==================== shift_rotate_pipe
**shift_rotate_pipe: PDN straps and rails**

Drawn at 2 px/um. Pins as bars on the die edge.
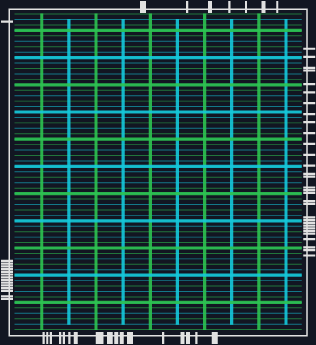

`config.mk`:
```
export PLATFORM = sky130hd
export DESIGN_NAME = shift_rotate_pipe
export DESIGN_NICKNAME = d
export VERILOG_FILES = /design/src/rtl/shift_rotate_pipe.sv
export SDC_FILE = /design/constraint.sdc
export NUM_CORES = 1
export LEC_CHECK = 0
export CAP_MARGIN = 20
export CORE_ASPECT_RATIO = 1.1
export CORE_MARGIN = 2
export CORE_UTILIZATION = 50
export CTS_CLUSTER_DIAMETER = 40
export CTS_CLUSTER_SIZE = 25
export DETAILED_ROUTE_END_ITERATION = 7
export PLACE_DENSITY = 0.76
export SLEW_MARGIN = 30
export SYNTH_ARGS = -nofsm -noshare
export SYNTH_HDL_FRONTEND = slang
export SYNTH_SLANG_ARGS = --single-unit
```
`constraint.sdc`:
```
create_clock -name clk -period 2.31 [get_ports clk]
set_clock_uncertainty 0.1 [all_clocks]
set_input_delay 0.462 -clock clk [delete_from_list [all_inputs] [get_ports clk]]
set_output_delay 0.462 -clock clk [all_outputs]
set_load 0.01 [all_outputs]
```
`src/rtl/shift_rotate_pipe.sv`:
```
// Pipelined shift/rotate unit: ROR, ROL, SHR, SHL, SRA with carry-out, zero flag and tag.
// Stage k applies a 2^k-position step when amount bit k is set; all stages advance together.
module shift_rotate_pipe #(
  parameter int WIDTH = 32,
  parameter int TAG_W = 4,
  parameter int SW    = $clog2(WIDTH)
) (
  input  logic             clk,
  input  logic             rst_n,
  input  logic             in_valid,
  output logic             in_ready,
  input  logic [WIDTH-1:0] in_data,
  input  logic [SW-1:0]    in_amt,
  input  logic [2:0]       in_op,
  input  logic [TAG_W-1:0] in_tag,
  output logic             out_valid,
  input  logic             out_ready,
  output logic [WIDTH-1:0] out_data,
  output logic             out_carry,
  output logic             out_zero,
  output logic [TAG_W-1:0] out_tag
);

  localparam logic [2:0] OP_ROR = 3'b000;
  localparam logic [2:0] OP_ROL = 3'b001;
  localparam logic [2:0] OP_SHR = 3'b010;
  localparam logic [2:0] OP_SHL = 3'b011;
  localparam logic [2:0] OP_SRA = 3'b100;

  // One pipeline step of s positions; returns {carry, data}. Reserved ops never shift.
  function automatic logic [WIDTH:0] shift_step(input logic [WIDTH-1:0] d, input logic [2:0] op,
                                                input int unsigned s, input logic c_in,
                                                input logic en);
    logic [WIDTH-1:0] r;
    logic [WIDTH-1:0] t;
    logic             c;
    r = d;
    t = d;
    c = c_in;
    if (en) begin
      case (op)
        OP_ROR: begin r = (d >> s) | (d << (WIDTH - s)); c = r[WIDTH-1]; end
        OP_ROL: begin r = (d << s) | (d >> (WIDTH - s)); c = r[0]; end
        OP_SHR: begin r = d >> s; t = d >> (s - 1); c = t[0]; end
        OP_SHL: begin r = d << s; t = d >> (WIDTH - s); c = t[0]; end
        // The sign bit is preserved by every SRA step, so it always equals the original msb.
        OP_SRA: begin r = WIDTH'($signed(d) >>> s); t = d >> (s - 1); c = t[0]; end
        default: begin r = d; c = c_in; end
      endcase
    end else begin
      r = d;
      c = c_in;
    end
    return {c, r};
  endfunction

  logic [SW-1:0][WIDTH-1:0] data_q, data_d, src_data_s, res_data_s;
  logic [SW-1:0][TAG_W-1:0] tag_q, tag_d, src_tag_s;
  logic [SW-1:0][2:0]       src_op_s;
  logic [SW-1:0][SW-1:0]    src_amt_s;
  logic [SW-2:0][2:0]       op_q, op_d;
  logic [SW-2:0][SW-1:0]    amt_q, amt_d;
  logic [SW-1:0]            carry_q, carry_d, src_carry_s, res_carry_s;
  logic [SW-1:0]            valid_q, valid_d, src_valid_s;
  logic                     zero_q, zero_d, adv_s;
  logic                     unused_amt_s;

  genvar k;
  generate
    for (k = 0; k < SW; k++) begin : g_stage
      if (k == 0) begin : g_first
        assign src_data_s[k]  = in_data;
        assign src_op_s[k]    = in_op;
        assign src_amt_s[k]   = in_amt;
        assign src_carry_s[k] = 1'b0;
        assign src_tag_s[k]   = in_tag;
        assign src_valid_s[k] = in_valid;
      end else begin : g_next
        assign src_data_s[k]  = data_q[k-1];
        assign src_op_s[k]    = op_q[k-1];
        assign src_amt_s[k]   = amt_q[k-1];
        assign src_carry_s[k] = carry_q[k-1];
        assign src_tag_s[k]   = tag_q[k-1];
        assign src_valid_s[k] = valid_q[k-1];
      end
      assign {res_carry_s[k], res_data_s[k]} =
        shift_step(src_data_s[k], src_op_s[k], 1 << k, src_carry_s[k], src_amt_s[k][k]);
    end
  endgenerate

  // Each stage only consumes its own amount bit; the rest ride along unread.
  assign unused_amt_s = ^amt_q;

  // Global advance: every stage loads from its predecessor or every stage holds.
  always_comb begin
    adv_s   = !valid_q[SW-1] || out_ready;
    data_d  = data_q;
    tag_d   = tag_q;
    op_d    = op_q;
    amt_d   = amt_q;
    carry_d = carry_q;
    valid_d = valid_q;
    zero_d  = zero_q;
    if (adv_s) begin
      data_d  = res_data_s;
      tag_d   = src_tag_s;
      op_d    = src_op_s[SW-2:0];
      amt_d   = src_amt_s[SW-2:0];
      carry_d = res_carry_s;
      valid_d = src_valid_s;
      zero_d  = (res_data_s[SW-1] == {WIDTH{1'b0}});
    end else begin
      zero_d  = zero_q;
    end
  end

  // Pipeline registers with synchronous active-low reset clearing everything.
  always_ff @(posedge clk) begin
    if (!rst_n) begin
      data_q  <= '0;
      tag_q   <= '0;
      op_q    <= '0;
      amt_q   <= '0;
      carry_q <= '0;
      valid_q <= '0;
      zero_q  <= 1'b0;
    end else begin
      data_q  <= data_d;
      tag_q   <= tag_d;
      op_q    <= op_d;
      amt_q   <= amt_d;
      carry_q <= carry_d;
      valid_q <= valid_d;
      zero_q  <= zero_d;
    end
  end

  assign in_ready  = adv_s;
  assign out_valid = valid_q[SW-1];
  assign out_data  = data_q[SW-1];
  assign out_carry = carry_q[SW-1];
  assign out_zero  = zero_q;
  assign out_tag   = tag_q[SW-1];

endmodule

```
==================== paint_ctrl_brush_flat
File: src/rtl/paint_pkg.sv
// rtl/paint_pkg.sv - shared state encoding and default widths for the paint controller
package paint_pkg;

    localparam int COORD_W_DEF = 6;
    localparam int COLOR_W_DEF = 8;
    localparam int BRUSH_W_DEF = 2;

    typedef enum logic [2:0] {
        ST_IDLE        = 3'd0,
        ST_SAMPLE      = 3'd1,
        ST_DECODE      = 3'd2,
        ST_CURSOR      = 3'd3,
        ST_PALETTE     = 3'd4,
        ST_PAL_CONFIRM = 3'd5,
        ST_SET_COLOR   = 3'd6,
        ST_STAMP       = 3'd7
    } state_t;

endpackage

File: src/rtl/paint_ctrl_brush_if.sv
// rtl/paint_ctrl_brush_if.sv - key/overlay/framebuffer signal bundle around the paint controller
interface paint_ctrl_brush_if #(
    parameter int COORD_W = paint_pkg::COORD_W_DEF,
    parameter int COLOR_W = paint_pkg::COLOR_W_DEF,
    parameter int BRUSH_W = paint_pkg::BRUSH_W_DEF
);
    logic               init;
    logic [COORD_W-1:0] cur_x;
    logic [COORD_W-1:0] cur_y;
    logic               key_pal;
    logic               key_enter;
    logic               key_enter_pal;
    logic               erase;
    logic [BRUSH_W-1:0] brush_size;
    logic               cursor_done;
    logic [COLOR_W-1:0] cursor_px;
    logic               pal_done;
    logic [COLOR_W-1:0] pal_px;
    logic               wr_ready;
    logic               cursor_start;
    logic               pal_start;
    logic               wr_en;
    logic [COORD_W-1:0] wr_x;
    logic [COORD_W-1:0] wr_y;
    logic [COLOR_W-1:0] px_data;
    logic [COLOR_W-1:0] color;
    logic               busy;

    // slave = the controller, master = its surroundings
    modport slave (
        input  init, cur_x, cur_y, key_pal, key_enter, key_enter_pal, erase,
               brush_size, cursor_done, cursor_px, pal_done, pal_px, wr_ready,
        output cursor_start, pal_start, wr_en, wr_x, wr_y, px_data, color, busy
    );

    modport master (
        output init, cur_x, cur_y, key_pal, key_enter, key_enter_pal, erase,
               brush_size, cursor_done, cursor_px, pal_done, pal_px, wr_ready,
        input  cursor_start, pal_start, wr_en, wr_x, wr_y, px_data, color, busy
    );
endinterface

File: src/rtl/paint_ctrl_brush_stamper.sv
// rtl/paint_ctrl_brush_stamper.sv - walks an NxN brush square, clipping off-panel pixels
module brush_stamper #(
    parameter int COORD_W  = paint_pkg::COORD_W_DEF,
    parameter int COLOR_W  = paint_pkg::COLOR_W_DEF,
    parameter int BRUSH_W  = paint_pkg::BRUSH_W_DEF,
    parameter int MATRIX_W = 64,
    parameter int MATRIX_H = 64
) (
    input  logic               clk,
    input  logic               rst,
    input  logic               i_start,
    input  logic [COORD_W-1:0] i_anchor_x,
    input  logic [COORD_W-1:0] i_anchor_y,
    input  logic [BRUSH_W-1:0] i_size,
    input  logic [COLOR_W-1:0] i_data,
    input  logic               i_wr_ready,
    output logic               o_wr_en,
    output logic [COORD_W-1:0] o_wr_x,
    output logic [COORD_W-1:0] o_wr_y,
    output logic [COLOR_W-1:0] o_wr_data,
    output logic               o_done
);
    localparam logic [COORD_W:0] LP_MAX_X = (COORD_W+1)'(MATRIX_W);
    localparam logic [COORD_W:0] LP_MAX_Y = (COORD_W+1)'(MATRIX_H);

    logic [BRUSH_W-1:0] r_dx;
    logic [BRUSH_W-1:0] r_dy;
    logic [COORD_W:0]   w_tx;
    logic [COORD_W:0]   w_ty;
    logic               w_in_panel;
    logic               w_adv;
    logic               w_last;

    // one extra bit so anchor+offset past the panel edge is clipped, not wrapped
    assign w_tx       = {1'b0, i_anchor_x} + (COORD_W+1)'(r_dx);
    assign w_ty       = {1'b0, i_anchor_y} + (COORD_W+1)'(r_dy);
    assign w_in_panel = (w_tx < LP_MAX_X) && (w_ty < LP_MAX_Y);
    assign w_adv      = i_start && (!w_in_panel || i_wr_ready);
    assign w_last     = (r_dx == i_size) && (r_dy == i_size);

    assign o_wr_en   = i_start && w_in_panel;
    assign o_wr_x    = w_tx[COORD_W-1:0];
    assign o_wr_y    = w_ty[COORD_W-1:0];
    assign o_wr_data = i_data;
    assign o_done    = w_adv && w_last;

    always_ff @(negedge clk or posedge rst) begin
        if (rst) begin
            r_dx <= '0;
            r_dy <= '0;
        end else if (!i_start || o_done) begin
            r_dx <= '0;
            r_dy <= '0;
        end else if (w_adv) begin
            if (r_dx == i_size) begin
                r_dx <= '0;
                r_dy <= r_dy + 1'b1;
            end else begin
                r_dx <= r_dx + 1'b1;
            end
        end
    end

endmodule

File: src/rtl/paint_ctrl_brush.sv
// rtl/paint_ctrl_brush.sv - paint control FSM: cursor/palette overlays, colour register, brush stamping
module paint_ctrl_brush
    import paint_pkg::*;
#(
    parameter int                 COORD_W       = COORD_W_DEF,
    parameter int                 COLOR_W       = COLOR_W_DEF,
    parameter int                 BRUSH_W       = BRUSH_W_DEF,
    parameter int                 MATRIX_W      = 64,
    parameter int                 MATRIX_H      = 64,
    parameter logic [COLOR_W-1:0] DEFAULT_COLOR = 8'hFF,
    parameter logic [COLOR_W-1:0] BG_COLOR      = 8'h00
) (
    input  logic              clk,
    input  logic              rst,
    paint_ctrl_brush_if.slave bus
);
    state_t             r_state;
    state_t             w_next;
    logic [COORD_W-1:0] r_ax;
    logic [COORD_W-1:0] r_ay;
    logic [BRUSH_W-1:0] r_size;
    logic               r_erase;
    logic               r_kpal;
    logic               r_kent;
    logic [COLOR_W-1:0] r_color;
    logic [COLOR_W-1:0] w_wr_data;
    logic               w_stamp;
    logic               w_done;

    always_ff @(negedge clk or posedge rst) begin
        if (rst) begin
            r_state <= ST_IDLE;
            r_ax    <= '0;
            r_ay    <= '0;
            r_size  <= '0;
            r_erase <= 1'b0;
            r_kpal  <= 1'b0;
            r_kent  <= 1'b0;
            r_color <= DEFAULT_COLOR;
        end else begin
            r_state <= w_next;
            if (r_state == ST_SAMPLE) begin
                r_ax    <= bus.cur_x;
                r_ay    <= bus.cur_y;
                r_size  <= bus.brush_size;
                r_erase <= bus.erase;
                r_kpal  <= bus.key_pal;
                r_kent  <= bus.key_enter;
            end
            // colour is taken from the live cursor, not the sampled anchor
            if (r_state == ST_SET_COLOR) begin
                r_color <= {bus.cur_x[COLOR_W/2-1:0], bus.cur_y[COLOR_W/2-1:0]};
            end
        end
    end

    always_comb begin
        w_next = r_state;
        case (r_state)
            ST_IDLE:        if (bus.init) w_next = ST_SAMPLE;
            ST_SAMPLE:      w_next = bus.init ? ST_DECODE : ST_IDLE;
            ST_DECODE: begin
                if (r_kpal)      w_next = ST_PALETTE;
                else if (r_kent) w_next = ST_STAMP;
                else             w_next = ST_CURSOR;
            end
            ST_CURSOR:      if (bus.cursor_done) w_next = ST_SAMPLE;
            ST_PALETTE:     if (bus.pal_done) w_next = ST_PAL_CONFIRM;
            ST_PAL_CONFIRM: w_next = bus.key_enter_pal ? ST_SET_COLOR : ST_PALETTE;
            ST_SET_COLOR:   w_next = ST_SAMPLE;
            ST_STAMP:       if (w_done) w_next = ST_SAMPLE;
            default:        w_next = ST_IDLE;
        endcase
    end

    assign w_stamp   = (r_state == ST_STAMP);
    assign w_wr_data = r_erase ? BG_COLOR : r_color;

    brush_stamper #(
        .COORD_W  (COORD_W),
        .COLOR_W  (COLOR_W),
        .BRUSH_W  (BRUSH_W),
        .MATRIX_W (MATRIX_W),
        .MATRIX_H (MATRIX_H)
    ) u_stamper (
        .clk        (clk),
        .rst        (rst),
        .i_start    (w_stamp),
        .i_anchor_x (r_ax),
        .i_anchor_y (r_ay),
        .i_size     (r_size),
        .i_data     (w_wr_data),
        .i_wr_ready (bus.wr_ready),
        .o_wr_en    (bus.wr_en),
        .o_wr_x     (bus.wr_x),
        .o_wr_y     (bus.wr_y),
        .o_wr_data  (),
        .o_done     (w_done)
    );

    always_comb begin
        bus.px_data = '0;
        case (r_state)
            ST_CURSOR:  bus.px_data = bus.cursor_px;
            ST_PALETTE: bus.px_data = bus.pal_px;
            ST_STAMP:   bus.px_data = w_wr_data;
            default:    bus.px_data = '0;
        endcase
    end

    assign bus.cursor_start = (r_state == ST_CURSOR);
    assign bus.pal_start    = (r_state == ST_PALETTE);
    assign bus.color        = r_color;
    assign bus.busy         = (r_state != ST_IDLE) && (r_state != ST_SAMPLE);

endmodule

File: src/flat_wrapper.sv
// flat-port wrapper written by rule: the top's interface ports become plain ports
module paint_ctrl_brush_flat import paint_pkg::*;
#(
    parameter int                 COORD_W       = COORD_W_DEF,
    parameter int                 COLOR_W       = COLOR_W_DEF,
    parameter int                 BRUSH_W       = BRUSH_W_DEF,
    parameter int                 MATRIX_W      = 64,
    parameter int                 MATRIX_H      = 64,
    parameter logic [COLOR_W-1:0] DEFAULT_COLOR = 8'hFF,
    parameter logic [COLOR_W-1:0] BG_COLOR      = 8'h00
)
  (clk, rst, bus_init, bus_cur_x, bus_cur_y, bus_key_pal, bus_key_enter, bus_key_enter_pal, bus_erase, bus_brush_size, bus_cursor_done, bus_cursor_px, bus_pal_done, bus_pal_px, bus_wr_ready, bus_cursor_start, bus_pal_start, bus_wr_en, bus_wr_x, bus_wr_y, bus_px_data, bus_color, bus_busy);
  paint_ctrl_brush_if #(.COORD_W(COORD_W), .COLOR_W(COLOR_W), .BRUSH_W(BRUSH_W)) bus_i ();
  input  logic clk;
  input  logic rst;
  input wire logic [$bits(bus_i.init)-1:0] bus_init;
  input wire logic [$bits(bus_i.cur_x)-1:0] bus_cur_x;
  input wire logic [$bits(bus_i.cur_y)-1:0] bus_cur_y;
  input wire logic [$bits(bus_i.key_pal)-1:0] bus_key_pal;
  input wire logic [$bits(bus_i.key_enter)-1:0] bus_key_enter;
  input wire logic [$bits(bus_i.key_enter_pal)-1:0] bus_key_enter_pal;
  input wire logic [$bits(bus_i.erase)-1:0] bus_erase;
  input wire logic [$bits(bus_i.brush_size)-1:0] bus_brush_size;
  input wire logic [$bits(bus_i.cursor_done)-1:0] bus_cursor_done;
  input wire logic [$bits(bus_i.cursor_px)-1:0] bus_cursor_px;
  input wire logic [$bits(bus_i.pal_done)-1:0] bus_pal_done;
  input wire logic [$bits(bus_i.pal_px)-1:0] bus_pal_px;
  input wire logic [$bits(bus_i.wr_ready)-1:0] bus_wr_ready;
  output wire logic [$bits(bus_i.cursor_start)-1:0] bus_cursor_start;
  output wire logic [$bits(bus_i.pal_start)-1:0] bus_pal_start;
  output wire logic [$bits(bus_i.wr_en)-1:0] bus_wr_en;
  output wire logic [$bits(bus_i.wr_x)-1:0] bus_wr_x;
  output wire logic [$bits(bus_i.wr_y)-1:0] bus_wr_y;
  output wire logic [$bits(bus_i.px_data)-1:0] bus_px_data;
  output wire logic [$bits(bus_i.color)-1:0] bus_color;
  output wire logic [$bits(bus_i.busy)-1:0] bus_busy;
  assign bus_i.init = bus_init;
  assign bus_i.cur_x = bus_cur_x;
  assign bus_i.cur_y = bus_cur_y;
  assign bus_i.key_pal = bus_key_pal;
  assign bus_i.key_enter = bus_key_enter;
  assign bus_i.key_enter_pal = bus_key_enter_pal;
  assign bus_i.erase = bus_erase;
  assign bus_i.brush_size = bus_brush_size;
  assign bus_i.cursor_done = bus_cursor_done;
  assign bus_i.cursor_px = bus_cursor_px;
  assign bus_i.pal_done = bus_pal_done;
  assign bus_i.pal_px = bus_pal_px;
  assign bus_i.wr_ready = bus_wr_ready;
  assign bus_cursor_start = bus_i.cursor_start;
  assign bus_pal_start = bus_i.pal_start;
  assign bus_wr_en = bus_i.wr_en;
  assign bus_wr_x = bus_i.wr_x;
  assign bus_wr_y = bus_i.wr_y;
  assign bus_px_data = bus_i.px_data;
  assign bus_color = bus_i.color;
  assign bus_busy = bus_i.busy;
  paint_ctrl_brush #(.COORD_W(COORD_W), .COLOR_W(COLOR_W), .BRUSH_W(BRUSH_W), .MATRIX_W(MATRIX_W), .MATRIX_H(MATRIX_H), .DEFAULT_COLOR(DEFAULT_COLOR), .BG_COLOR(BG_COLOR)) u_core (.clk(clk), .rst(rst), .bus(bus_i));
endmodule
File: config.mk
export PLATFORM = sky130hd
export DESIGN_NAME = paint_ctrl_brush_flat
export DESIGN_NICKNAME = d
export VERILOG_FILES = /design/src/rtl/paint_pkg.sv /design/src/rtl/paint_ctrl_brush_if.sv /design/src/rtl/paint_ctrl_brush_stamper.sv /design/src/rtl/paint_ctrl_brush.sv /design/src/flat_wrapper.sv
export SDC_FILE = /design/constraint.sdc
export NUM_CORES = 1
export LEC_CHECK = 0
export ABC_AREA = 1
export ABC_CLOCK_PERIOD_IN_PS = 7000
export CAP_MARGIN = 10
export CORE_MARGIN = 2
export CORE_UTILIZATION = 49
export CTS_CLUSTER_DIAMETER = 120
export CTS_CLUSTER_SIZE = 12
export DETAILED_ROUTE_END_ITERATION = 10
export PLACE_DENSITY = 0.95
export SETUP_SLACK_MARGIN = 0.02
export SLEW_MARGIN = 15
export SYNTH_ARGS = -nofsm -noshare
export SYNTH_HDL_FRONTEND = slang
export SYNTH_HIERARCHICAL = 1
export SYNTH_SLANG_ARGS = --single-unit
File: constraint.sdc
create_clock -name clk -period 7 [get_ports clk]
set_clock_uncertainty 0.1 [all_clocks]
set_input_delay 1.4 -clock clk [delete_from_list [all_inputs] [get_ports clk]]
set_output_delay 1.4 -clock clk [all_outputs]
set_load 0.03 [all_outputs]
==================== dma_2d_engine_flat
--- config.mk ---
export PLATFORM = sky130hd
export DESIGN_NAME = dma_2d_engine_flat
export DESIGN_NICKNAME = d
export VERILOG_FILES = /design/src/rtl/dma_2d_engine_if.sv /design/src/rtl/dma_2d_engine.sv /design/src/flat_wrapper.sv
export SDC_FILE = /design/constraint.sdc
export NUM_CORES = 1
export LEC_CHECK = 0
export ABC_AREA = 0
export CAP_MARGIN = 20
export CORE_MARGIN = 2
export CORE_UTILIZATION = 45
export CTS_CLUSTER_SIZE = 25
export DETAILED_ROUTE_END_ITERATION = 6
export PLACE_DENSITY = 0.66
export SYNTH_ARGS = -nofsm -noshare
export SYNTH_HDL_FRONTEND = slang
export SYNTH_SLANG_ARGS = --single-unit
--- constraint.sdc ---
create_clock -name clk -period 5.8 [get_ports clk]
set_input_delay 1.74 -clock clk [delete_from_list [all_inputs] [get_ports clk]]
set_output_delay 1.74 -clock clk [all_outputs]
set_load 0.02 [all_outputs]
--- src/rtl/dma_2d_engine_if.sv ---
`default_nettype none
// ============================================================================
// dma_2d_engine_if : HAL read port + GLB write port bundle of the 2-D DMA
// Rev 1.0
// ============================================================================
interface dma_2d_engine_if #(
  parameter int ADDR_WIDTH = 32,
  parameter int DATA_WIDTH = 32
);
  logic                  rd_req_valid;
  logic                  rd_req_ready;
  logic [ADDR_WIDTH-1:0] rd_req_addr;
  logic                  rd_rsp_valid;
  logic [DATA_WIDTH-1:0] rd_rsp_data;
  logic                  wr_en;
  logic                  wr_ready;
  logic [ADDR_WIDTH-1:0] wr_addr;
  logic [DATA_WIDTH-1:0] wr_data;

  modport master (
    output rd_req_valid, rd_req_addr, wr_en, wr_addr, wr_data,
    input  rd_req_ready, rd_rsp_valid, rd_rsp_data, wr_ready
  );

  modport slave (
    input  rd_req_valid, rd_req_addr, wr_en, wr_addr, wr_data,
    output rd_req_ready, rd_rsp_valid, rd_rsp_data, wr_ready
  );
endinterface
`default_nettype wire

--- src/rtl/dma_2d_engine.sv ---
`default_nettype none
// ============================================================================
// dma_2d_engine : 2-D tile mover DRAM -> GLB with credit-limited read FIFO
// Optional perf counters when DMA_2D_PERF_EN is defined.   Rev 1.0
// ============================================================================
module dma_2d_engine #(
  parameter int ADDR_WIDTH = 32,
  parameter int DATA_WIDTH = 32,
  parameter int LEN_WIDTH  = 16,
  parameter int FIFO_DEPTH = 4
) (
  input  logic                  clk,
  input  logic                  rst_n,
  input  logic                  start,
  input  logic [ADDR_WIDTH-1:0] src_addr,
  input  logic [ADDR_WIDTH-1:0] dst_addr,
  input  logic [LEN_WIDTH-1:0]  row_len,
  input  logic [LEN_WIDTH-1:0]  row_cnt,
  input  logic [ADDR_WIDTH-1:0] src_stride,
  input  logic [ADDR_WIDTH-1:0] dst_stride,
  output logic                  busy,
  output logic                  done,
`ifdef DMA_2D_PERF_EN
  output logic [31:0]           perf_cycles,
  output logic [31:0]           perf_stall,
`endif
  dma_2d_engine_if.master       bus
);
  localparam int PTR_W = $clog2(FIFO_DEPTH);
  localparam int CNT_W = PTR_W + 1;
  localparam logic [ADDR_WIDTH-1:0] STEP    = ADDR_WIDTH'(DATA_WIDTH / 8);
  localparam logic [LEN_WIDTH-1:0]  LEN_ONE = LEN_WIDTH'(1);
  localparam logic [PTR_W-1:0]      PTR_ONE = PTR_W'(1);
  localparam logic [CNT_W-1:0]      CNT_ONE = CNT_W'(1);
  localparam logic [CNT_W:0]        DEPTH_C = (CNT_W + 1)'(FIFO_DEPTH);

  typedef enum logic [1:0] {S_IDLE = 2'd0, S_LOAD = 2'd1, S_RUN = 2'd2, S_DONE = 2'd3} state_e;
  state_e state_q, state_d;

  logic [LEN_WIDTH-1:0]  row_len_q, row_len_d, row_cnt_q, row_cnt_d;
  logic [ADDR_WIDTH-1:0] src_stride_q, src_stride_d, dst_stride_q, dst_stride_d;
  logic [ADDR_WIDTH-1:0] src_row_q, src_row_d, rd_addr_q, rd_addr_d;
  logic [ADDR_WIDTH-1:0] dst_row_q, dst_row_d, wr_addr_q, wr_addr_d;
  logic [LEN_WIDTH-1:0]  rd_col_q, rd_col_d, rd_row_q, rd_row_d;
  logic [LEN_WIDTH-1:0]  wr_col_q, wr_col_d, wr_row_q, wr_row_d;
  logic                  reads_done_q, reads_done_d;
  logic [CNT_W-1:0]      outst_q, outst_d, fifo_cnt_q, fifo_cnt_d;
  logic [PTR_W-1:0]      head_q, head_d, tail_q, tail_d;
  logic [DATA_WIDTH-1:0] mem_q [FIFO_DEPTH];

  logic           in_run_w, rd_valid_w, rd_fire_w, push_w, wr_en_w, wr_fire_w, wr_last_w;
  logic [CNT_W:0] credit_used_w;

  assign in_run_w      = (state_q == S_RUN);
  // Credits cover both in-flight reads and buffered data, so the FIFO can never overflow
  assign credit_used_w = {1'b0, outst_q} + {1'b0, fifo_cnt_q};
  assign rd_valid_w    = in_run_w && !reads_done_q && (credit_used_w < DEPTH_C);
  assign rd_fire_w     = rd_valid_w && bus.rd_req_ready;
  assign push_w        = in_run_w && bus.rd_rsp_valid;
  assign wr_en_w       = in_run_w && (fifo_cnt_q != '0);
  assign wr_fire_w     = wr_en_w && bus.wr_ready;
  assign wr_last_w     = (wr_col_q == row_len_q - LEN_ONE) && (wr_row_q == row_cnt_q - LEN_ONE);

  always_comb begin
    state_d      = state_q;
    row_len_d    = row_len_q;
    row_cnt_d    = row_cnt_q;
    src_stride_d = src_stride_q;
    dst_stride_d = dst_stride_q;
    src_row_d    = src_row_q;
    rd_addr_d    = rd_addr_q;
    rd_col_d     = rd_col_q;
    rd_row_d     = rd_row_q;
    reads_done_d = reads_done_q;
    dst_row_d    = dst_row_q;
    wr_addr_d    = wr_addr_q;
    wr_col_d     = wr_col_q;
    wr_row_d     = wr_row_q;
    outst_d      = outst_q;
    fifo_cnt_d   = fifo_cnt_q;
    head_d       = head_q;
    tail_d       = tail_q;
    case (state_q)
      S_IDLE: if (start) state_d = S_LOAD;
      S_LOAD: begin
        row_len_d    = row_len;
        row_cnt_d    = row_cnt;
        src_stride_d = src_stride;
        dst_stride_d = dst_stride;
        src_row_d    = src_addr;
        rd_addr_d    = src_addr;
        dst_row_d    = dst_addr;
        wr_addr_d    = dst_addr;
        rd_col_d     = '0;
        rd_row_d     = '0;
        wr_col_d     = '0;
        wr_row_d     = '0;
        reads_done_d = 1'b0;
        outst_d      = '0;
        fifo_cnt_d   = '0;
        head_d       = '0;
        tail_d       = '0;
        state_d      = (row_len == '0 || row_cnt == '0) ? S_DONE : S_RUN;
      end
      S_RUN: begin
        if (rd_fire_w) begin
          if (rd_col_q == row_len_q - LEN_ONE) begin
            rd_col_d  = '0;
            src_row_d = src_row_q + src_stride_q;
            rd_addr_d = src_row_q + src_stride_q;
            rd_row_d  = rd_row_q + LEN_ONE;
            if (rd_row_q == row_cnt_q - LEN_ONE) reads_done_d = 1'b1;
          end else begin
            rd_col_d  = rd_col_q + LEN_ONE;
            rd_addr_d = rd_addr_q + STEP;
          end
        end
        if (wr_fire_w) begin
          if (wr_col_q == row_len_q - LEN_ONE) begin
            wr_col_d  = '0;
            dst_row_d = dst_row_q + dst_stride_q;
            wr_addr_d = dst_row_q + dst_stride_q;
            wr_row_d  = wr_row_q + LEN_ONE;
          end else begin
            wr_col_d  = wr_col_q + LEN_ONE;
            wr_addr_d = wr_addr_q + STEP;
          end
          if (wr_last_w) state_d = S_DONE;
        end
        case ({rd_fire_w, push_w})
          2'b10:   outst_d = outst_q + CNT_ONE;
          2'b01:   outst_d = outst_q - CNT_ONE;
          default: outst_d = outst_q;
        endcase
        case ({push_w, wr_fire_w})
          2'b10:   fifo_cnt_d = fifo_cnt_q + CNT_ONE;
          2'b01:   fifo_cnt_d = fifo_cnt_q - CNT_ONE;
          default: fifo_cnt_d = fifo_cnt_q;
        endcase
        if (push_w)    tail_d = tail_q + PTR_ONE;
        if (wr_fire_w) head_d = head_q + PTR_ONE;
      end
      S_DONE:  state_d = S_IDLE;
      default: state_d = S_IDLE;
    endcase
  end

  always_ff @(posedge clk or negedge rst_n) begin
    if (!rst_n) begin
      state_q      <= S_IDLE;
      row_len_q    <= '0;
      row_cnt_q    <= '0;
      src_stride_q <= '0;
      dst_stride_q <= '0;
      src_row_q    <= '0;
      rd_addr_q    <= '0;
      rd_col_q     <= '0;
      rd_row_q     <= '0;
      reads_done_q <= 1'b0;
      dst_row_q    <= '0;
      wr_addr_q    <= '0;
      wr_col_q     <= '0;
      wr_row_q     <= '0;
      outst_q      <= '0;
      fifo_cnt_q   <= '0;
      head_q       <= '0;
      tail_q       <= '0;
    end else begin
      state_q      <= state_d;
      row_len_q    <= row_len_d;
      row_cnt_q    <= row_cnt_d;
      src_stride_q <= src_stride_d;
      dst_stride_q <= dst_stride_d;
      src_row_q    <= src_row_d;
      rd_addr_q    <= rd_addr_d;
      rd_col_q     <= rd_col_d;
      rd_row_q     <= rd_row_d;
      reads_done_q <= reads_done_d;
      dst_row_q    <= dst_row_d;
      wr_addr_q    <= wr_addr_d;
      wr_col_q     <= wr_col_d;
      wr_row_q     <= wr_row_d;
      outst_q      <= outst_d;
      fifo_cnt_q   <= fifo_cnt_d;
      head_q       <= head_d;
      tail_q       <= tail_d;
    end
  end

  always_ff @(posedge clk) begin
    if (push_w) mem_q[tail_q] <= bus.rd_rsp_data;
  end

  assign busy             = (state_q == S_LOAD) || in_run_w;
  assign done             = (state_q == S_DONE);
  assign bus.rd_req_valid = rd_valid_w;
  assign bus.rd_req_addr  = rd_addr_q;
  assign bus.wr_en        = wr_en_w;
  assign bus.wr_addr      = wr_addr_q;
  // Data is masked when idle so the port reads zero out of reset
  assign bus.wr_data      = wr_en_w ? mem_q[head_q] : '0;

`ifdef DMA_2D_PERF_EN
  logic [31:0] perf_cycles_q, perf_cycles_d, perf_stall_q, perf_stall_d;

  always_comb begin
    perf_cycles_d = perf_cycles_q;
    perf_stall_d  = perf_stall_q;
    if (state_q == S_LOAD) begin
      perf_cycles_d = '0;
      perf_stall_d  = '0;
    end else if (in_run_w) begin
      if (perf_cycles_q != '1) perf_cycles_d = perf_cycles_q + 32'd1;
      if ((wr_en_w && !bus.wr_ready) || (rd_valid_w && !bus.rd_req_ready))
        perf_stall_d = perf_stall_q + 32'd1;
    end
  end

  always_ff @(posedge clk or negedge rst_n) begin
    if (!rst_n) begin
      perf_cycles_q <= '0;
      perf_stall_q  <= '0;
    end else begin
      perf_cycles_q <= perf_cycles_d;
      perf_stall_q  <= perf_stall_d;
    end
  end

  assign perf_cycles = perf_cycles_q;
  assign perf_stall  = perf_stall_q;
`endif
endmodule
`default_nettype wire

--- src/flat_wrapper.sv ---
// flat-port wrapper written by rule: the top's interface ports become plain ports
module dma_2d_engine_flat 
#(
  parameter int ADDR_WIDTH = 32,
  parameter int DATA_WIDTH = 32,
  parameter int LEN_WIDTH  = 16,
  parameter int FIFO_DEPTH = 4
)
  (clk, rst_n, start, src_addr, dst_addr, row_len, row_cnt, src_stride, dst_stride, busy, done, bus_rd_req_valid, bus_rd_req_addr, bus_wr_en, bus_wr_addr, bus_wr_data, bus_rd_req_ready, bus_rd_rsp_valid, bus_rd_rsp_data, bus_wr_ready);
  dma_2d_engine_if #(.ADDR_WIDTH(ADDR_WIDTH), .DATA_WIDTH(DATA_WIDTH)) bus_i ();
  input  logic clk;
  input  logic rst_n;
  input  logic start;
  input  logic [ADDR_WIDTH-1:0] src_addr;
  input  logic [ADDR_WIDTH-1:0] dst_addr;
  input  logic [LEN_WIDTH-1:0] row_len;
  input  logic [LEN_WIDTH-1:0] row_cnt;
  input  logic [ADDR_WIDTH-1:0] src_stride;
  input  logic [ADDR_WIDTH-1:0] dst_stride;
  output logic busy;
  output logic done;
  output wire logic [$bits(bus_i.rd_req_valid)-1:0] bus_rd_req_valid;
  output wire logic [$bits(bus_i.rd_req_addr)-1:0] bus_rd_req_addr;
  output wire logic [$bits(bus_i.wr_en)-1:0] bus_wr_en;
  output wire logic [$bits(bus_i.wr_addr)-1:0] bus_wr_addr;
  output wire logic [$bits(bus_i.wr_data)-1:0] bus_wr_data;
  input wire logic [$bits(bus_i.rd_req_ready)-1:0] bus_rd_req_ready;
  input wire logic [$bits(bus_i.rd_rsp_valid)-1:0] bus_rd_rsp_valid;
  input wire logic [$bits(bus_i.rd_rsp_data)-1:0] bus_rd_rsp_data;
  input wire logic [$bits(bus_i.wr_ready)-1:0] bus_wr_ready;
  assign bus_rd_req_valid = bus_i.rd_req_valid;
  assign bus_rd_req_addr = bus_i.rd_req_addr;
  assign bus_wr_en = bus_i.wr_en;
  assign bus_wr_addr = bus_i.wr_addr;
  assign bus_wr_data = bus_i.wr_data;
  assign bus_i.rd_req_ready = bus_rd_req_ready;
  assign bus_i.rd_rsp_valid = bus_rd_rsp_valid;
  assign bus_i.rd_rsp_data = bus_rd_rsp_data;
  assign bus_i.wr_ready = bus_wr_ready;
  dma_2d_engine #(.ADDR_WIDTH(ADDR_WIDTH), .DATA_WIDTH(DATA_WIDTH), .LEN_WIDTH(LEN_WIDTH), .FIFO_DEPTH(FIFO_DEPTH)) u_core (.clk(clk), .rst_n(rst_n), .start(start), .src_addr(src_addr), .dst_addr(dst_addr), .row_len(row_len), .row_cnt(row_cnt), .src_stride(src_stride), .dst_stride(dst_stride), .busy(busy), .done(done), .bus(bus_i));
endmodule
**paint_ctrl_brush_flat: PDN straps and rails**

Drawn at 6 px/um. Pins as bars on the die edge.
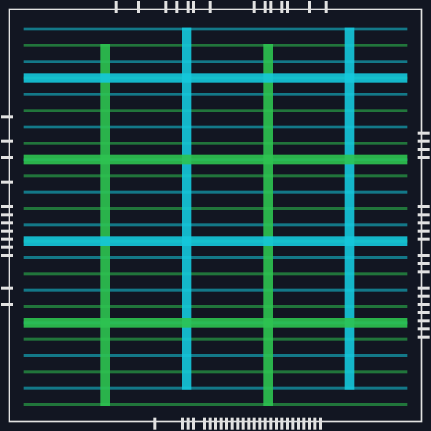
[cyan] VDD
[green] VSS
rows: 23
met4 straps: 4
met1 rails: 24

==> results.rst, paint_ctrl_brush_flat <==
Physical design figures
=======================

.. list-table::
   :header-rows: 1

   * - Metric
     - Value
   * - Outcome
     - completed
   * - Wire length of the first global-routing pass
     - slightly below 9 mm
   * - Sum of met2 wire segment lengths after detailed routing
     - 2.90 mm
   * - Resized Gates After CTS
     - 13
   * - Crit path buf inv count
     - 3
   * - Type of the worst setup path
     - register to output pin
   * - Final number of hold-violating endpoints
     - 0
   * - Core area
     - roughly 0.004 mm^2
   * - Combinational group share of total power
     - roughly three fifths
   * - Routing usage on met2
     - 45.0%
   * - DRT antenna net count
     - 0
   * - Non-clk bufs
     - 80
   * - Max_slew headroom
     - between 50% and 60%
   * - Internal Dissipation
     - ~0.65 mW
   * - R2R Path Start
     - u_core/r_ay[0]$_DFFE_NP0N_
   * - Max stage delay on crit path
     - about 0.42 ns
   * - CP Max Fanout
     - 3
   * - Fraction of layout cells with a size suffix above 1
     - around 14%
   * - Count of non-CTS inverters in the layout
     - 49
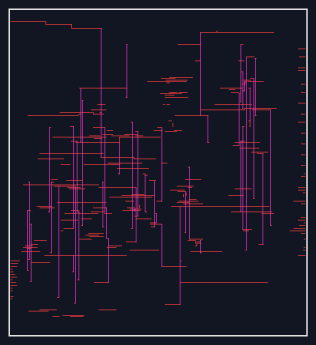
**Above:** shift_rotate_pipe (metal layers overlaid).
Drawn at 2 px/um. Two of the layers only.
[red] metal 3 | wire length: 1,570 um
[magenta] metal 4 | wire length: 1,580 um
All-Layer GR Usage: 24.4%
wire per inst: 17.0 um
routed wire length: 30.2 mm

## Picture notes: 'PDN straps and rails' of shift_rotate_pipe
[cyan] VDD
[green] VSS
met5 straps: 11
signal pins: 88
met1 rails: 59
largest voltage drop on the vdd net: 0.676 mV
core area: 0.0226 mm^2

==> results.rst, shift_rotate_pipe <==
Physical design figures
=======================

.. list-table::
   :header-rows: 1

   * - Metric
     - Value
   * - Largest cell class by area
     - logic gates
   * - Number of vias after detailed routing
     - between 10,000 and 15,000
   * - Max_slew headroom
     - roughly two thirds
   * - Largest net degree at the start of global routing
     - 140
   * - Transition at the pin with the smallest max-transition slack
     - roughly 0.52 ns
   * - Ranking of synthesized cells by instance count
     - nand2_1 (216), dfxtp_1 (213), a21boi_0 (120)
   * - Xor and xnor area share after synthesis
     - 0%
   * - Outcome
     - completed
   * - Number of failing setup endpoints in the final timing report
     - 0
   * - Top-count cell post-synth
     - nand2_1
   * - Number of sequential cells
     - around 210
   * - Clock edge transition at the registers on the reported setup and hold paths
     - approximately 0.070 ns
   * - Fraction of post-synthesis cell area in the top cell type by area
     - between 30 and 40%
   * - Synth cell types
     - approximately 58
   * - Largest register FFs
     - between 100 and 150
   * - Global routing usage on met3
     - 3.25%
   * - Part of the total power dissipated in sequential elements
     - around 43%
   * - Routing usage on met2
     - 41.0%
   * - Max-cap violation count
     - 0
   * - Most crowded layer after global routing
     - met2
   * - Crit path arrival time
     - approximately 1.6 ns
   * - Share of final layout cell area taken by clock buffers and inverters
     - 6.96%
   * - Maximum clock path buffer count
     - 3
   * - Count of synthesis-stage warnings from yosys
     - 0
**dma_2d_engine_flat: metal layers overlaid**

Drawn at 1.5 px/um. Two of the layers only.
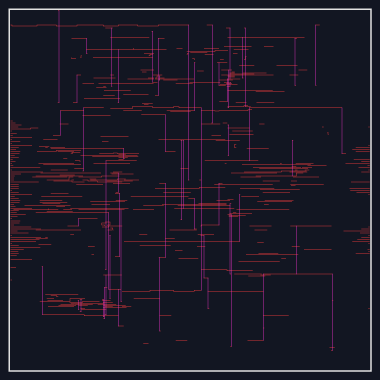
[red] metal 3 | wire length: 5,050 um
[magenta] metal 4 | wire length: 2,010 um

**dma_2d_engine_flat: clock distribution**

Drawn at 2 px/um.
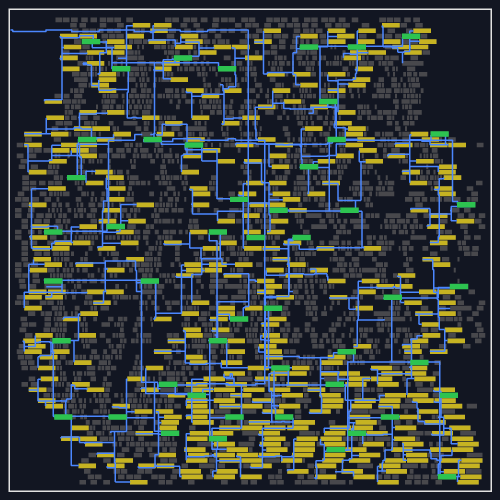
[green] clock drivers | count: 49
[blue] clock wires | length: 6,120 um
[yellow] flip-flops | count: 429
routed clock nets: 50

==> results.rst, dma_2d_engine_flat <==
Physical design figures
=======================

.. list-table::
   :header-rows: 1

   * - Metric
     - Value
   * - Path category of the worst min-delay check
     - register to register
   * - Share of final layout cell area taken by clock buffers and inverters
     - under 10%
   * - Number of vias after detailed routing
     - ~21,000
   * - Total net switching power
     - 3.01 mW
   * - Outcome
     - completed
   * - Main flop type after synthesis
     - dfrtp_1
   * - Final weighted congestion in routability-driven placement
     - around 0.94
   * - Synthesized net count
     - about 2,800
   * - Num CTS Buffers
     - between 40 and 50
   * - Hold_buf cts
     - 0
   * - Top-count cell post-synth
     - dfrtp_1
   * - Sum of met2 wire segment lengths after detailed routing
     - 35.7 mm
   * - Resized Gates After CTS
     - 0
   * - Crit path buf inv count
     - 2
   * - Number of cells in the yosys synthesis report
     - roughly 2,500
   * - Critical Path Start Type
     - register
   * - Mapped Avg Cell Area
     - 10.1 um^2
   * - Slowest-stage cell, CP
     - clkdlybuf4s50_1
   * - Most common logic cell in the routed design
     - dfrtp_1

## Gallery

Cell classes on the final placement.
panel A
Drawn at 1.5 px/um. Fill, decap, tap and diode cells in grey.
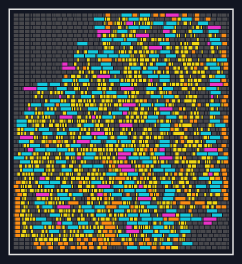
panel B
Drawn at 1 px/um. Fill, decap, tap and diode cells in grey.
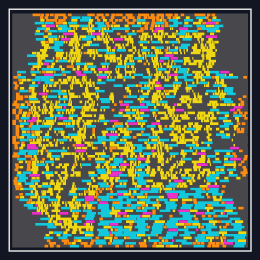
panel C
Drawn at 4 px/um. Fill, decap, tap and diode cells in grey.
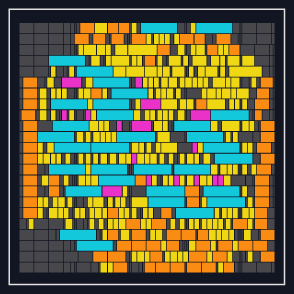
For dma_2d_engine_flat, see panel B.
For shift_rotate_pipe, see panel A.
For paint_ctrl_brush_flat, see panel C.
- most cells: panel B
- most sequential cells: panel B

Key to panel A:
[yellow] combinational and other logic | cells: 1,057 | share of their area: 48%
[orange] other buffers and delay cells | cells: 161 | share of their area: 12%
[cyan] flops | cells: 213 | share of their area: 33%
[magenta] clock drivers and dummy loads | cells: 51 | share of their area: 7.2%


==================== vga_timing
**vga_timing: cell classes on the final placement**

Drawn at 3 px/um. Fill, decap, tap and diode cells in grey.
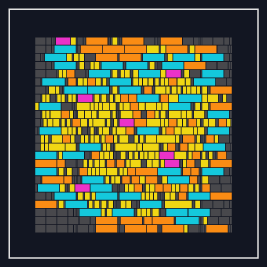

`src/rtl/vga_timing.sv`:
```
// ---------------------------------------------------------------------------
// vga_timing
//   Raster timing generator: free-running horizontal/vertical counters that
//   produce hsync, vsync, pixel coordinates, data-enable and a frame pulse.
//   All outputs are registered one clk after the counter value they describe.
//   A pixel enable (ce) allows a pixel rate slower than clk; ce=0 freezes
//   the counters and every output, including the frame pulse.
//
// Ports
//   clk        in   1      system clock, rising edge
//   rst        in   1      synchronous reset, active-high (priority over ce)
//   ce         in   1      pixel enable
//   out_hsync  out  1      horizontal sync, active level H_POL
//   out_vsync  out  1      vertical sync, active level V_POL (line-aligned)
//   out_hdata  out  WIDTH  pixel x, 0..H_TOTAL-1
//   out_vdata  out  WIDTH  line y, 0..V_TOTAL-1
//   out_de     out  1      high inside the visible area
//   out_frame  out  1      high while outputs show (0,0)
// ---------------------------------------------------------------------------
module vga_timing #(
  parameter int   WIDTH    = 11,
  parameter int   H_ACTIVE = 640,
  parameter int   H_FP     = 16,
  parameter int   H_SYNC   = 96,
  parameter int   H_BP     = 48,
  parameter int   V_ACTIVE = 480,
  parameter int   V_FP     = 10,
  parameter int   V_SYNC   = 2,
  parameter int   V_BP     = 33,
  parameter logic H_POL    = 1'b0,
  parameter logic V_POL    = 1'b0
) (
  input  logic             clk,
  input  logic             rst,
  input  logic             ce,
  output logic             out_hsync,
  output logic             out_vsync,
  output logic [WIDTH-1:0] out_hdata,
  output logic [WIDTH-1:0] out_vdata,
  output logic             out_de,
  output logic             out_frame
);

  localparam int H_TOTAL = H_ACTIVE + H_FP + H_SYNC + H_BP;
  localparam int V_TOTAL = V_ACTIVE + V_FP + V_SYNC + V_BP;

  localparam logic [WIDTH-1:0] H_LAST = WIDTH'(H_TOTAL - 1);
  localparam logic [WIDTH-1:0] V_LAST = WIDTH'(V_TOTAL - 1);
  localparam logic [WIDTH-1:0] ONE    = {{(WIDTH-1){1'b0}}, 1'b1};

  // Region boundaries carry one extra bit so that a boundary equal to the
  // total (zero back porch) still compares correctly.
  localparam logic [WIDTH:0] H_ACT_B = (WIDTH+1)'(H_ACTIVE);
  localparam logic [WIDTH:0] H_SS_B  = (WIDTH+1)'(H_ACTIVE + H_FP);
  localparam logic [WIDTH:0] H_SE_B  = (WIDTH+1)'(H_ACTIVE + H_FP + H_SYNC);
  localparam logic [WIDTH:0] V_ACT_B = (WIDTH+1)'(V_ACTIVE);
  localparam logic [WIDTH:0] V_SS_B  = (WIDTH+1)'(V_ACTIVE + V_FP);
  localparam logic [WIDTH:0] V_SE_B  = (WIDTH+1)'(V_ACTIVE + V_FP + V_SYNC);

  logic [WIDTH-1:0] r_hc;
  logic [WIDTH-1:0] r_vc;

  logic [WIDTH-1:0] w_hc_next;
  logic [WIDTH-1:0] w_vc_next;
  logic [WIDTH:0]   w_hc_x;
  logic [WIDTH:0]   w_vc_x;
  logic             w_de;
  logic             w_hsync;
  logic             w_vsync;
  logic             w_frame;

  // Next counter values: hc wraps at end of line, vc steps only on that wrap.
  always_comb begin
    w_hc_next = r_hc;
    w_vc_next = r_vc;
    if (r_hc == H_LAST) begin
      w_hc_next = '0;
      if (r_vc == V_LAST) begin
        w_vc_next = '0;
      end else begin
        w_vc_next = r_vc + ONE;
      end
    end else begin
      w_hc_next = r_hc + ONE;
      w_vc_next = r_vc;
    end
  end

  // Decode the current counter position into the video control signals.
  always_comb begin
    w_hc_x  = {1'b0, r_hc};
    w_vc_x  = {1'b0, r_vc};
    w_de    = (w_hc_x < H_ACT_B) && (w_vc_x < V_ACT_B);
    // vsync depends only on vc, so it naturally changes with hdata=0.
    w_hsync = ((w_hc_x >= H_SS_B) && (w_hc_x < H_SE_B)) ? H_POL : ~H_POL;
    w_vsync = ((w_vc_x >= V_SS_B) && (w_vc_x < V_SE_B)) ? V_POL : ~V_POL;
    w_frame = (r_hc == '0) && (r_vc == '0);
  end

  // Counter and output registers; rst wins over ce, ce=0 holds everything.
  always_ff @(posedge clk) begin
    if (rst) begin
      r_hc      <= '0;
      r_vc      <= '0;
      out_hdata <= '0;
      out_vdata <= '0;
      out_de    <= 1'b0;
      out_frame <= 1'b0;
      out_hsync <= ~H_POL;
      out_vsync <= ~V_POL;
    end else if (ce) begin
      r_hc      <= w_hc_next;
      r_vc      <= w_vc_next;
      out_hdata <= r_hc;
      out_vdata <= r_vc;
      out_de    <= w_de;
      out_frame <= w_frame;
      out_hsync <= w_hsync;
      out_vsync <= w_vsync;
    end
  end

endmodule

```
`config.mk`:
```
export PLATFORM = sky130hd
export DESIGN_NAME = vga_timing
export DESIGN_NICKNAME = d
export VERILOG_FILES = /design/src/rtl/vga_timing.sv
export SDC_FILE = /design/constraint.sdc
export NUM_CORES = 1
export LEC_CHECK = 0
export ABC_AREA = 1
export CAP_MARGIN = 20
export CORE_MARGIN = 8
export CORE_UTILIZATION = 48
export CTS_CLUSTER_DIAMETER = 60
export DETAILED_ROUTE_END_ITERATION = 6
export PLACE_DENSITY = 0.74
export SLEW_MARGIN = 20
export SYNTH_ARGS = -nofsm -noshare
export SYNTH_HDL_FRONTEND = slang
export SYNTH_SLANG_ARGS = --single-unit
```
`constraint.sdc`:
```
create_clock -name clk -period 1.2 [get_ports clk]
set_input_delay 0.24 -clock clk [delete_from_list [all_inputs] [get_ports clk]]
set_output_delay 0.24 -clock clk [all_outputs]
set_load 0.05 [all_outputs]
```
==================== mem_word_sequencer
==> src/rtl/mem_bus_pkg.sv <==
// Shared definitions for the CPU-side memory sequencer: FSM state
// encoding and the default bus geometry.
package mem_bus_pkg;

  localparam int unsigned ADDR_WIDTH_DEFAULT = 16;

  // Page (address[15:8]) that the downstream Memory block accepts writes for.
  localparam logic [7:0]  WRITE_PAGE_DEFAULT = 8'hFF;

  typedef enum logic [1:0] {
    IDLE   = 2'd0,
    FIRST  = 2'd1,
    SECOND = 2'd2,
    RESP   = 2'd3
  } state_e;

endpackage

==> src/rtl/mem_word_sequencer.sv <==
// mem_word_sequencer: turns byte / 16-bit word requests from the CPU
// datapath into byte cycles on the 8-bit Memory bus. Words are big-endian:
// high byte at A, low byte at A+1 (wrapping at the top of the address space).
// One request outstanding at a time; completion is a one-cycle resp_valid.
//
// Optional build macro MEM_WRITE_FAULT_EN adds a write_fault output that
// pulses with resp_valid when any byte of a write fell outside WRITE_PAGE.
module mem_word_sequencer
  import mem_bus_pkg::*;
#(
  parameter int unsigned ADDR_WIDTH = ADDR_WIDTH_DEFAULT
`ifdef MEM_WRITE_FAULT_EN
  ,
  parameter logic [7:0]  WRITE_PAGE = WRITE_PAGE_DEFAULT
`endif
) (
  input  logic                  clock,
  input  logic                  reset,
  input  logic                  req_valid,
  output logic                  req_ready,
  input  logic                  req_write,
  input  logic                  req_word,
  input  logic [ADDR_WIDTH-1:0] req_address,
  input  logic [15:0]           req_wdata,
  output logic                  resp_valid,
  output logic [15:0]           resp_rdata,
  output logic [ADDR_WIDTH-1:0] mem_address,
  output logic                  mem_write_en,
  output logic [7:0]            mem_wdata,
`ifdef MEM_WRITE_FAULT_EN
  output logic                  write_fault,
`endif
  input  logic [7:0]            mem_rdata
);

  state_e                r_state;
  state_e                w_next_state;

  // Captured request
  logic                  r_write;
  logic                  r_word;
  logic [ADDR_WIDTH-1:0] r_addr;
  logic [15:0]           r_wdata;
  logic [7:0]            r_rdata_hi;

  // Memory-bus and response registers
  logic [ADDR_WIDTH-1:0] r_mem_address;
  logic                  r_mem_write_en;
  logic [7:0]            r_mem_wdata;
  logic [15:0]           r_resp_rdata;

  logic                  w_accept;
  logic [ADDR_WIDTH-1:0] w_addr_plus1;

  // Reset masks the handshake and bus strobes combinationally so that a reset
  // arriving mid-operation stops writes and completions in that same cycle.
  assign req_ready    = (r_state == IDLE) && !reset;
  assign w_accept     = req_ready && req_valid;
  assign resp_valid   = (r_state == RESP) && !reset;
  assign mem_write_en = r_mem_write_en && !reset;
  assign mem_address  = r_mem_address;
  assign mem_wdata    = r_mem_wdata;
  assign resp_rdata   = r_resp_rdata;

  // Low-byte address; natural truncation gives the 0xFFFF -> 0x0000 wrap.
  assign w_addr_plus1 = r_addr + ADDR_WIDTH'(1);

  // State register.
  // NOTE: sequential blocks use non-blocking (<=) so every register samples
  // the pre-edge values of the others, independent of block ordering.
  always_ff @(posedge clock) begin
    if (reset) r_state <= IDLE;
    else       r_state <= w_next_state;
  end

  // Next-state logic.
  // NOTE: the default assignment first guarantees no path leaves
  // w_next_state unassigned, so no latch is inferred.
  always_comb begin
    w_next_state = r_state;
    unique case (r_state)
      IDLE:    if (req_valid) w_next_state = FIRST;
      FIRST:   w_next_state = r_word ? SECOND : RESP;
      SECOND:  w_next_state = RESP;
      RESP:    w_next_state = IDLE;
      default: w_next_state = IDLE;
    endcase
  end

  // Request capture on acceptance.
  // NOTE: these are data-path holding registers, only read after being loaded
  // by an accepted request, so they carry no reset.
  always_ff @(posedge clock) begin
    if (w_accept) begin
      r_write <= req_write;
      r_word  <= req_word;
      r_addr  <= req_address;
      r_wdata <= req_wdata;
    end
  end

  // Memory bus drive: address/data are loaded one edge ahead of the byte
  // cycle that uses them and hold their value in IDLE and RESP.
  always_ff @(posedge clock) begin
    if (reset) begin
      r_mem_address  <= '0;
      r_mem_write_en <= 1'b0;
      r_mem_wdata    <= 8'h00;
    end else begin
      unique case (r_state)
        IDLE: begin
          if (req_valid) begin
            r_mem_address  <= req_address;
            r_mem_write_en <= req_write;
            if (req_write) r_mem_wdata <= req_word ? req_wdata[15:8] : req_wdata[7:0];
          end
        end
        FIRST: begin
          if (r_word) begin
            r_mem_address <= w_addr_plus1;
            if (r_write) r_mem_wdata <= r_wdata[7:0];
          end else begin
            r_mem_write_en <= 1'b0;
          end
        end
        SECOND:  r_mem_write_en <= 1'b0;
        default: ;
      endcase
    end
  end

  // Read-data assembly: high byte parked in FIRST of a word, result
  // published on entry to RESP and held until the next completion.
  always_ff @(posedge clock) begin
    if (reset) begin
      r_resp_rdata <= 16'h0000;
    end else begin
      unique case (r_state)
        FIRST: begin
          if (r_word) r_rdata_hi   <= mem_rdata;
          else        r_resp_rdata <= r_write ? 16'h0000 : {8'h00, mem_rdata};
        end
        SECOND:  r_resp_rdata <= r_write ? 16'h0000 : {r_rdata_hi, mem_rdata};
        default: ;
      endcase
    end
  end

`ifdef MEM_WRITE_FAULT_EN
  logic r_fault;

  assign write_fault = resp_valid && r_fault;

  // Off-page tracking: flag set if any byte cycle of a write leaves WRITE_PAGE.
  always_ff @(posedge clock) begin
    if (reset) begin
      r_fault <= 1'b0;
    end else if (w_accept) begin
      r_fault <= req_write && (req_address[ADDR_WIDTH-1 -: 8] != WRITE_PAGE);
    end else if (r_state == FIRST && r_word && r_write &&
                 (w_addr_plus1[ADDR_WIDTH-1 -: 8] != WRITE_PAGE)) begin
      r_fault <= 1'b1;
    end
  end
`endif

endmodule

==> config.mk <==
export PLATFORM = sky130hd
export DESIGN_NAME = mem_word_sequencer
export DESIGN_NICKNAME = d
export VERILOG_FILES = /design/src/rtl/mem_bus_pkg.sv /design/src/rtl/mem_word_sequencer.sv
export SDC_FILE = /design/constraint.sdc
export NUM_CORES = 1
export LEC_CHECK = 0
export CAP_MARGIN = 25
export CORE_MARGIN = 2
export CORE_UTILIZATION = 49
export DETAILED_ROUTE_END_ITERATION = 6
export GPL_TIMING_DRIVEN = 0
export PLACE_DENSITY = 0.85
export SYNTH_ARGS = -nofsm -noshare
export SYNTH_HDL_FRONTEND = slang
export SYNTH_SLANG_ARGS = --single-unit
==> constraint.sdc <==
create_clock -name clock -period 2.4 [get_ports clock]
set_input_delay 0.36 -clock clock [delete_from_list [all_inputs] [get_ports clock]]
set_output_delay 0.36 -clock clock [all_outputs]
set_load 0.05 [all_outputs]
==================== uart_receiver
### src/rtl/uart_receiver.sv
// uart_receiver: 8N1 UART receiver with mid-bit sampling from a clock-count timebase.
// Define UART_RX_SYNC_EN to put a 2-flop synchronizer on input_serial (adds 2 cycles latency).
module uart_receiver #(
   parameter int CLKS_PER_BIT = 1
) (
   input  logic       clk,
   input  logic       rst_n,
   input  logic       input_serial,
   output logic       done,
   output logic [7:0] output_Byte
);
   localparam int CW = (CLKS_PER_BIT > 1) ? $clog2(CLKS_PER_BIT) : 1;
   localparam int M  = (CLKS_PER_BIT - 1) / 2;
   localparam logic [CW-1:0] CNT_LAST   = CW'(CLKS_PER_BIT - 1);
   localparam logic [CW-1:0] START_LAST = (M > 0) ? CW'(M - 1) : '0;
   localparam bit            SKIP_START = (M == 0);

   typedef enum logic [2:0] {
      IDLE      = 3'd0,
      START_BIT = 3'd1,
      DATA_BITS = 3'd2,
      STOP_BIT  = 3'd3,
      CLEANUP   = 3'd4
   } state_t;

   state_t        state, state_next;
   logic          rx;
   logic [CW-1:0] cnt, cnt_next;
   logic [2:0]    idx, idx_next;
   logic [7:0]    shift, shift_next;
   logic [7:0]    byte_next;
   logic          done_next;
   logic          err, err_next;

`ifdef UART_RX_SYNC_EN
   logic [1:0] sync;

   always_ff @(posedge clk or negedge rst_n) begin
      if (!rst_n) sync <= '1;
      else        sync <= {sync[0], input_serial};
   end

   assign rx = sync[1];
`else
   assign rx = input_serial;
`endif

   always_ff @(posedge clk or negedge rst_n) begin
      if (!rst_n) state <= IDLE;
      else        state <= state_next;
   end

   always_comb begin
      state_next = state;
      case (state)
         IDLE:      if (!rx) state_next = SKIP_START ? DATA_BITS : START_BIT;
         START_BIT: if (cnt == START_LAST) state_next = rx ? IDLE : DATA_BITS;
         DATA_BITS: if (cnt == CNT_LAST && idx == 3'd7) state_next = STOP_BIT;
         STOP_BIT:  if (cnt == CNT_LAST) state_next = CLEANUP;
         // A framing error parks here until the line recovers, so a stuck-low line never retriggers.
         CLEANUP:   if (!err || rx) state_next = IDLE;
         default:   state_next = IDLE;
      endcase
   end

   always_comb begin
      cnt_next   = cnt;
      idx_next   = idx;
      shift_next = shift;
      byte_next  = output_Byte;
      done_next  = 1'b0;
      err_next   = err;
      case (state)
         IDLE: begin
            cnt_next = '0;
            idx_next = '0;
         end
         START_BIT: begin
            if (cnt == START_LAST) begin
               cnt_next = '0;
               idx_next = '0;
            end else begin
               cnt_next = cnt + 1'b1;
            end
         end
         DATA_BITS: begin
            if (cnt == CNT_LAST) begin
               cnt_next        = '0;
               shift_next[idx] = rx;
               if (idx != 3'd7) idx_next = idx + 3'd1;
            end else begin
               cnt_next = cnt + 1'b1;
            end
         end
         STOP_BIT: begin
            if (cnt == CNT_LAST) begin
               cnt_next = '0;
               if (rx) begin
                  byte_next = shift;
                  done_next = 1'b1;
                  err_next  = 1'b0;
               end else begin
                  err_next  = 1'b1;
               end
            end else begin
               cnt_next = cnt + 1'b1;
            end
         end
         CLEANUP: begin
            cnt_next = '0;
            if (!err || rx) err_next = 1'b0;
         end
         default: begin
            cnt_next = '0;
            idx_next = '0;
            err_next = 1'b0;
         end
      endcase
   end

   always_ff @(posedge clk or negedge rst_n) begin
      if (!rst_n) begin
         cnt         <= '0;
         idx         <= '0;
         shift       <= '0;
         output_Byte <= '0;
         done        <= 1'b0;
         err         <= 1'b0;
      end else begin
         cnt         <= cnt_next;
         idx         <= idx_next;
         shift       <= shift_next;
         output_Byte <= byte_next;
         done        <= done_next;
         err         <= err_next;
      end
   end

endmodule

### config.mk
export PLATFORM = sky130hd
export DESIGN_NAME = uart_receiver
export DESIGN_NICKNAME = d
export VERILOG_FILES = /design/src/rtl/uart_receiver.sv
export SDC_FILE = /design/constraint.sdc
export NUM_CORES = 1
export LEC_CHECK = 0
export ABC_AREA = 1
export CELL_PAD_IN_SITES_DETAIL_PLACEMENT = 2
export CELL_PAD_IN_SITES_GLOBAL_PLACEMENT = 2
export CORE_UTILIZATION = 30
export CTS_BUF_LIST = sky130_fd_sc_hd__clkbuf_2 sky130_fd_sc_hd__clkbuf_4 sky130_fd_sc_hd__clkbuf_8
export DETAILED_ROUTE_END_ITERATION = 8
export PLACE_DENSITY = 0.81
export SYNTH_ARGS = -nofsm -noshare
export SYNTH_HDL_FRONTEND = slang
export SYNTH_SLANG_ARGS = --single-unit
### constraint.sdc
create_clock -name clk -period 1.2 [get_ports clk]
set_input_delay 0.18 -clock clk [delete_from_list [all_inputs] [get_ports clk]]
set_output_delay 0.18 -clock clk [all_outputs]
set_load 0.02 [all_outputs]
==================== md_sequencer
===== src/rtl/md_sequencer.sv =====
// Iterative multiply/divide sequencer that owns HI/LO. It takes DATA_W steps per
// operation (shift-add multiply or restoring divide) and stalls dependent front-end requests.
module md_sequencer #(
    parameter int DATA_W = 32
) (
    input  logic              clock,
    input  logic              rst_n,
    input  logic              start,
    input  logic [1:0]        md_op,
    input  logic [DATA_W-1:0] rs_data,
    input  logic [DATA_W-1:0] rt_data,
    input  logic              mthi,
    input  logic              mtlo,
    input  logic              hi_rd,
    input  logic              lo_rd,
    output logic [DATA_W-1:0] hi,
    output logic [DATA_W-1:0] lo,
    output logic              busy,
    output logic              done,
    output logic              stall
);
    localparam int CNT_W = $clog2(DATA_W);

    typedef enum logic [1:0] {IDLE, CALC, FIX} state_t;

    state_t              state;
    logic                op_div;
    logic                neg_q;
    logic                neg_r;
    logic                div_zero_r;
    logic [CNT_W-1:0]    cnt;
    logic [DATA_W-1:0]   opnd;
    logic [DATA_W-1:0]   p_hi;
    logic [DATA_W-1:0]   p_lo;

    // md_op[0] set means unsigned; only signed ops take magnitudes
    logic                a_neg, b_neg, div_zero;
    logic [DATA_W-1:0]   a_abs, b_abs;
    assign a_neg    = rs_data[DATA_W-1] & ~md_op[0];
    assign b_neg    = rt_data[DATA_W-1] & ~md_op[0];
    assign a_abs    = a_neg ? (~rs_data + 1'b1) : rs_data;
    assign b_abs    = b_neg ? (~rt_data + 1'b1) : rt_data;
    assign div_zero = md_op[1] & (rt_data == '0);

    // Multiply: multiplier sits in p_lo and shifts out LSB-first as the product shifts in
    logic [DATA_W:0]     mul_sum;
    assign mul_sum = {1'b0, p_hi} + (p_lo[0] ? {1'b0, opnd} : {(DATA_W+1){1'b0}});

    // Restoring divide: p_hi is the partial remainder, p_lo shifts dividend out / quotient in
    logic [DATA_W:0]     div_sh;
    logic                div_ge;
    logic [DATA_W-1:0]   div_diff;
    assign div_sh   = {p_hi, p_lo[DATA_W-1]};
    assign div_ge   = div_sh >= {1'b0, opnd};
    assign div_diff = div_sh[DATA_W-1:0] - opnd;

    logic [2*DATA_W-1:0] prod, prod_fix;
    logic [DATA_W-1:0]   quo_fix, rem_fix;
    assign prod     = {p_hi, p_lo};
    assign prod_fix = neg_q ? (~prod + 1'b1) : prod;
    assign quo_fix  = neg_q ? (~p_lo + 1'b1) : p_lo;
    assign rem_fix  = neg_r ? (~p_hi + 1'b1) : p_hi;

    assign stall = busy & (start | hi_rd | lo_rd | mthi | mtlo);

    always_ff @(posedge clock or negedge rst_n) begin
        if (!rst_n) begin
            state      <= IDLE;
            op_div     <= 1'b0;
            neg_q      <= 1'b0;
            neg_r      <= 1'b0;
            div_zero_r <= 1'b0;
            cnt        <= '0;
            opnd       <= '0;
            p_hi       <= '0;
            p_lo       <= '0;
            hi         <= '0;
            lo         <= '0;
            busy       <= 1'b0;
            done       <= 1'b0;
        end else begin
            done <= 1'b0;
            case (state)
                IDLE: begin
                    if (start) begin
                        op_div     <= md_op[1];
                        neg_q      <= a_neg ^ b_neg;
                        neg_r      <= a_neg;
                        div_zero_r <= div_zero;
                        cnt        <= '0;
                        busy       <= 1'b1;
                        if (div_zero) begin
                            opnd  <= '0;
                            p_hi  <= rs_data;
                            p_lo  <= '0;
                            state <= FIX;
                        end else if (md_op[1]) begin
                            opnd  <= b_abs;
                            p_hi  <= '0;
                            p_lo  <= a_abs;
                            state <= CALC;
                        end else begin
                            opnd  <= a_abs;
                            p_hi  <= '0;
                            p_lo  <= b_abs;
                            state <= CALC;
                        end
                    end else begin
                        if (mthi) hi <= rs_data;
                        if (mtlo) lo <= rs_data;
                    end
                end
                CALC: begin
                    if (op_div) begin
                        p_hi <= div_ge ? div_diff : div_sh[DATA_W-1:0];
                        p_lo <= {p_lo[DATA_W-2:0], div_ge};
                    end else begin
                        p_hi <= mul_sum[DATA_W:1];
                        p_lo <= {mul_sum[0], p_lo[DATA_W-1:1]};
                    end
                    cnt <= cnt + 1'b1;
                    if (cnt == CNT_W'(DATA_W-1)) state <= FIX;
                end
                FIX: begin
                    if (div_zero_r) begin
                        hi <= p_hi;
                        lo <= '1;
                    end else if (op_div) begin
                        hi <= rem_fix;
                        lo <= quo_fix;
                    end else begin
                        hi <= prod_fix[2*DATA_W-1:DATA_W];
                        lo <= prod_fix[DATA_W-1:0];
                    end
                    done  <= 1'b1;
                    busy  <= 1'b0;
                    state <= IDLE;
                end
                default: state <= IDLE;
            endcase
        end
    end
endmodule


===== config.mk =====
export PLATFORM = sky130hd
export DESIGN_NAME = md_sequencer
export DESIGN_NICKNAME = d
export VERILOG_FILES = /design/src/rtl/md_sequencer.sv
export SDC_FILE = /design/constraint.sdc
export NUM_CORES = 1
export LEC_CHECK = 0
export CORE_MARGIN = 4
export CORE_UTILIZATION = 47
export DETAILED_ROUTE_END_ITERATION = 10
export GPL_TIMING_DRIVEN = 0
export PLACE_DENSITY = 0.64
export RECOVER_POWER = 25
export SLEW_MARGIN = 5
export SYNTH_ARGS = -nofsm -noshare
export SYNTH_HDL_FRONTEND = slang
export SYNTH_SLANG_ARGS = --single-unit
export TNS_END_PERCENT = 5

===== constraint.sdc =====
create_clock -name clock -period 4 [get_ports clock]
set_input_delay 0.8 -clock clock [delete_from_list [all_inputs] [get_ports clock]]
set_output_delay 0.8 -clock clock [all_outputs]
set_load 0.02 [all_outputs]

==================== perf_counter_unit
### config.mk
export PLATFORM = sky130hd
export DESIGN_NAME = perf_counter_unit
export DESIGN_NICKNAME = d
export VERILOG_FILES = /design/src/rtl/perf_pkg.sv /design/src/rtl/perf_cnt_cell.sv /design/src/rtl/perf_counter_unit.sv
export SDC_FILE = /design/constraint.sdc
export NUM_CORES = 1
export LEC_CHECK = 0
export CAP_MARGIN = 40
export CORE_MARGIN = 5
export CORE_UTILIZATION = 45
export CTS_BUF_LIST = sky130_fd_sc_hd__clkbuf_8 sky130_fd_sc_hd__clkbuf_16
export DETAILED_ROUTE_END_ITERATION = 7
export HOLD_SLACK_MARGIN = 0.08
export SETUP_SLACK_MARGIN = 0.5
export SKIP_CTS_REPAIR_TIMING = 1
export SYNTH_ARGS = -nofsm -noshare
export SYNTH_HDL_FRONTEND = slang
export SYNTH_SLANG_ARGS = --single-unit
### constraint.sdc
create_clock -name i_clk -period 7.7 [get_ports i_clk]
set_clock_uncertainty 0.15 [all_clocks]
set_input_delay 0.77 -clock i_clk [delete_from_list [all_inputs] [get_ports i_clk]]
set_output_delay 0.77 -clock i_clk [all_outputs]
set_load 0.02 [all_outputs]
### src/rtl/perf_pkg.sv
// Shared types for the performance-counter unit: measurement FSM states and
// the default read-select width.
package perf_pkg;

    typedef enum logic [1:0] {
        IDLE   = 2'd0,
        RUN    = 2'd1,
        FROZEN = 2'd2
    } state_t;

    localparam int DEF_NUM_EVT = 4;
    localparam int DEF_SEL_W   = $clog2(DEF_NUM_EVT + 1);

endpackage

### src/rtl/perf_cnt_cell.sv
// One live counter with sticky overflow; saturates or wraps at all-ones.
// Exposes its next value so the parent can snapshot post-increment counts.
module perf_cnt_cell #(
    parameter int CNT_W    = 32,
    parameter int SAT_MODE = 1
) (
    input  logic             i_clk,
    input  logic             i_reset,
    input  logic             i_clr,
    input  logic             i_inc,
    output logic [CNT_W-1:0] o_cnt,
    output logic [CNT_W-1:0] o_cnt_nxt,
    output logic             o_ovf
);

    logic [CNT_W-1:0] r_cnt;
    logic             r_ovf;
    logic [CNT_W-1:0] w_cnt_nxt;
    logic             w_ovf_nxt;

    always_comb begin
        w_cnt_nxt = r_cnt;
        w_ovf_nxt = r_ovf;
        if (i_clr) begin
            w_cnt_nxt = '0;
            w_ovf_nxt = 1'b0;
        end else if (i_inc) begin
            if (&r_cnt) begin
                w_ovf_nxt = 1'b1;
                w_cnt_nxt = (SAT_MODE != 0) ? r_cnt : '0;
            end else begin
                w_cnt_nxt = r_cnt + CNT_W'(1);
            end
        end
    end

    always_ff @(posedge i_clk) begin
        if (i_reset) begin
            r_cnt <= '0;
            r_ovf <= 1'b0;
        end else begin
            r_cnt <= w_cnt_nxt;
            r_ovf <= w_ovf_nxt;
        end
    end

    assign o_cnt     = r_cnt;
    assign o_cnt_nxt = w_cnt_nxt;
    assign o_ovf     = r_ovf;

endmodule

### src/rtl/perf_counter_unit.sv
// Cycle + event performance monitor: IDLE/RUN/FROZEN FSM, auto-freeze at END_PC,
// shadow snapshot bank with a registered read port (1-cycle latency).
module perf_counter_unit
    import perf_pkg::*;
#(
    parameter int             NUM_EVT  = 4,
    parameter int             CNT_W    = 32,
    parameter int             SAT_MODE = 1,
    parameter int             PC_W     = 32,
    parameter logic [PC_W-1:0] END_PC  = 'h1c
) (
    input  logic                           i_clk,
    input  logic                           i_reset,
    input  logic [PC_W-1:0]                i_pc_debug,
    input  logic                           i_cnt_en,
    input  logic [NUM_EVT-1:0]             i_evt,
    input  logic                           i_clear,
    input  logic                           i_snap,
    input  logic [$clog2(NUM_EVT+1)-1:0]   i_rd_sel,
    output logic [CNT_W-1:0]               o_rd_data,
    output logic [NUM_EVT:0]               o_ovf,
    output logic                           o_running,
    output logic                           o_done
);

    localparam int NC    = NUM_EVT + 1;
    localparam int SEL_W = $clog2(NUM_EVT + 1);

    state_t           r_state;
    logic             r_running;
    logic             r_done;
    logic [CNT_W-1:0] r_rd_data;
    logic [CNT_W-1:0] r_shadow [NC];

    logic [CNT_W-1:0] w_cnt     [NC];
    logic [CNT_W-1:0] w_cnt_nxt [NC];
    logic [NC-1:0]    w_inc;
    logic [NC-1:0]    w_ovf;
    logic             w_count;
    logic             w_end;
    logic [CNT_W-1:0] w_rd;

    // A clear cycle never counts and never freezes, even when END_PC is seen.
    assign w_count = (r_state == RUN) && !i_clear;
    assign w_end   = w_count && (i_pc_debug == END_PC);

    for (genvar k = 0; k < NC; k++) begin : g_cell
        if (k == 0) begin : g_cyc
            assign w_inc[k] = w_count;
        end else begin : g_evt
            assign w_inc[k] = w_count & i_evt[k-1];
        end
        perf_cnt_cell #(.CNT_W(CNT_W), .SAT_MODE(SAT_MODE)) u_cell (
            .i_clk     (i_clk),
            .i_reset   (i_reset),
            .i_clr     (i_clear),
            .i_inc     (w_inc[k]),
            .o_cnt     (w_cnt[k]),
            .o_cnt_nxt (w_cnt_nxt[k]),
            .o_ovf     (w_ovf[k])
        );
    end

    always_ff @(posedge i_clk) begin
        if (i_reset) begin
            r_state   <= IDLE;
            r_running <= 1'b0;
            r_done    <= 1'b0;
        end else begin
            r_done <= w_end;
            if (i_clear) begin
                if (r_state == FROZEN) r_state <= IDLE;
            end else begin
                unique case (r_state)
                    IDLE: if (i_cnt_en) begin
                        r_state   <= RUN;
                        r_running <= 1'b1;
                    end
                    RUN: if (i_pc_debug == END_PC) begin
                        r_state   <= FROZEN;
                        r_running <= 1'b0;
                    end else if (!i_cnt_en) begin
                        r_state   <= IDLE;
                        r_running <= 1'b0;
                    end
                    FROZEN: ;
                    default: begin
                        r_state   <= IDLE;
                        r_running <= 1'b0;
                    end
                endcase
            end
        end
    end

    always_comb begin
        w_rd = '0;
        for (int k = 0; k < NC; k++) begin
            if (i_rd_sel == SEL_W'(k)) w_rd = r_shadow[k];
        end
    end

    // Auto-snapshot takes post-increment values; manual snap takes start-of-cycle values.
    always_ff @(posedge i_clk) begin
        if (i_reset) begin
            r_rd_data <= '0;
            for (int k = 0; k < NC; k++) r_shadow[k] <= '0;
        end else begin
            r_rd_data <= w_rd;
            for (int k = 0; k < NC; k++) begin
                if (w_end)       r_shadow[k] <= w_cnt_nxt[k];
                else if (i_snap) r_shadow[k] <= w_cnt[k];
            end
        end
    end

    assign o_rd_data = r_rd_data;
    assign o_ovf     = w_ovf;
    assign o_running = r_running;
    assign o_done    = r_done;

endmodule

**mem_word_sequencer: metal layers overlaid**

Drawn at 4 px/um. Two of the layers only.
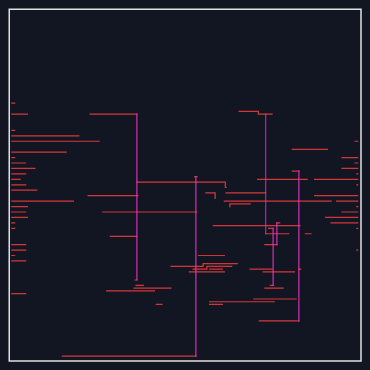
[magenta] metal 4 | wire length: 173 um
[red] metal 3 | wire length: 533 um
number of vias after detailed routing: 2,971
All-Layer GR Usage: 24.2%
wire per inst: 17.4 um

==> results.rst, mem_word_sequencer <==
Physical design figures
=======================

.. list-table::
   :header-rows: 1

   * - Metric
     - Value
   * - Outcome
     - completed
   * - Met1 Usage GRT
     - a little under a third
   * - Top-count cell post-synth
     - dfxtp_1
   * - Largest net degree at the start of global routing
     - 21
   * - Number of failing setup endpoints in the final timing report
     - 0
   * - Root Buffer
     - clkbuf_8
   * - Leakage power
     - between 1.5 and 2 nW
   * - Buffers added on ports
     - 87
   * - Clock edge transition at the registers on the reported setup and hold paths
     - about 0.08 ns
   * - Number of cells traversed by the worst register-to-register path
     - 10
   * - Max_slew headroom
     - 54.9%
   * - Clk sinks
     - approximately 77
   * - Final weighted congestion in routability-driven placement
     - 0.849
   * - Global routing usage on met3
     - under 10%
   * - Hold_buf cts
     - 0
   * - Post-layout instance count excluding filler cells
     - 512
   * - Final number of hold-violating endpoints
     - 0
   * - Combinational power
     - roughly 2.9 mW
   * - Xor and xnor area share after synthesis
     - just over 2%
   * - Top cell family by delay on the critical path
     - buffers and inverters
   * - TritonCTS clock tree
     - done
   * - Clock group
     - a little over 0.9 mW
   * - Vias in the first global route
     - 2,945
   * - Transition at the pin with the smallest max-transition slack
     - between 0.6 and 0.7 ns
   * - Cell type with the largest total area after synthesis
     - edfxtp_1
   * - DRT antenna net count
     - 0
   * - Ranking of synthesized cells by instance count
     - dfxtp_1 (43), a21oi_1 (39), edfxtp_1 (34)
   * - CP Max Fanout
     - 10
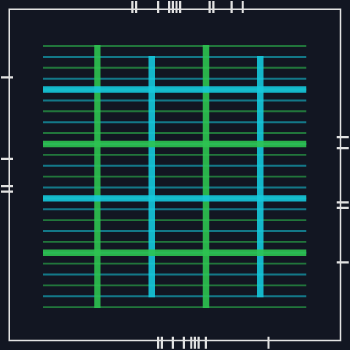
**Above:** vga_timing (PDN straps and rails).
Drawn at 4 px/um. Pins as bars on the die edge.
[green] VSS
[cyan] VDD
rows: 24
met4 straps: 4
signal pins: 29
met1 rails: 25
met5 straps: 4
largest voltage drop on the vdd net: 0.948 mV
Die Ht: 82.5 um

**vga_timing: metal layers overlaid**

Drawn at 4 px/um. Two of the layers only.
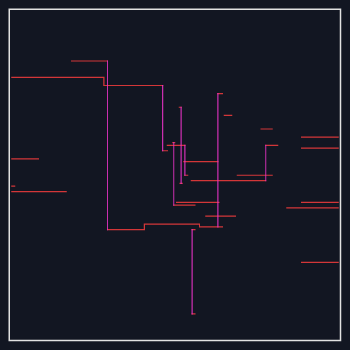
[red] metal 3 | wire length: 226 um
[magenta] metal 4 | wire length: 164 um
wire per inst: 13.9 um
All-Layer GR Usage: 17.6%
number of vias after detailed routing: 2,131
routed wire length: 5.76 mm

Notes on 'cell classes on the final placement' of vga_timing above:
[magenta] clock drivers and dummy loads | cells: 7 | share of their area: 3.0%
[yellow] combinational and other logic | cells: 232 | share of their area: 39%
[cyan] flops | cells: 48 | share of their area: 30%
[orange] other buffers and delay cells | cells: 75 | share of their area: 28%
row count: 24
core area: 0.00429 mm^2
flop share of the area: 29.5%
share of the core filled with cells in the final layout: 76.3%
final std cell area, no fill: 0.00328 mm^2

==> results.rst, vga_timing <==
Physical design figures
=======================

.. list-table::
   :header-rows: 1

   * - Metric
     - Value
   * - Outcome
     - finished, violations left
   * - Failing checks
     - setup timing
   * - Fraction of layout cells with a size suffix above 1
     - 35.4%
   * - Number of cells in the yosys synthesis report
     - approximately 290
   * - R2R Path Start
     - r_hc[0]$_SDFFE_PP0P_
   * - Combinational group share of total power
     - between 15 and 20%
   * - Critical R2R Capture
     - r_hc[3]$_SDFFE_PP0P_
   * - Well tap count
     - about 52
   * - OpenROAD warnings
     - 31
   * - Clock edge transition at the registers on the reported setup and hold paths
     - roughly 0.090 ns
   * - Synth top area cells
     - dfxtp_1 (45%), nand2_1 (10%), a21oi_1 (7.3%)
   * - Layout Nets
     - roughly 370
   * - Power consumed by sequential cells
     - ~1.7 mW
   * - Hold path startpoint
     - ce
   * - Number of failing setup endpoints in the final timing report
     - 21
   * - Combined flip-flop and latch cell area
     - 967 um^2
   * - Fillers
     - slightly below 300
   * - Top cell family by delay on the critical path
     - simple AND/OR/NAND/NOR gates
   * - Sum of met2 wire segment lengths after detailed routing
     - a little under 3 mm
   * - Final worst setup slack
     - -0.188 ns
   * - Number of sequential cells
     - roughly 48
   * - Top-count cell post-synth
     - nand2_1
   * - Router iterations before antenna repair
     - 4
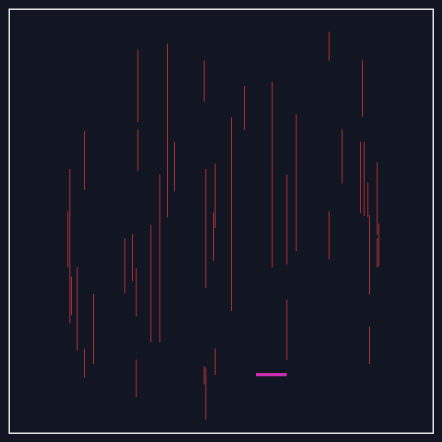
**Above:** perf_counter_unit (metal layers overlaid).
Drawn at 2 px/um. Two of the layers only.
[red] metal 4 | wire length: 1,490 um
[magenta] metal 5 | wire length: 13.8 um

==> results.rst, perf_counter_unit <==
Physical design figures
=======================

.. list-table::
   :header-rows: 1

   * - Metric
     - Value
   * - Global routing usage on met3
     - about 3.8%
   * - CP Max Fanout
     - slightly below 70
   * - Final std cell area, no fill
     - 0.0207 mm^2
   * - Number of failing setup endpoints in the final timing report
     - 0
   * - Transition at the pin with the smallest max-transition slack
     - between 0.9 and 1 ns
   * - Row count
     - between 70 and 80
   * - Synth mux share
     - ~4.3%
   * - Final number of hold-violating endpoints
     - 0
   * - Synth-to-layout area growth
     - 13.8%
   * - Start point of the critical path
     - i_reset
   * - I/O pin total
     - between 80 and 90
   * - Final clock period utilization by the worst path
     - about three fifths
   * - Wire length of the first global-routing pass
     - between 70 and 80 mm
   * - Share of the core filled with cells in the final layout
     - between 50 and 60%
   * - Number of vias after detailed routing
     - roughly 14,000
   * - Outcome
     - completed
   * - Multi-In Gates
     - ~1,400
   * - Max_slew headroom
     - between 30% and 40%
   * - Internal reg-to-reg setup slack
     - approximately 3.8 ns
   * - Critical R2R Capture
     - r_shadow[3][4]$_SDFFCE_PP0P_
   * - Worst hold-check slack
     - 0.353 ns
   * - Effective utilization at floorplan
     - between 40% and 50%
   * - Series of cell instances along the critical path
     - clkdlybuf4s50_1, buf_4, inv_1, nand2_4, or4_4, inv_6, buf_16, buf_4, o21ai_0, a31oi_1
   * - Xor and xnor area share after synthesis
     - between 7 and 8%
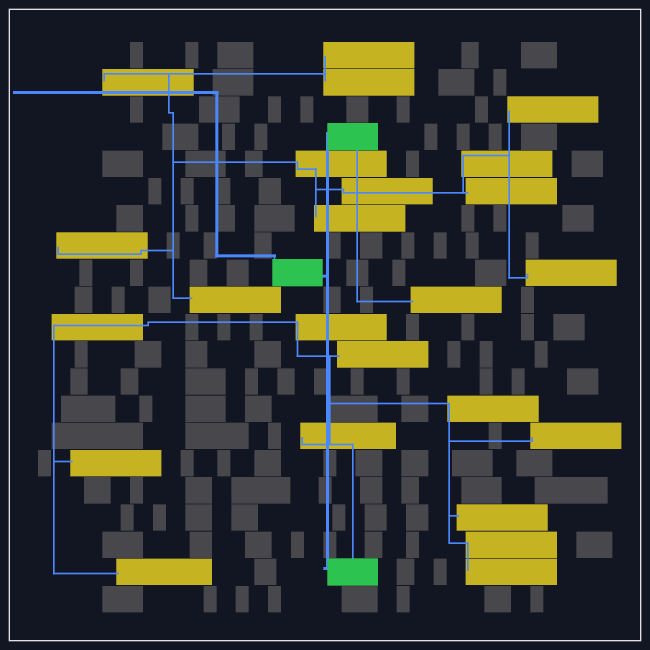
**Above:** uart_receiver (clock distribution).
Drawn at 10 px/um.
[yellow] flip-flops | count: 24
[green] clock drivers | count: 3
[blue] clock wires | length: 374 um
routed clock nets: 4

**uart_receiver: placement view**

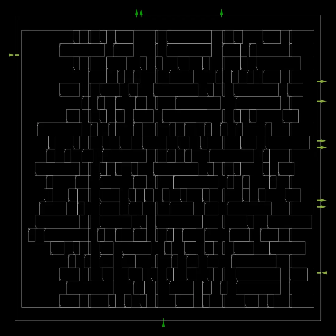
row count: 21
flop share of the area: 38.5%

==> results.rst, uart_receiver <==
Physical design figures
=======================

.. list-table::
   :header-rows: 1

   * - Metric
     - Value
   * - Outcome
     - finished, violations left
   * - Failing checks
     - setup timing
   * - Routing usage on met2
     - roughly 33%
   * - Crit path depth
     - 8
   * - Count of inserted antenna diode cells
     - 0
   * - Fraction of layout cells with a size suffix above 1
     - approximately a third
   * - Wire length of the first global-routing pass
     - 5.54 mm
   * - OpenROAD warnings
     - 30
   * - Most crowded layer after global routing
     - met2
   * - Chip Area
     - between 0.003 and 0.004 mm^2
   * - Synth mux share
     - 0%
   * - Largest cell class by area
     - flip-flops and latches
   * - Clock group
     - 0.582 mW
   * - Overall power after layout
     - ~3.9 mW
   * - Multi-input logic portion of the cell area
     - about a third
   * - Power consumed by sequential cells
     - about 1.4 mW
   * - Final-report max-slew violation count
     - 0
   * - Top cell family by delay on the critical path
     - flip-flops
   * - Buffers added on ports
     - 11
   * - Critical Path Start Type
     - register
   * - Final worst setup slack
     - -0.0599 ns
   * - Number of failing setup endpoints in the final timing report
     - 5
   * - Synth cell types
     - 19
**md_sequencer: metal layers overlaid**

Drawn at 2 px/um. Two of the layers only.
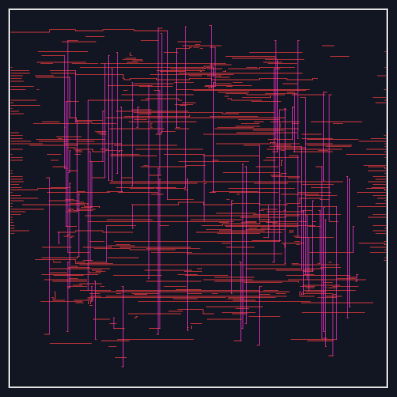
[red] metal 3 | wire length: 7,300 um
[magenta] metal 4 | wire length: 3,680 um
wire per inst: 27.1 um
routed wire length: 69.0 mm

**md_sequencer: cell classes on the final placement**

Drawn at 1.5 px/um. Fill, decap, tap and diode cells in grey.
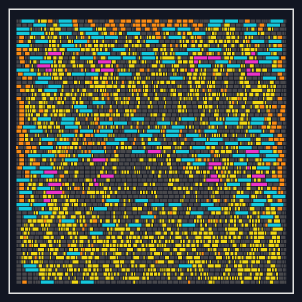
[orange] other buffers and delay cells | cells: 263 | share of their area: 11%
[magenta] clock drivers and dummy loads | cells: 32 | share of their area: 3.4%
[yellow] combinational and other logic | cells: 1,646 | share of their area: 61%
[cyan] flops | cells: 173 | share of their area: 25%

==> results.rst, md_sequencer <==
Physical design figures
=======================

.. list-table::
   :header-rows: 1

   * - Metric
     - Value
   * - Largest net degree at the start of global routing
     - approximately 120
   * - Count of inserted antenna diode cells
     - 0
   * - Flop and latch count out of synthesis
     - roughly 170
   * - DRT antenna net count
     - 0
   * - Outcome
     - finished, violations left
   * - Clock Latency Late Sink
     - about 0.47 ns
   * - Failing checks
     - capacitance limit, slew limit, setup timing
   * - Max_slew headroom
     - -115%
   * - Max-cap violation count
     - 1
   * - Total net switching power
     - slightly above 9 mW
   * - Number of failing setup endpoints in the final timing report
     - 11
   * - Post-layout instance count excluding filler cells
     - around 2,500
   * - Maximum clock path buffer count
     - 2
   * - Core area
     - roughly 0.032 mm^2
   * - Final worst setup slack
     - -0.179 ns
   * - Number of cells in the yosys synthesis report
     - between 1,500 and 2,000
   * - Count of synthesis-stage warnings from yosys
     - 0
   * - Final-report max-slew violation count
     - about 60
   * - Die Ht
     - approximately 190 um
   * - Compound-gate portion of the synthesized area
     - between 30% and 40%
   * - Clock share of power
     - 10.1%
   * - Internal Dissipation
     - 8.46 mW
   * - Group drawing the most power
     - combinational cells
   * - Resized Gates After CTS
     - 21

==================== mult_fu_pipe_flat
**mult_fu_pipe_flat: metal layers overlaid**

Drawn at 1 px/um. Two of the layers only.
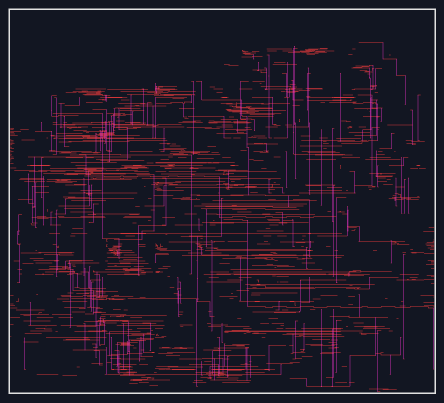

`src/rtl/mult_fu_pipe_pkg.sv`:
```
// mult_fu_pipe_pkg: shared types and branch-resolve helper for the multiply FU
// Holds the function encoding, the branch mask type and the per-stage packet.
package mult_fu_pipe_pkg;
    localparam int XLEN_P = 32;
    localparam int B_MASK_W_P = 4;
    localparam int TAG_W_P = 6;
    localparam int DW = 2 * XLEN_P;
    typedef enum logic [1:0] {
        MULT_MUL    = 2'd0,
        MULT_MULH   = 2'd1,
        MULT_MULHSU = 2'd2,
        MULT_MULHU  = 2'd3
    } mult_func_t;
    typedef logic [B_MASK_W_P-1:0] b_mask_t;
    typedef struct packed {
        logic                 valid;
        logic [DW-1:0]        rs1_ext;
        logic [DW-1:0]        rs2_ext;
        logic [DW-1:0]        acc;
        mult_func_t           func;
        logic [TAG_W_P-1:0]   dest_tag;
        b_mask_t              b_mask;
    } mult_stage_packet_t;
    // A mispredict kills any op depending on the resolving branch; a correct
    // prediction just drops that branch from the op's mask.
    function automatic mult_stage_packet_t mult_resolve(input mult_stage_packet_t p, input b_mask_t res, input logic mis);
        mult_stage_packet_t r;
        r = p;
        r.valid = p.valid & ~(mis & (|(p.b_mask & res)));
        r.b_mask = mis ? p.b_mask : (p.b_mask & ~res);
        return r;
    endfunction
endpackage

```
`src/rtl/mult_fu_pipe_if.sv`:
```
// mult_fu_pipe_if: issue, CDB and branch-resolution bundle of the multiply FU
// master = issue/CDB side, slave = the functional unit.
interface mult_fu_pipe_if #(
    parameter int XLEN = 32,
    parameter int TAG_W = 6,
    parameter int B_MASK_W = 4
);
    logic                in_valid;
    logic [XLEN-1:0]     in_rs1;
    logic [XLEN-1:0]     in_rs2;
    logic [1:0]          in_func;
    logic [TAG_W-1:0]    in_dest_tag;
    logic [B_MASK_W-1:0] in_b_mask;
    logic                free;
    logic                cdb_early_valid;
    logic                cdb_valid;
    logic                cdb_gnt;
    logic [XLEN-1:0]     out_result;
    logic [TAG_W-1:0]    out_dest_tag;
    logic [B_MASK_W-1:0] out_b_mask;
    logic [B_MASK_W-1:0] b_mm_resolve;
    logic                b_mm_mispred;
    modport master (
        output in_valid, in_rs1, in_rs2, in_func, in_dest_tag, in_b_mask, cdb_gnt, b_mm_resolve, b_mm_mispred,
        input  free, cdb_early_valid, cdb_valid, out_result, out_dest_tag, out_b_mask
    );
    modport slave (
        input  in_valid, in_rs1, in_rs2, in_func, in_dest_tag, in_b_mask, cdb_gnt, b_mm_resolve, b_mm_mispred,
        output free, cdb_early_valid, cdb_valid, out_result, out_dest_tag, out_b_mask
    );
endinterface

```
`src/rtl/mult_fu_pipe_stage.sv`:
```
// mult_stage: one partial-product step of the multiply pipeline with branch squash
// Ports: clock/reset; ld loads the resolved upstream packet plus this stage's
// partial product, otherwise the held packet is kept with its mask resolved;
// q is the raw register, cur its view after this cycle's branch resolution.
module mult_stage
    import mult_fu_pipe_pkg::*;
#(
    parameter int K = 0,
    parameter int NUM_STAGES = 4
) (
    input  logic               clock,
    input  logic               reset,
    input  logic               ld,
    input  mult_stage_packet_t prev,
    input  b_mask_t            b_mm_resolve,
    input  logic               b_mm_mispred,
    output mult_stage_packet_t q,
    output mult_stage_packet_t cur
);
    localparam int C = DW / NUM_STAGES;
    mult_stage_packet_t up, nxt;
    always_comb begin
        up = mult_resolve(prev, b_mm_resolve, b_mm_mispred);
        nxt = up;
        nxt.acc = up.acc + ((up.rs1_ext * DW'(up.rs2_ext[K*C +: C])) << (K * C));
    end
    assign cur = mult_resolve(q, b_mm_resolve, b_mm_mispred);
    always_ff @(posedge clock) begin
        if (reset) q <= '0;
        else q <= ld ? nxt : cur;
    end
endmodule

```
`src/rtl/mult_fu_pipe.sv`:
```
// mult_fu_pipe: pipelined RV32M multiply unit with branch squash and CDB backpressure
// Ports: clock, reset (sync, active-high); io (mult_fu_pipe_if.slave) carries
// issue (in_*, free), CDB (cdb_*, out_*) and branch resolution (b_mm_*).
// MULT_BUBBLE_COLLAPSE_EN: per-stage ready so bubbles collapse behind a stalled
// final stage; otherwise the whole pipe freezes while the CDB withholds grant.
module mult_fu_pipe
    import mult_fu_pipe_pkg::*;
#(
    parameter int XLEN = 32,
    parameter int NUM_STAGES = 4,
    parameter int B_MASK_W = 4,
    parameter int TAG_W = 6
) (
    input  logic            clock,
    input  logic            reset,
    mult_fu_pipe_if.slave   io
);
    mult_func_t              func_in;
    mult_stage_packet_t      in_pkt;
    mult_stage_packet_t      prev [NUM_STAGES];
    mult_stage_packet_t      q    [NUM_STAGES];
    mult_stage_packet_t      cur  [NUM_STAGES];
    logic [NUM_STAGES-1:0]   ld;
    assign func_in = mult_func_t'(io.in_func);
    always_comb begin
        in_pkt.valid = io.in_valid;
        in_pkt.rs1_ext = (func_in != MULT_MULHU) ? DW'($signed(io.in_rs1)) : DW'(io.in_rs1);
        in_pkt.rs2_ext = (func_in == MULT_MUL || func_in == MULT_MULH) ? DW'($signed(io.in_rs2)) : DW'(io.in_rs2);
        in_pkt.acc = '0;
        in_pkt.func = func_in;
        in_pkt.dest_tag = io.in_dest_tag;
        in_pkt.b_mask = io.in_b_mask;
    end
`ifdef MULT_BUBBLE_COLLAPSE_EN
    // A stage may load whenever its current content leaves or is dead.
    always_comb begin
        ld[NUM_STAGES-1] = ~cur[NUM_STAGES-1].valid | io.cdb_gnt;
        for (int i = NUM_STAGES - 2; i >= 0; i--) ld[i] = ~cur[i].valid | ld[i+1];
    end
`else
    assign ld = {NUM_STAGES{~(cur[NUM_STAGES-1].valid & ~io.cdb_gnt)}};
`endif
    for (genvar k = 0; k < NUM_STAGES; k++) begin : g_stage
        if (k == 0) begin : g_head
            assign prev[k] = in_pkt;
        end else begin : g_body
            assign prev[k] = q[k-1];
        end
        mult_stage #(.K(k), .NUM_STAGES(NUM_STAGES)) u_stage (
            .clock        (clock),
            .reset        (reset),
            .ld           (ld[k]),
            .prev         (prev[k]),
            .b_mm_resolve (io.b_mm_resolve),
            .b_mm_mispred (io.b_mm_mispred),
            .q            (q[k]),
            .cur          (cur[k])
        );
    end
    assign io.free = ld[0];
    assign io.cdb_valid = cur[NUM_STAGES-1].valid;
    assign io.cdb_early_valid = cur[NUM_STAGES-2].valid;
    assign io.out_result = XLEN'((q[NUM_STAGES-1].func == MULT_MUL) ? q[NUM_STAGES-1].acc : (q[NUM_STAGES-1].acc >> XLEN));
    assign io.out_dest_tag = TAG_W'(cur[NUM_STAGES-1].dest_tag);
    assign io.out_b_mask = B_MASK_W'(cur[NUM_STAGES-1].b_mask);
endmodule

```
`src/flat_wrapper.sv`:
```
// flat-port wrapper written by rule: the top's interface ports become plain ports
module mult_fu_pipe_flat import mult_fu_pipe_pkg::*;
#(
    parameter int XLEN = 32,
    parameter int NUM_STAGES = 4,
    parameter int B_MASK_W = 4,
    parameter int TAG_W = 6
)
  (clock, reset, io_in_valid, io_in_rs1, io_in_rs2, io_in_func, io_in_dest_tag, io_in_b_mask, io_cdb_gnt, io_b_mm_resolve, io_b_mm_mispred, io_free, io_cdb_early_valid, io_cdb_valid, io_out_result, io_out_dest_tag, io_out_b_mask);
  mult_fu_pipe_if #(.XLEN(XLEN), .TAG_W(TAG_W), .B_MASK_W(B_MASK_W)) io_i ();
  input  logic clock;
  input  logic reset;
  input wire logic [$bits(io_i.in_valid)-1:0] io_in_valid;
  input wire logic [$bits(io_i.in_rs1)-1:0] io_in_rs1;
  input wire logic [$bits(io_i.in_rs2)-1:0] io_in_rs2;
  input wire logic [$bits(io_i.in_func)-1:0] io_in_func;
  input wire logic [$bits(io_i.in_dest_tag)-1:0] io_in_dest_tag;
  input wire logic [$bits(io_i.in_b_mask)-1:0] io_in_b_mask;
  input wire logic [$bits(io_i.cdb_gnt)-1:0] io_cdb_gnt;
  input wire logic [$bits(io_i.b_mm_resolve)-1:0] io_b_mm_resolve;
  input wire logic [$bits(io_i.b_mm_mispred)-1:0] io_b_mm_mispred;
  output wire logic [$bits(io_i.free)-1:0] io_free;
  output wire logic [$bits(io_i.cdb_early_valid)-1:0] io_cdb_early_valid;
  output wire logic [$bits(io_i.cdb_valid)-1:0] io_cdb_valid;
  output wire logic [$bits(io_i.out_result)-1:0] io_out_result;
  output wire logic [$bits(io_i.out_dest_tag)-1:0] io_out_dest_tag;
  output wire logic [$bits(io_i.out_b_mask)-1:0] io_out_b_mask;
  assign io_i.in_valid = io_in_valid;
  assign io_i.in_rs1 = io_in_rs1;
  assign io_i.in_rs2 = io_in_rs2;
  assign io_i.in_func = io_in_func;
  assign io_i.in_dest_tag = io_in_dest_tag;
  assign io_i.in_b_mask = io_in_b_mask;
  assign io_i.cdb_gnt = io_cdb_gnt;
  assign io_i.b_mm_resolve = io_b_mm_resolve;
  assign io_i.b_mm_mispred = io_b_mm_mispred;
  assign io_free = io_i.free;
  assign io_cdb_early_valid = io_i.cdb_early_valid;
  assign io_cdb_valid = io_i.cdb_valid;
  assign io_out_result = io_i.out_result;
  assign io_out_dest_tag = io_i.out_dest_tag;
  assign io_out_b_mask = io_i.out_b_mask;
  mult_fu_pipe #(.XLEN(XLEN), .NUM_STAGES(NUM_STAGES), .B_MASK_W(B_MASK_W), .TAG_W(TAG_W)) u_core (.clock(clock), .reset(reset), .io(io_i));
endmodule
```
`config.mk`:
```
export PLATFORM = sky130hd
export DESIGN_NAME = mult_fu_pipe_flat
export DESIGN_NICKNAME = d
export VERILOG_FILES = /design/src/rtl/mult_fu_pipe_pkg.sv /design/src/rtl/mult_fu_pipe_if.sv /design/src/rtl/mult_fu_pipe_stage.sv /design/src/rtl/mult_fu_pipe.sv /design/src/flat_wrapper.sv
export SDC_FILE = /design/constraint.sdc
export NUM_CORES = 2
export LEC_CHECK = 0
export CORE_ASPECT_RATIO = 0.9
export CORE_MARGIN = 3
export CORE_UTILIZATION = 57
export DETAILED_ROUTE_END_ITERATION = 16
export PLACE_DENSITY = 0.73
export SLEW_MARGIN = 10
export SYNTH_ARGS = -nofsm -noshare
export SYNTH_HDL_FRONTEND = slang
export SYNTH_HIERARCHICAL = 1
export SYNTH_SLANG_ARGS = --single-unit
```
`constraint.sdc`:
```
create_clock -name clock -period 51.2 [get_ports clock]
set_input_delay 7.68 -clock clock [delete_from_list [all_inputs] [get_ports clock]]
set_output_delay 7.68 -clock clock [all_outputs]
set_load 0.05 [all_outputs]
```
==================== uart_frame_loader_flat
$ cat src/rtl/uart_frame_loader_if.sv
// Signal bundle between the UART receiver, the frame loader and the systolic stage.
// The slave modport is the loader's view; master is the upstream/downstream environment.
interface uart_frame_loader_if #(
  parameter int DATA_W = 8
);
  logic [DATA_W-1:0] rx_data;
  logic              rx_valid;
  logic              sys_enable;
  logic [DATA_W-1:0] in_data;
  logic              sin_en;
  logic              busy;
  logic              overrun;
  logic              timeout;

  modport master (
    output rx_data, rx_valid, sys_enable,
    input  in_data, sin_en, busy, overrun, timeout
  );

  modport slave (
    input  rx_data, rx_valid, sys_enable,
    output in_data, sin_en, busy, overrun, timeout
  );
endinterface

$ cat src/rtl/uart_frame_loader.sv
// Buffers one frame of UART bytes, replays it to the systolic stage as a gap-free
// burst, then waits (with timeout) for the consumer's done strobe.
//
// state    | meaning
// ---------+-----------------------------------------------------------
// S_IDLE   | empty buffer, first rx byte lands at index 0
// S_FILL   | collecting bytes until index FRAME_LEN-1 is written
// S_STREAM | replaying mem[0..FRAME_LEN-1], one byte per clock
// S_WAIT   | burst done, waiting for sys_enable or the timeout
module uart_frame_loader #(
  parameter int DATA_W    = 8,
  parameter int FRAME_LEN = 9,
  parameter int ADDR_W    = 4,
  parameter int TIMEOUT   = 64
) (
  input  logic               clk_i,
  input  logic               rst_i,
  uart_frame_loader_if.slave bus_if
);

  typedef enum logic [1:0] {
    S_IDLE   = 2'd0,
    S_FILL   = 2'd1,
    S_STREAM = 2'd2,
    S_WAIT   = 2'd3
  } state_t;

  localparam int                RD_W      = ADDR_W + 1;
  localparam logic [ADDR_W-1:0] LAST_IDX  = ADDR_W'(FRAME_LEN - 1);
  localparam logic [RD_W-1:0]   RD_END    = RD_W'(FRAME_LEN);
  localparam logic [7:0]        WAIT_LAST = 8'(TIMEOUT - 1);

  state_t              state_q, state_d;
  logic [ADDR_W-1:0]   wr_ptr_q, wr_ptr_d;
  // One extra bit so the read pointer can sit one past the last byte for the
  // trailing STREAM cycle, even when FRAME_LEN == 2**ADDR_W.
  logic [RD_W-1:0]     rd_ptr_q, rd_ptr_d;
  logic [7:0]          wait_cnt_q, wait_cnt_d;

  logic [DATA_W-1:0]   in_data_q, in_data_d;
  logic                sin_en_q, sin_en_d;
  logic                busy_q, busy_d;
  logic                overrun_q, overrun_d;
  logic                timeout_q, timeout_d;

  logic [DATA_W-1:0]   mem_q [2**ADDR_W];
  logic                mem_we;
  logic [ADDR_W-1:0]   mem_waddr;

  always_ff @(posedge clk_i or posedge rst_i) begin
    if (rst_i) begin
      state_q    <= S_IDLE;
      wr_ptr_q   <= '0;
      rd_ptr_q   <= '0;
      wait_cnt_q <= '0;
      in_data_q  <= '0;
      sin_en_q   <= 1'b0;
      busy_q     <= 1'b0;
      overrun_q  <= 1'b0;
      timeout_q  <= 1'b0;
    end else begin
      state_q    <= state_d;
      wr_ptr_q   <= wr_ptr_d;
      rd_ptr_q   <= rd_ptr_d;
      wait_cnt_q <= wait_cnt_d;
      in_data_q  <= in_data_d;
      sin_en_q   <= sin_en_d;
      busy_q     <= busy_d;
      overrun_q  <= overrun_d;
      timeout_q  <= timeout_d;
    end
  end

  // Frame storage needs no reset: every slot is rewritten before it is replayed.
  always_ff @(posedge clk_i) begin
    if (mem_we) begin
      mem_q[mem_waddr] <= bus_if.rx_data;
    end
  end

  always_comb begin
    state_d    = state_q;
    wr_ptr_d   = wr_ptr_q;
    rd_ptr_d   = rd_ptr_q;
    wait_cnt_d = wait_cnt_q;
    mem_we     = 1'b0;
    mem_waddr  = wr_ptr_q;
    case (state_q)
      S_IDLE: begin
        if (bus_if.rx_valid) begin
          mem_we    = 1'b1;
          mem_waddr = '0;
          wr_ptr_d  = ADDR_W'(1);
          state_d   = S_FILL;
        end
      end
      S_FILL: begin
        if (bus_if.rx_valid) begin
          mem_we   = 1'b1;
          wr_ptr_d = wr_ptr_q + ADDR_W'(1);
          if (wr_ptr_q == LAST_IDX) begin
            rd_ptr_d = '0;
            state_d  = S_STREAM;
          end
        end
      end
      S_STREAM: begin
        if (rd_ptr_q == RD_END) begin
          wait_cnt_d = '0;
          state_d    = S_WAIT;
        end else begin
          rd_ptr_d = rd_ptr_q + RD_W'(1);
        end
      end
      S_WAIT: begin
        if (bus_if.sys_enable || (wait_cnt_q == WAIT_LAST)) begin
          wr_ptr_d = '0;
          state_d  = S_IDLE;
        end else begin
          wait_cnt_d = wait_cnt_q + 8'd1;
        end
      end
      default: begin
        state_d = S_IDLE;
      end
    endcase
  end

  always_comb begin
    sin_en_d  = 1'b0;
    in_data_d = '0;
    if ((state_q == S_STREAM) && (rd_ptr_q != RD_END)) begin
      sin_en_d  = 1'b1;
      in_data_d = mem_q[rd_ptr_q[ADDR_W-1:0]];
    end
    busy_d    = (state_d != S_IDLE);
    overrun_d = bus_if.rx_valid && ((state_q == S_STREAM) || (state_q == S_WAIT));
    // A simultaneous sys_enable completes normally and suppresses the pulse.
    timeout_d = (state_q == S_WAIT) && !bus_if.sys_enable && (wait_cnt_q == WAIT_LAST);
  end

  assign bus_if.in_data = in_data_q;
  assign bus_if.sin_en  = sin_en_q;
  assign bus_if.busy    = busy_q;
  assign bus_if.overrun = overrun_q;
  assign bus_if.timeout = timeout_q;

endmodule
$ cat src/flat_wrapper.sv
// flat-port wrapper written by rule: the top's interface ports become plain ports
module uart_frame_loader_flat 
#(
  parameter int DATA_W    = 8,
  parameter int FRAME_LEN = 9,
  parameter int ADDR_W    = 4,
  parameter int TIMEOUT   = 64
)
  (clk_i, rst_i, bus_if_rx_data, bus_if_rx_valid, bus_if_sys_enable, bus_if_in_data, bus_if_sin_en, bus_if_busy, bus_if_overrun, bus_if_timeout);
  uart_frame_loader_if #(.DATA_W(DATA_W)) bus_if_i ();
  input  logic clk_i;
  input  logic rst_i;
  input wire logic [$bits(bus_if_i.rx_data)-1:0] bus_if_rx_data;
  input wire logic [$bits(bus_if_i.rx_valid)-1:0] bus_if_rx_valid;
  input wire logic [$bits(bus_if_i.sys_enable)-1:0] bus_if_sys_enable;
  output wire logic [$bits(bus_if_i.in_data)-1:0] bus_if_in_data;
  output wire logic [$bits(bus_if_i.sin_en)-1:0] bus_if_sin_en;
  output wire logic [$bits(bus_if_i.busy)-1:0] bus_if_busy;
  output wire logic [$bits(bus_if_i.overrun)-1:0] bus_if_overrun;
  output wire logic [$bits(bus_if_i.timeout)-1:0] bus_if_timeout;
  assign bus_if_i.rx_data = bus_if_rx_data;
  assign bus_if_i.rx_valid = bus_if_rx_valid;
  assign bus_if_i.sys_enable = bus_if_sys_enable;
  assign bus_if_in_data = bus_if_i.in_data;
  assign bus_if_sin_en = bus_if_i.sin_en;
  assign bus_if_busy = bus_if_i.busy;
  assign bus_if_overrun = bus_if_i.overrun;
  assign bus_if_timeout = bus_if_i.timeout;
  uart_frame_loader #(.DATA_W(DATA_W), .FRAME_LEN(FRAME_LEN), .ADDR_W(ADDR_W), .TIMEOUT(TIMEOUT)) u_core (.clk_i(clk_i), .rst_i(rst_i), .bus_if(bus_if_i));
endmodule
$ cat config.mk
export PLATFORM = sky130hd
export DESIGN_NAME = uart_frame_loader_flat
export DESIGN_NICKNAME = d
export VERILOG_FILES = /design/src/rtl/uart_frame_loader_if.sv /design/src/rtl/uart_frame_loader.sv /design/src/flat_wrapper.sv
export SDC_FILE = /design/constraint.sdc
export NUM_CORES = 1
export LEC_CHECK = 0
export CAP_MARGIN = 40
export CORE_UTILIZATION = 45
export CTS_CLUSTER_DIAMETER = 150
export DETAILED_ROUTE_END_ITERATION = 8
export DONT_BUFFER_PORTS = 1
export SKIP_CTS_REPAIR_TIMING = 1
export SLEW_MARGIN = 20
export SYNTH_ARGS = -nofsm -noshare
export SYNTH_HDL_FRONTEND = slang
export SYNTH_SLANG_ARGS = --single-unit
$ cat constraint.sdc
create_clock -name clk_i -period 2.2 [get_ports clk_i]
set_input_delay 0.66 -clock clk_i [delete_from_list [all_inputs] [get_ports clk_i]]
set_output_delay 0.66 -clock clk_i [all_outputs]
set_load 0.01 [all_outputs]

==> gallery <==
Cell classes on the final placement.
picture 1
Drawn at 2 px/um. Fill, decap, tap and diode cells in grey.
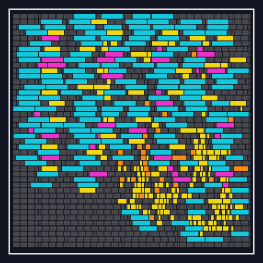
picture 2
Drawn at 1 px/um. Fill, decap, tap and diode cells in grey.
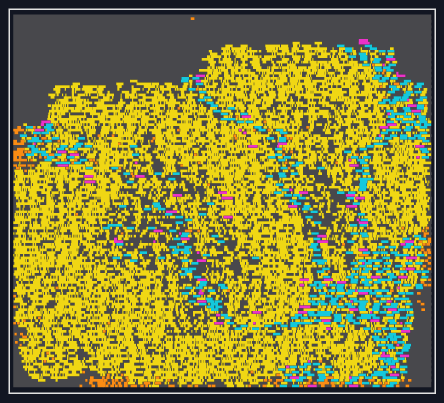
The one with the largest die is picture 2.
The one with the most sequential cells is picture 2.
- mult_fu_pipe_flat = picture 2
- uart_frame_loader_flat = picture 1

**mult_fu_pipe_flat: clock distribution**

Drawn at 1.5 px/um.
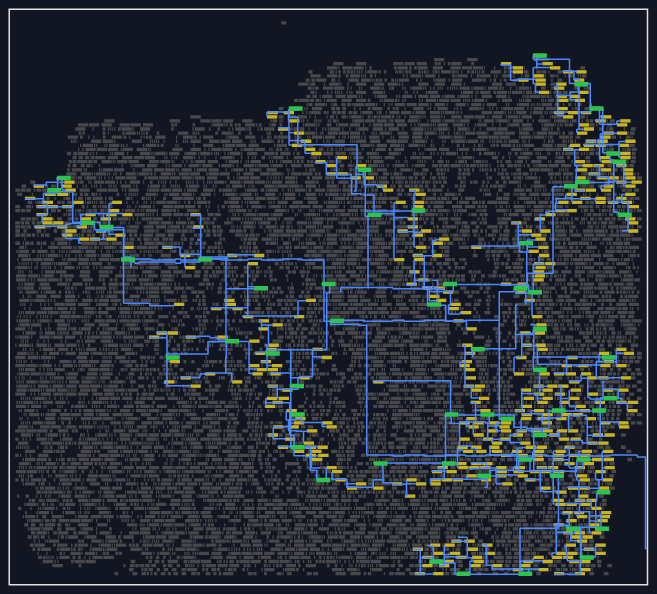
[yellow] flip-flops | count: 500
[green] clock drivers | count: 57
[blue] clock wires | length: 7,380 um
routed clock nets: 58
flops lie: spread over the die

## Picture notes: 'metal layers overlaid' of mult_fu_pipe_flat
[red] metal 3 | wire length: 19,600 um
[magenta] metal 4 | wire length: 6,760 um
All-Layer GR Usage: 28.6%
number of vias after detailed routing: 65,400
wire per inst: 19.1 um
routed wire length: 227 mm

==> results.rst, mult_fu_pipe_flat <==
Physical design figures
=======================

.. list-table::
   :header-rows: 1

   * - Metric
     - Value
   * - Transition at the pin with the smallest max-transition slack
     - 1.19 ns
   * - Combined flip-flop and latch cell area
     - around 0.010 mm^2
   * - DRC violations left
     - 0
   * - I/O pin total
     - 130
   * - Most common logic cell in the routed design
     - inv_1
   * - Vias in the first global route
     - ~69,000
   * - Routing usage on met2
     - ~46%
   * - Effective utilization at floorplan
     - between 50 and 60%
   * - Die Ht
     - 383 um
   * - Final clock period utilization by the worst path
     - a little over a third
   * - Number of cells traversed by the worst register-to-register path
     - 35
   * - Detailed router's first-iteration violation count
     - between 4,000 and 5,000
   * - Slowest-stage cell, CP
     - clkdlybuf4s50_1
   * - TritonCTS clock tree
     - done
   * - Hold path startpoint
     - u_core/g_stage[1].u_stage/cur[74]$_SDFFE_PP0P_
   * - Fin Clk Skew
     - between 0.09 and 0.1 ns
   * - Outcome
     - completed
   * - Num CTS Buffers
     - approximately 57
**uart_frame_loader_flat: clock distribution**

Drawn at 4 px/um.
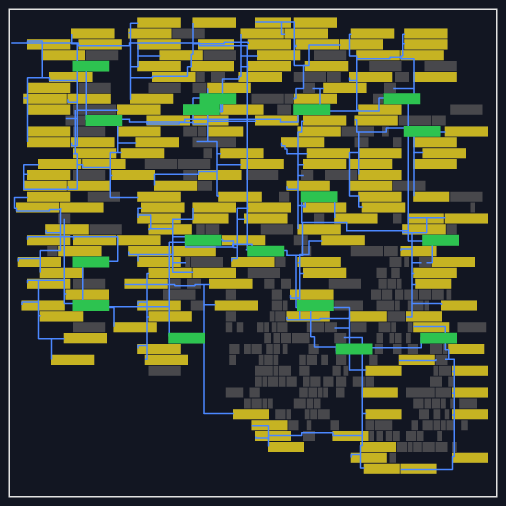
[green] clock drivers | count: 17
[blue] clock wires | length: 1,750 um
[yellow] flip-flops | count: 159
flops lie: spread over the die

==> results.rst, uart_frame_loader_flat <==
Physical design figures
=======================

.. list-table::
   :header-rows: 1

   * - Metric
     - Value
   * - Vias in the first global route
     - around 3,400
   * - Count of non-CTS inverters in the layout
     - 6
   * - Synth top area cells
     - edfxtp_1 (60%), dfrtp_1 (12%), mux4_2 (11%)
   * - Placed cell areas
     - just under 0.007 mm^2
   * - Fillers
     - between 1,000 and 1,500
   * - Final critical path time including I/O delays and setup
     - around 1.9 ns
   * - EDFF count, synth
     - ~130
   * - Max stage delay on crit path
     - around 0.60 ns
   * - Most crowded layer after global routing
     - met2
   * - Type of the worst setup path
     - register to register
   * - Largest cell class by area
     - flip-flops and latches
   * - Share of final layout cell area taken by clock buffers and inverters
     - about 8%
   * - Portion of the post-synthesis area used by sequential elements
     - around 70%
   * - Router iterations before antenna repair
     - 5
   * - Number of failing setup endpoints in the final timing report
     - 0
   * - Crit path buf inv count
     - 1
   * - Outcome
     - completed
   * - Count of synthesis-stage warnings from yosys
     - 0
   * - Yosys stat area
     - ~0.0064 mm^2
   * - Routed length on met3
     - 676 um
   * - Clock Latency Late Sink
     - roughly 0.42 ns
   * - Worst hold-check slack
     - around 0.12 ns
   * - Data buffer area share
     - 2.98%
   * - Data required time at the worst endpoint
     - 2.50 ns

==================== wrr_arbiter
**wrr_arbiter: PDN straps and rails**

Drawn at 4 px/um. Pins as bars on the die edge.
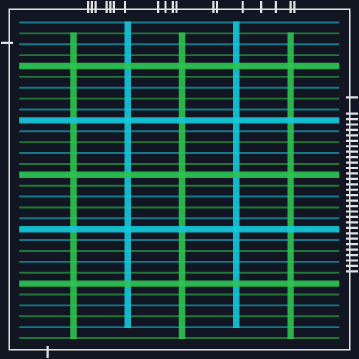
**wrr_arbiter: cell classes on the final placement**

Drawn at 3 px/um. Fill, decap, tap and diode cells in grey.
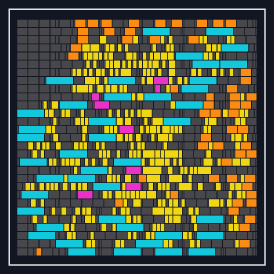
File: config.mk
export PLATFORM = sky130hd
export DESIGN_NAME = wrr_arbiter
export DESIGN_NICKNAME = d
export VERILOG_FILES = /design/src/rtl/wrr_arbiter.sv
export SDC_FILE = /design/constraint.sdc
export NUM_CORES = 1
export LEC_CHECK = 0
export ABC_AREA = 1
export CAP_MARGIN = 20
export CORE_MARGIN = 2
export CORE_UTILIZATION = 40
export CTS_CLUSTER_SIZE = 12
export DETAILED_ROUTE_END_ITERATION = 10
export SYNTH_ARGS = -nofsm -noshare
export SYNTH_HDL_FRONTEND = slang
export SYNTH_SLANG_ARGS = --single-unit
File: constraint.sdc
create_clock -name clk -period 4.85 [get_ports clk]
set_input_delay 0.7275 -clock clk [delete_from_list [all_inputs] [get_ports clk]]
set_output_delay 0.7275 -clock clk [all_outputs]
set_load 0.005 [all_outputs]
File: src/rtl/wrr_arbiter.sv
// wrr_arbiter: weighted round-robin arbiter, registered one-hot grant held until the last beat
module wrr_arbiter #(
  parameter int N = 7,
  parameter int WW = 4,
  localparam int IW = $clog2(N)
) (
  input  logic            clk,
  input  logic            rst_n,
  input  logic [N-1:0]    req,
  input  logic [N*WW-1:0] weight,
  input  logic            arb_en,
  input  logic            grant_ready,
  input  logic            last,
  output logic [N-1:0]    grant,
  output logic            grant_valid,
  output logic [IW-1:0]   grant_id
);
  typedef enum logic {IDLE, BUSY} state_t;
  state_t r_state, w_state_nxt;
  logic [N-1:0] r_grant;
  logic r_valid;
  logic [IW-1:0] r_id, r_ptr, w_ptr_nxt, w_win;
  logic [WW-1:0] r_used [N];
  logic [WW-1:0] w_wt, w_effw;
  logic [WW:0] w_used1;
  logic w_done, w_rot, w_arb;

  // masked search from p upward; the unmasked pass is the wrap-around fallback
  function automatic logic [IW-1:0] pick(input logic [N-1:0] r, input logic [IW-1:0] p);
    pick = '0;
    for (int i = N-1; i >= 0; i--) if (r[i]) pick = IW'(i);
    for (int i = N-1; i >= 0; i--) if (r[i] && IW'(i) >= p) pick = IW'(i);
  endfunction

  assign w_wt = weight[r_id*WW +: WW];
  assign w_effw = (w_wt == '0) ? WW'(1) : w_wt;
  assign w_used1 = {1'b0, r_used[r_id]} + (WW+1)'(1);
  assign w_rot = w_used1 >= {1'b0, w_effw};
  assign w_done = (r_state == BUSY) && grant_ready && last;
  assign w_ptr_nxt = !w_done ? r_ptr : !w_rot ? r_id : (r_id == IW'(N-1)) ? '0 : r_id + IW'(1);
  assign w_win = pick(req, w_ptr_nxt);
  assign w_arb = arb_en && |req && (r_state == IDLE || w_done);

  always_comb w_state_nxt = w_arb ? BUSY : w_done ? IDLE : r_state;

  always_ff @(posedge clk or negedge rst_n)
    if (!rst_n) begin
      r_state <= IDLE;
      r_ptr <= '0;
      r_grant <= '0;
      r_valid <= 1'b0;
      r_id <= '0;
      for (int i = 0; i < N; i++) r_used[i] <= '0;
    end else begin
      r_state <= w_state_nxt;
      r_ptr <= w_ptr_nxt;
      if (w_done) r_used[r_id] <= w_rot ? '0 : w_used1[WW-1:0];
      if (w_arb) begin
        r_grant <= N'(1) << w_win;
        r_valid <= 1'b1;
        r_id <= w_win;
      end else if (w_done) begin
        r_grant <= '0;
        r_valid <= 1'b0;
        r_id <= '0;
      end
    end

  assign grant = r_grant;
  assign grant_valid = r_valid;
  assign grant_id = r_id;
endmodule

==> results.rst <==
Physical design figures
=======================

.. list-table::
   :header-rows: 1

   * - Metric
     - Value
   * - Wire per inst
     - 13.8 um
   * - Area share of and/or/nand/nor cells after synthesis
     - around a third
   * - Router iterations before antenna repair
     - 4
   * - Outcome
     - completed
   * - Crit path depth
     - 29
   * - Width of the chip
     - 84.7 um
   * - HPWL reported at the end of detailed placement
     - roughly 5 mm
   * - Largest cell class by area
     - logic gates
   * - Well tap count
     - 77
   * - Routed length on met3
     - between 200 and 300 um
   * - Hold Path End
     - grant[5]$_DFFE_PN0P_
   * - Type of the worst setup path
     - register to register
   * - Pre-CTS setup slack
     - between 0.6 and 0.7 ns
   * - Cell mode on critical path
     - nand2_1
   * - Final number of hold-violating endpoints
     - 0
   * - Combinational group share of total power
     - a little over three fifths
   * - Flop share of the area
     - roughly 32%
Notes on 'PDN straps and rails' of wrr_arbiter above:
[cyan] VDD
[green] VSS
rows: 29
met5 straps: 5

Notes on 'cell classes on the final placement' of wrr_arbiter above:
[magenta] clock drivers and dummy loads | cells: 8 | share of their area: 3.0%
[cyan] flops | cells: 42 | share of their area: 33%
[orange] other buffers and delay cells | cells: 55 | share of their area: 17%
[yellow] combinational and other logic | cells: 313 | share of their area: 47%



==> gallery <==
PDN straps and rails.
image #1
Drawn at 2 px/um. Pins as bars on the die edge.
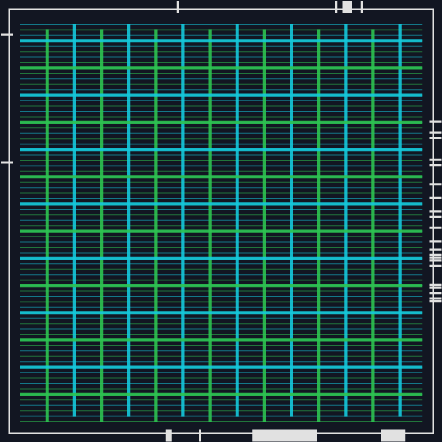
image #2
Drawn at 6 px/um. Pins as bars on the die edge.
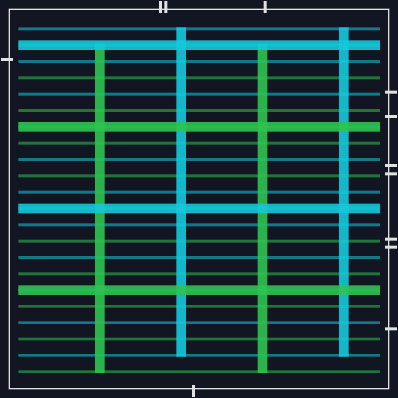
image #3
Drawn at 4 px/um. Pins as bars on the die edge.
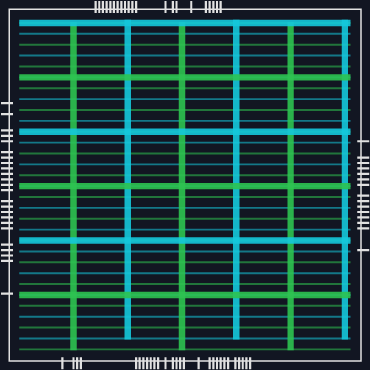
image #4
Drawn at 1.5 px/um. Pins as bars on the die edge.
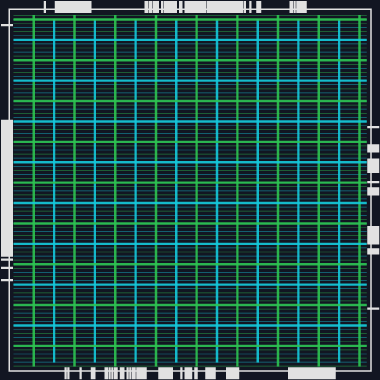
image #5
Drawn at 2 px/um. Pins as bars on the die edge.
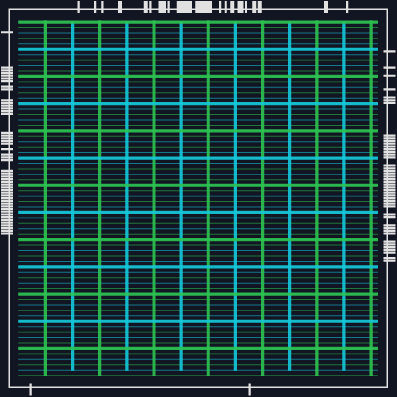
image #6
Drawn at 3 px/um. Pins as bars on the die edge.
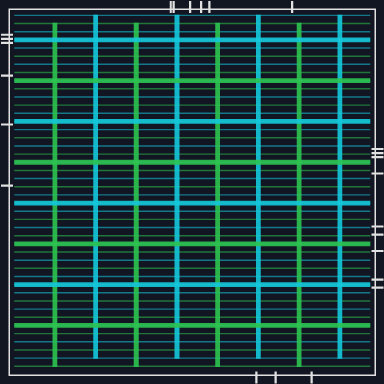
Image #2 comes from uart_receiver.
Image #6 comes from uart_frame_loader_flat.
Image #5 comes from md_sequencer.
Image #4 comes from dma_2d_engine_flat.
Image #3 comes from mem_word_sequencer.
Image #1 comes from perf_counter_unit.

Key to image #6:
[green] VSS
[cyan] VDD
rows: 43
met4 straps: 8
met1 rails: 44
met5 straps: 8
signal pins: 24


==> layout pictures side by side <==
Cell classes on the final placement.
(a)
Drawn at 1 px/um. Fill, decap, tap and diode cells in grey.
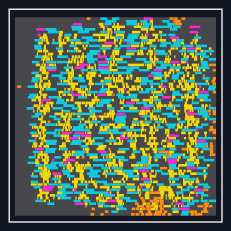
(b)
Drawn at 4 px/um. Fill, decap, tap and diode cells in grey.
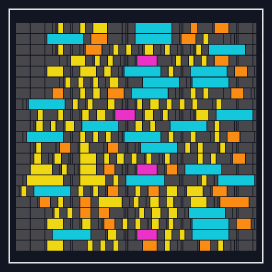
(c)
Drawn at 3 px/um. Fill, decap, tap and diode cells in grey.
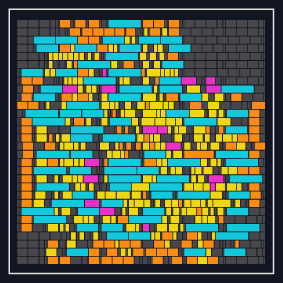
(b): uart_receiver
(c): mem_word_sequencer
(a): perf_counter_unit
Of these, smallest die: (b)
Of these, most sequential cells: (a)

Power and IR drop assume default switching activity.
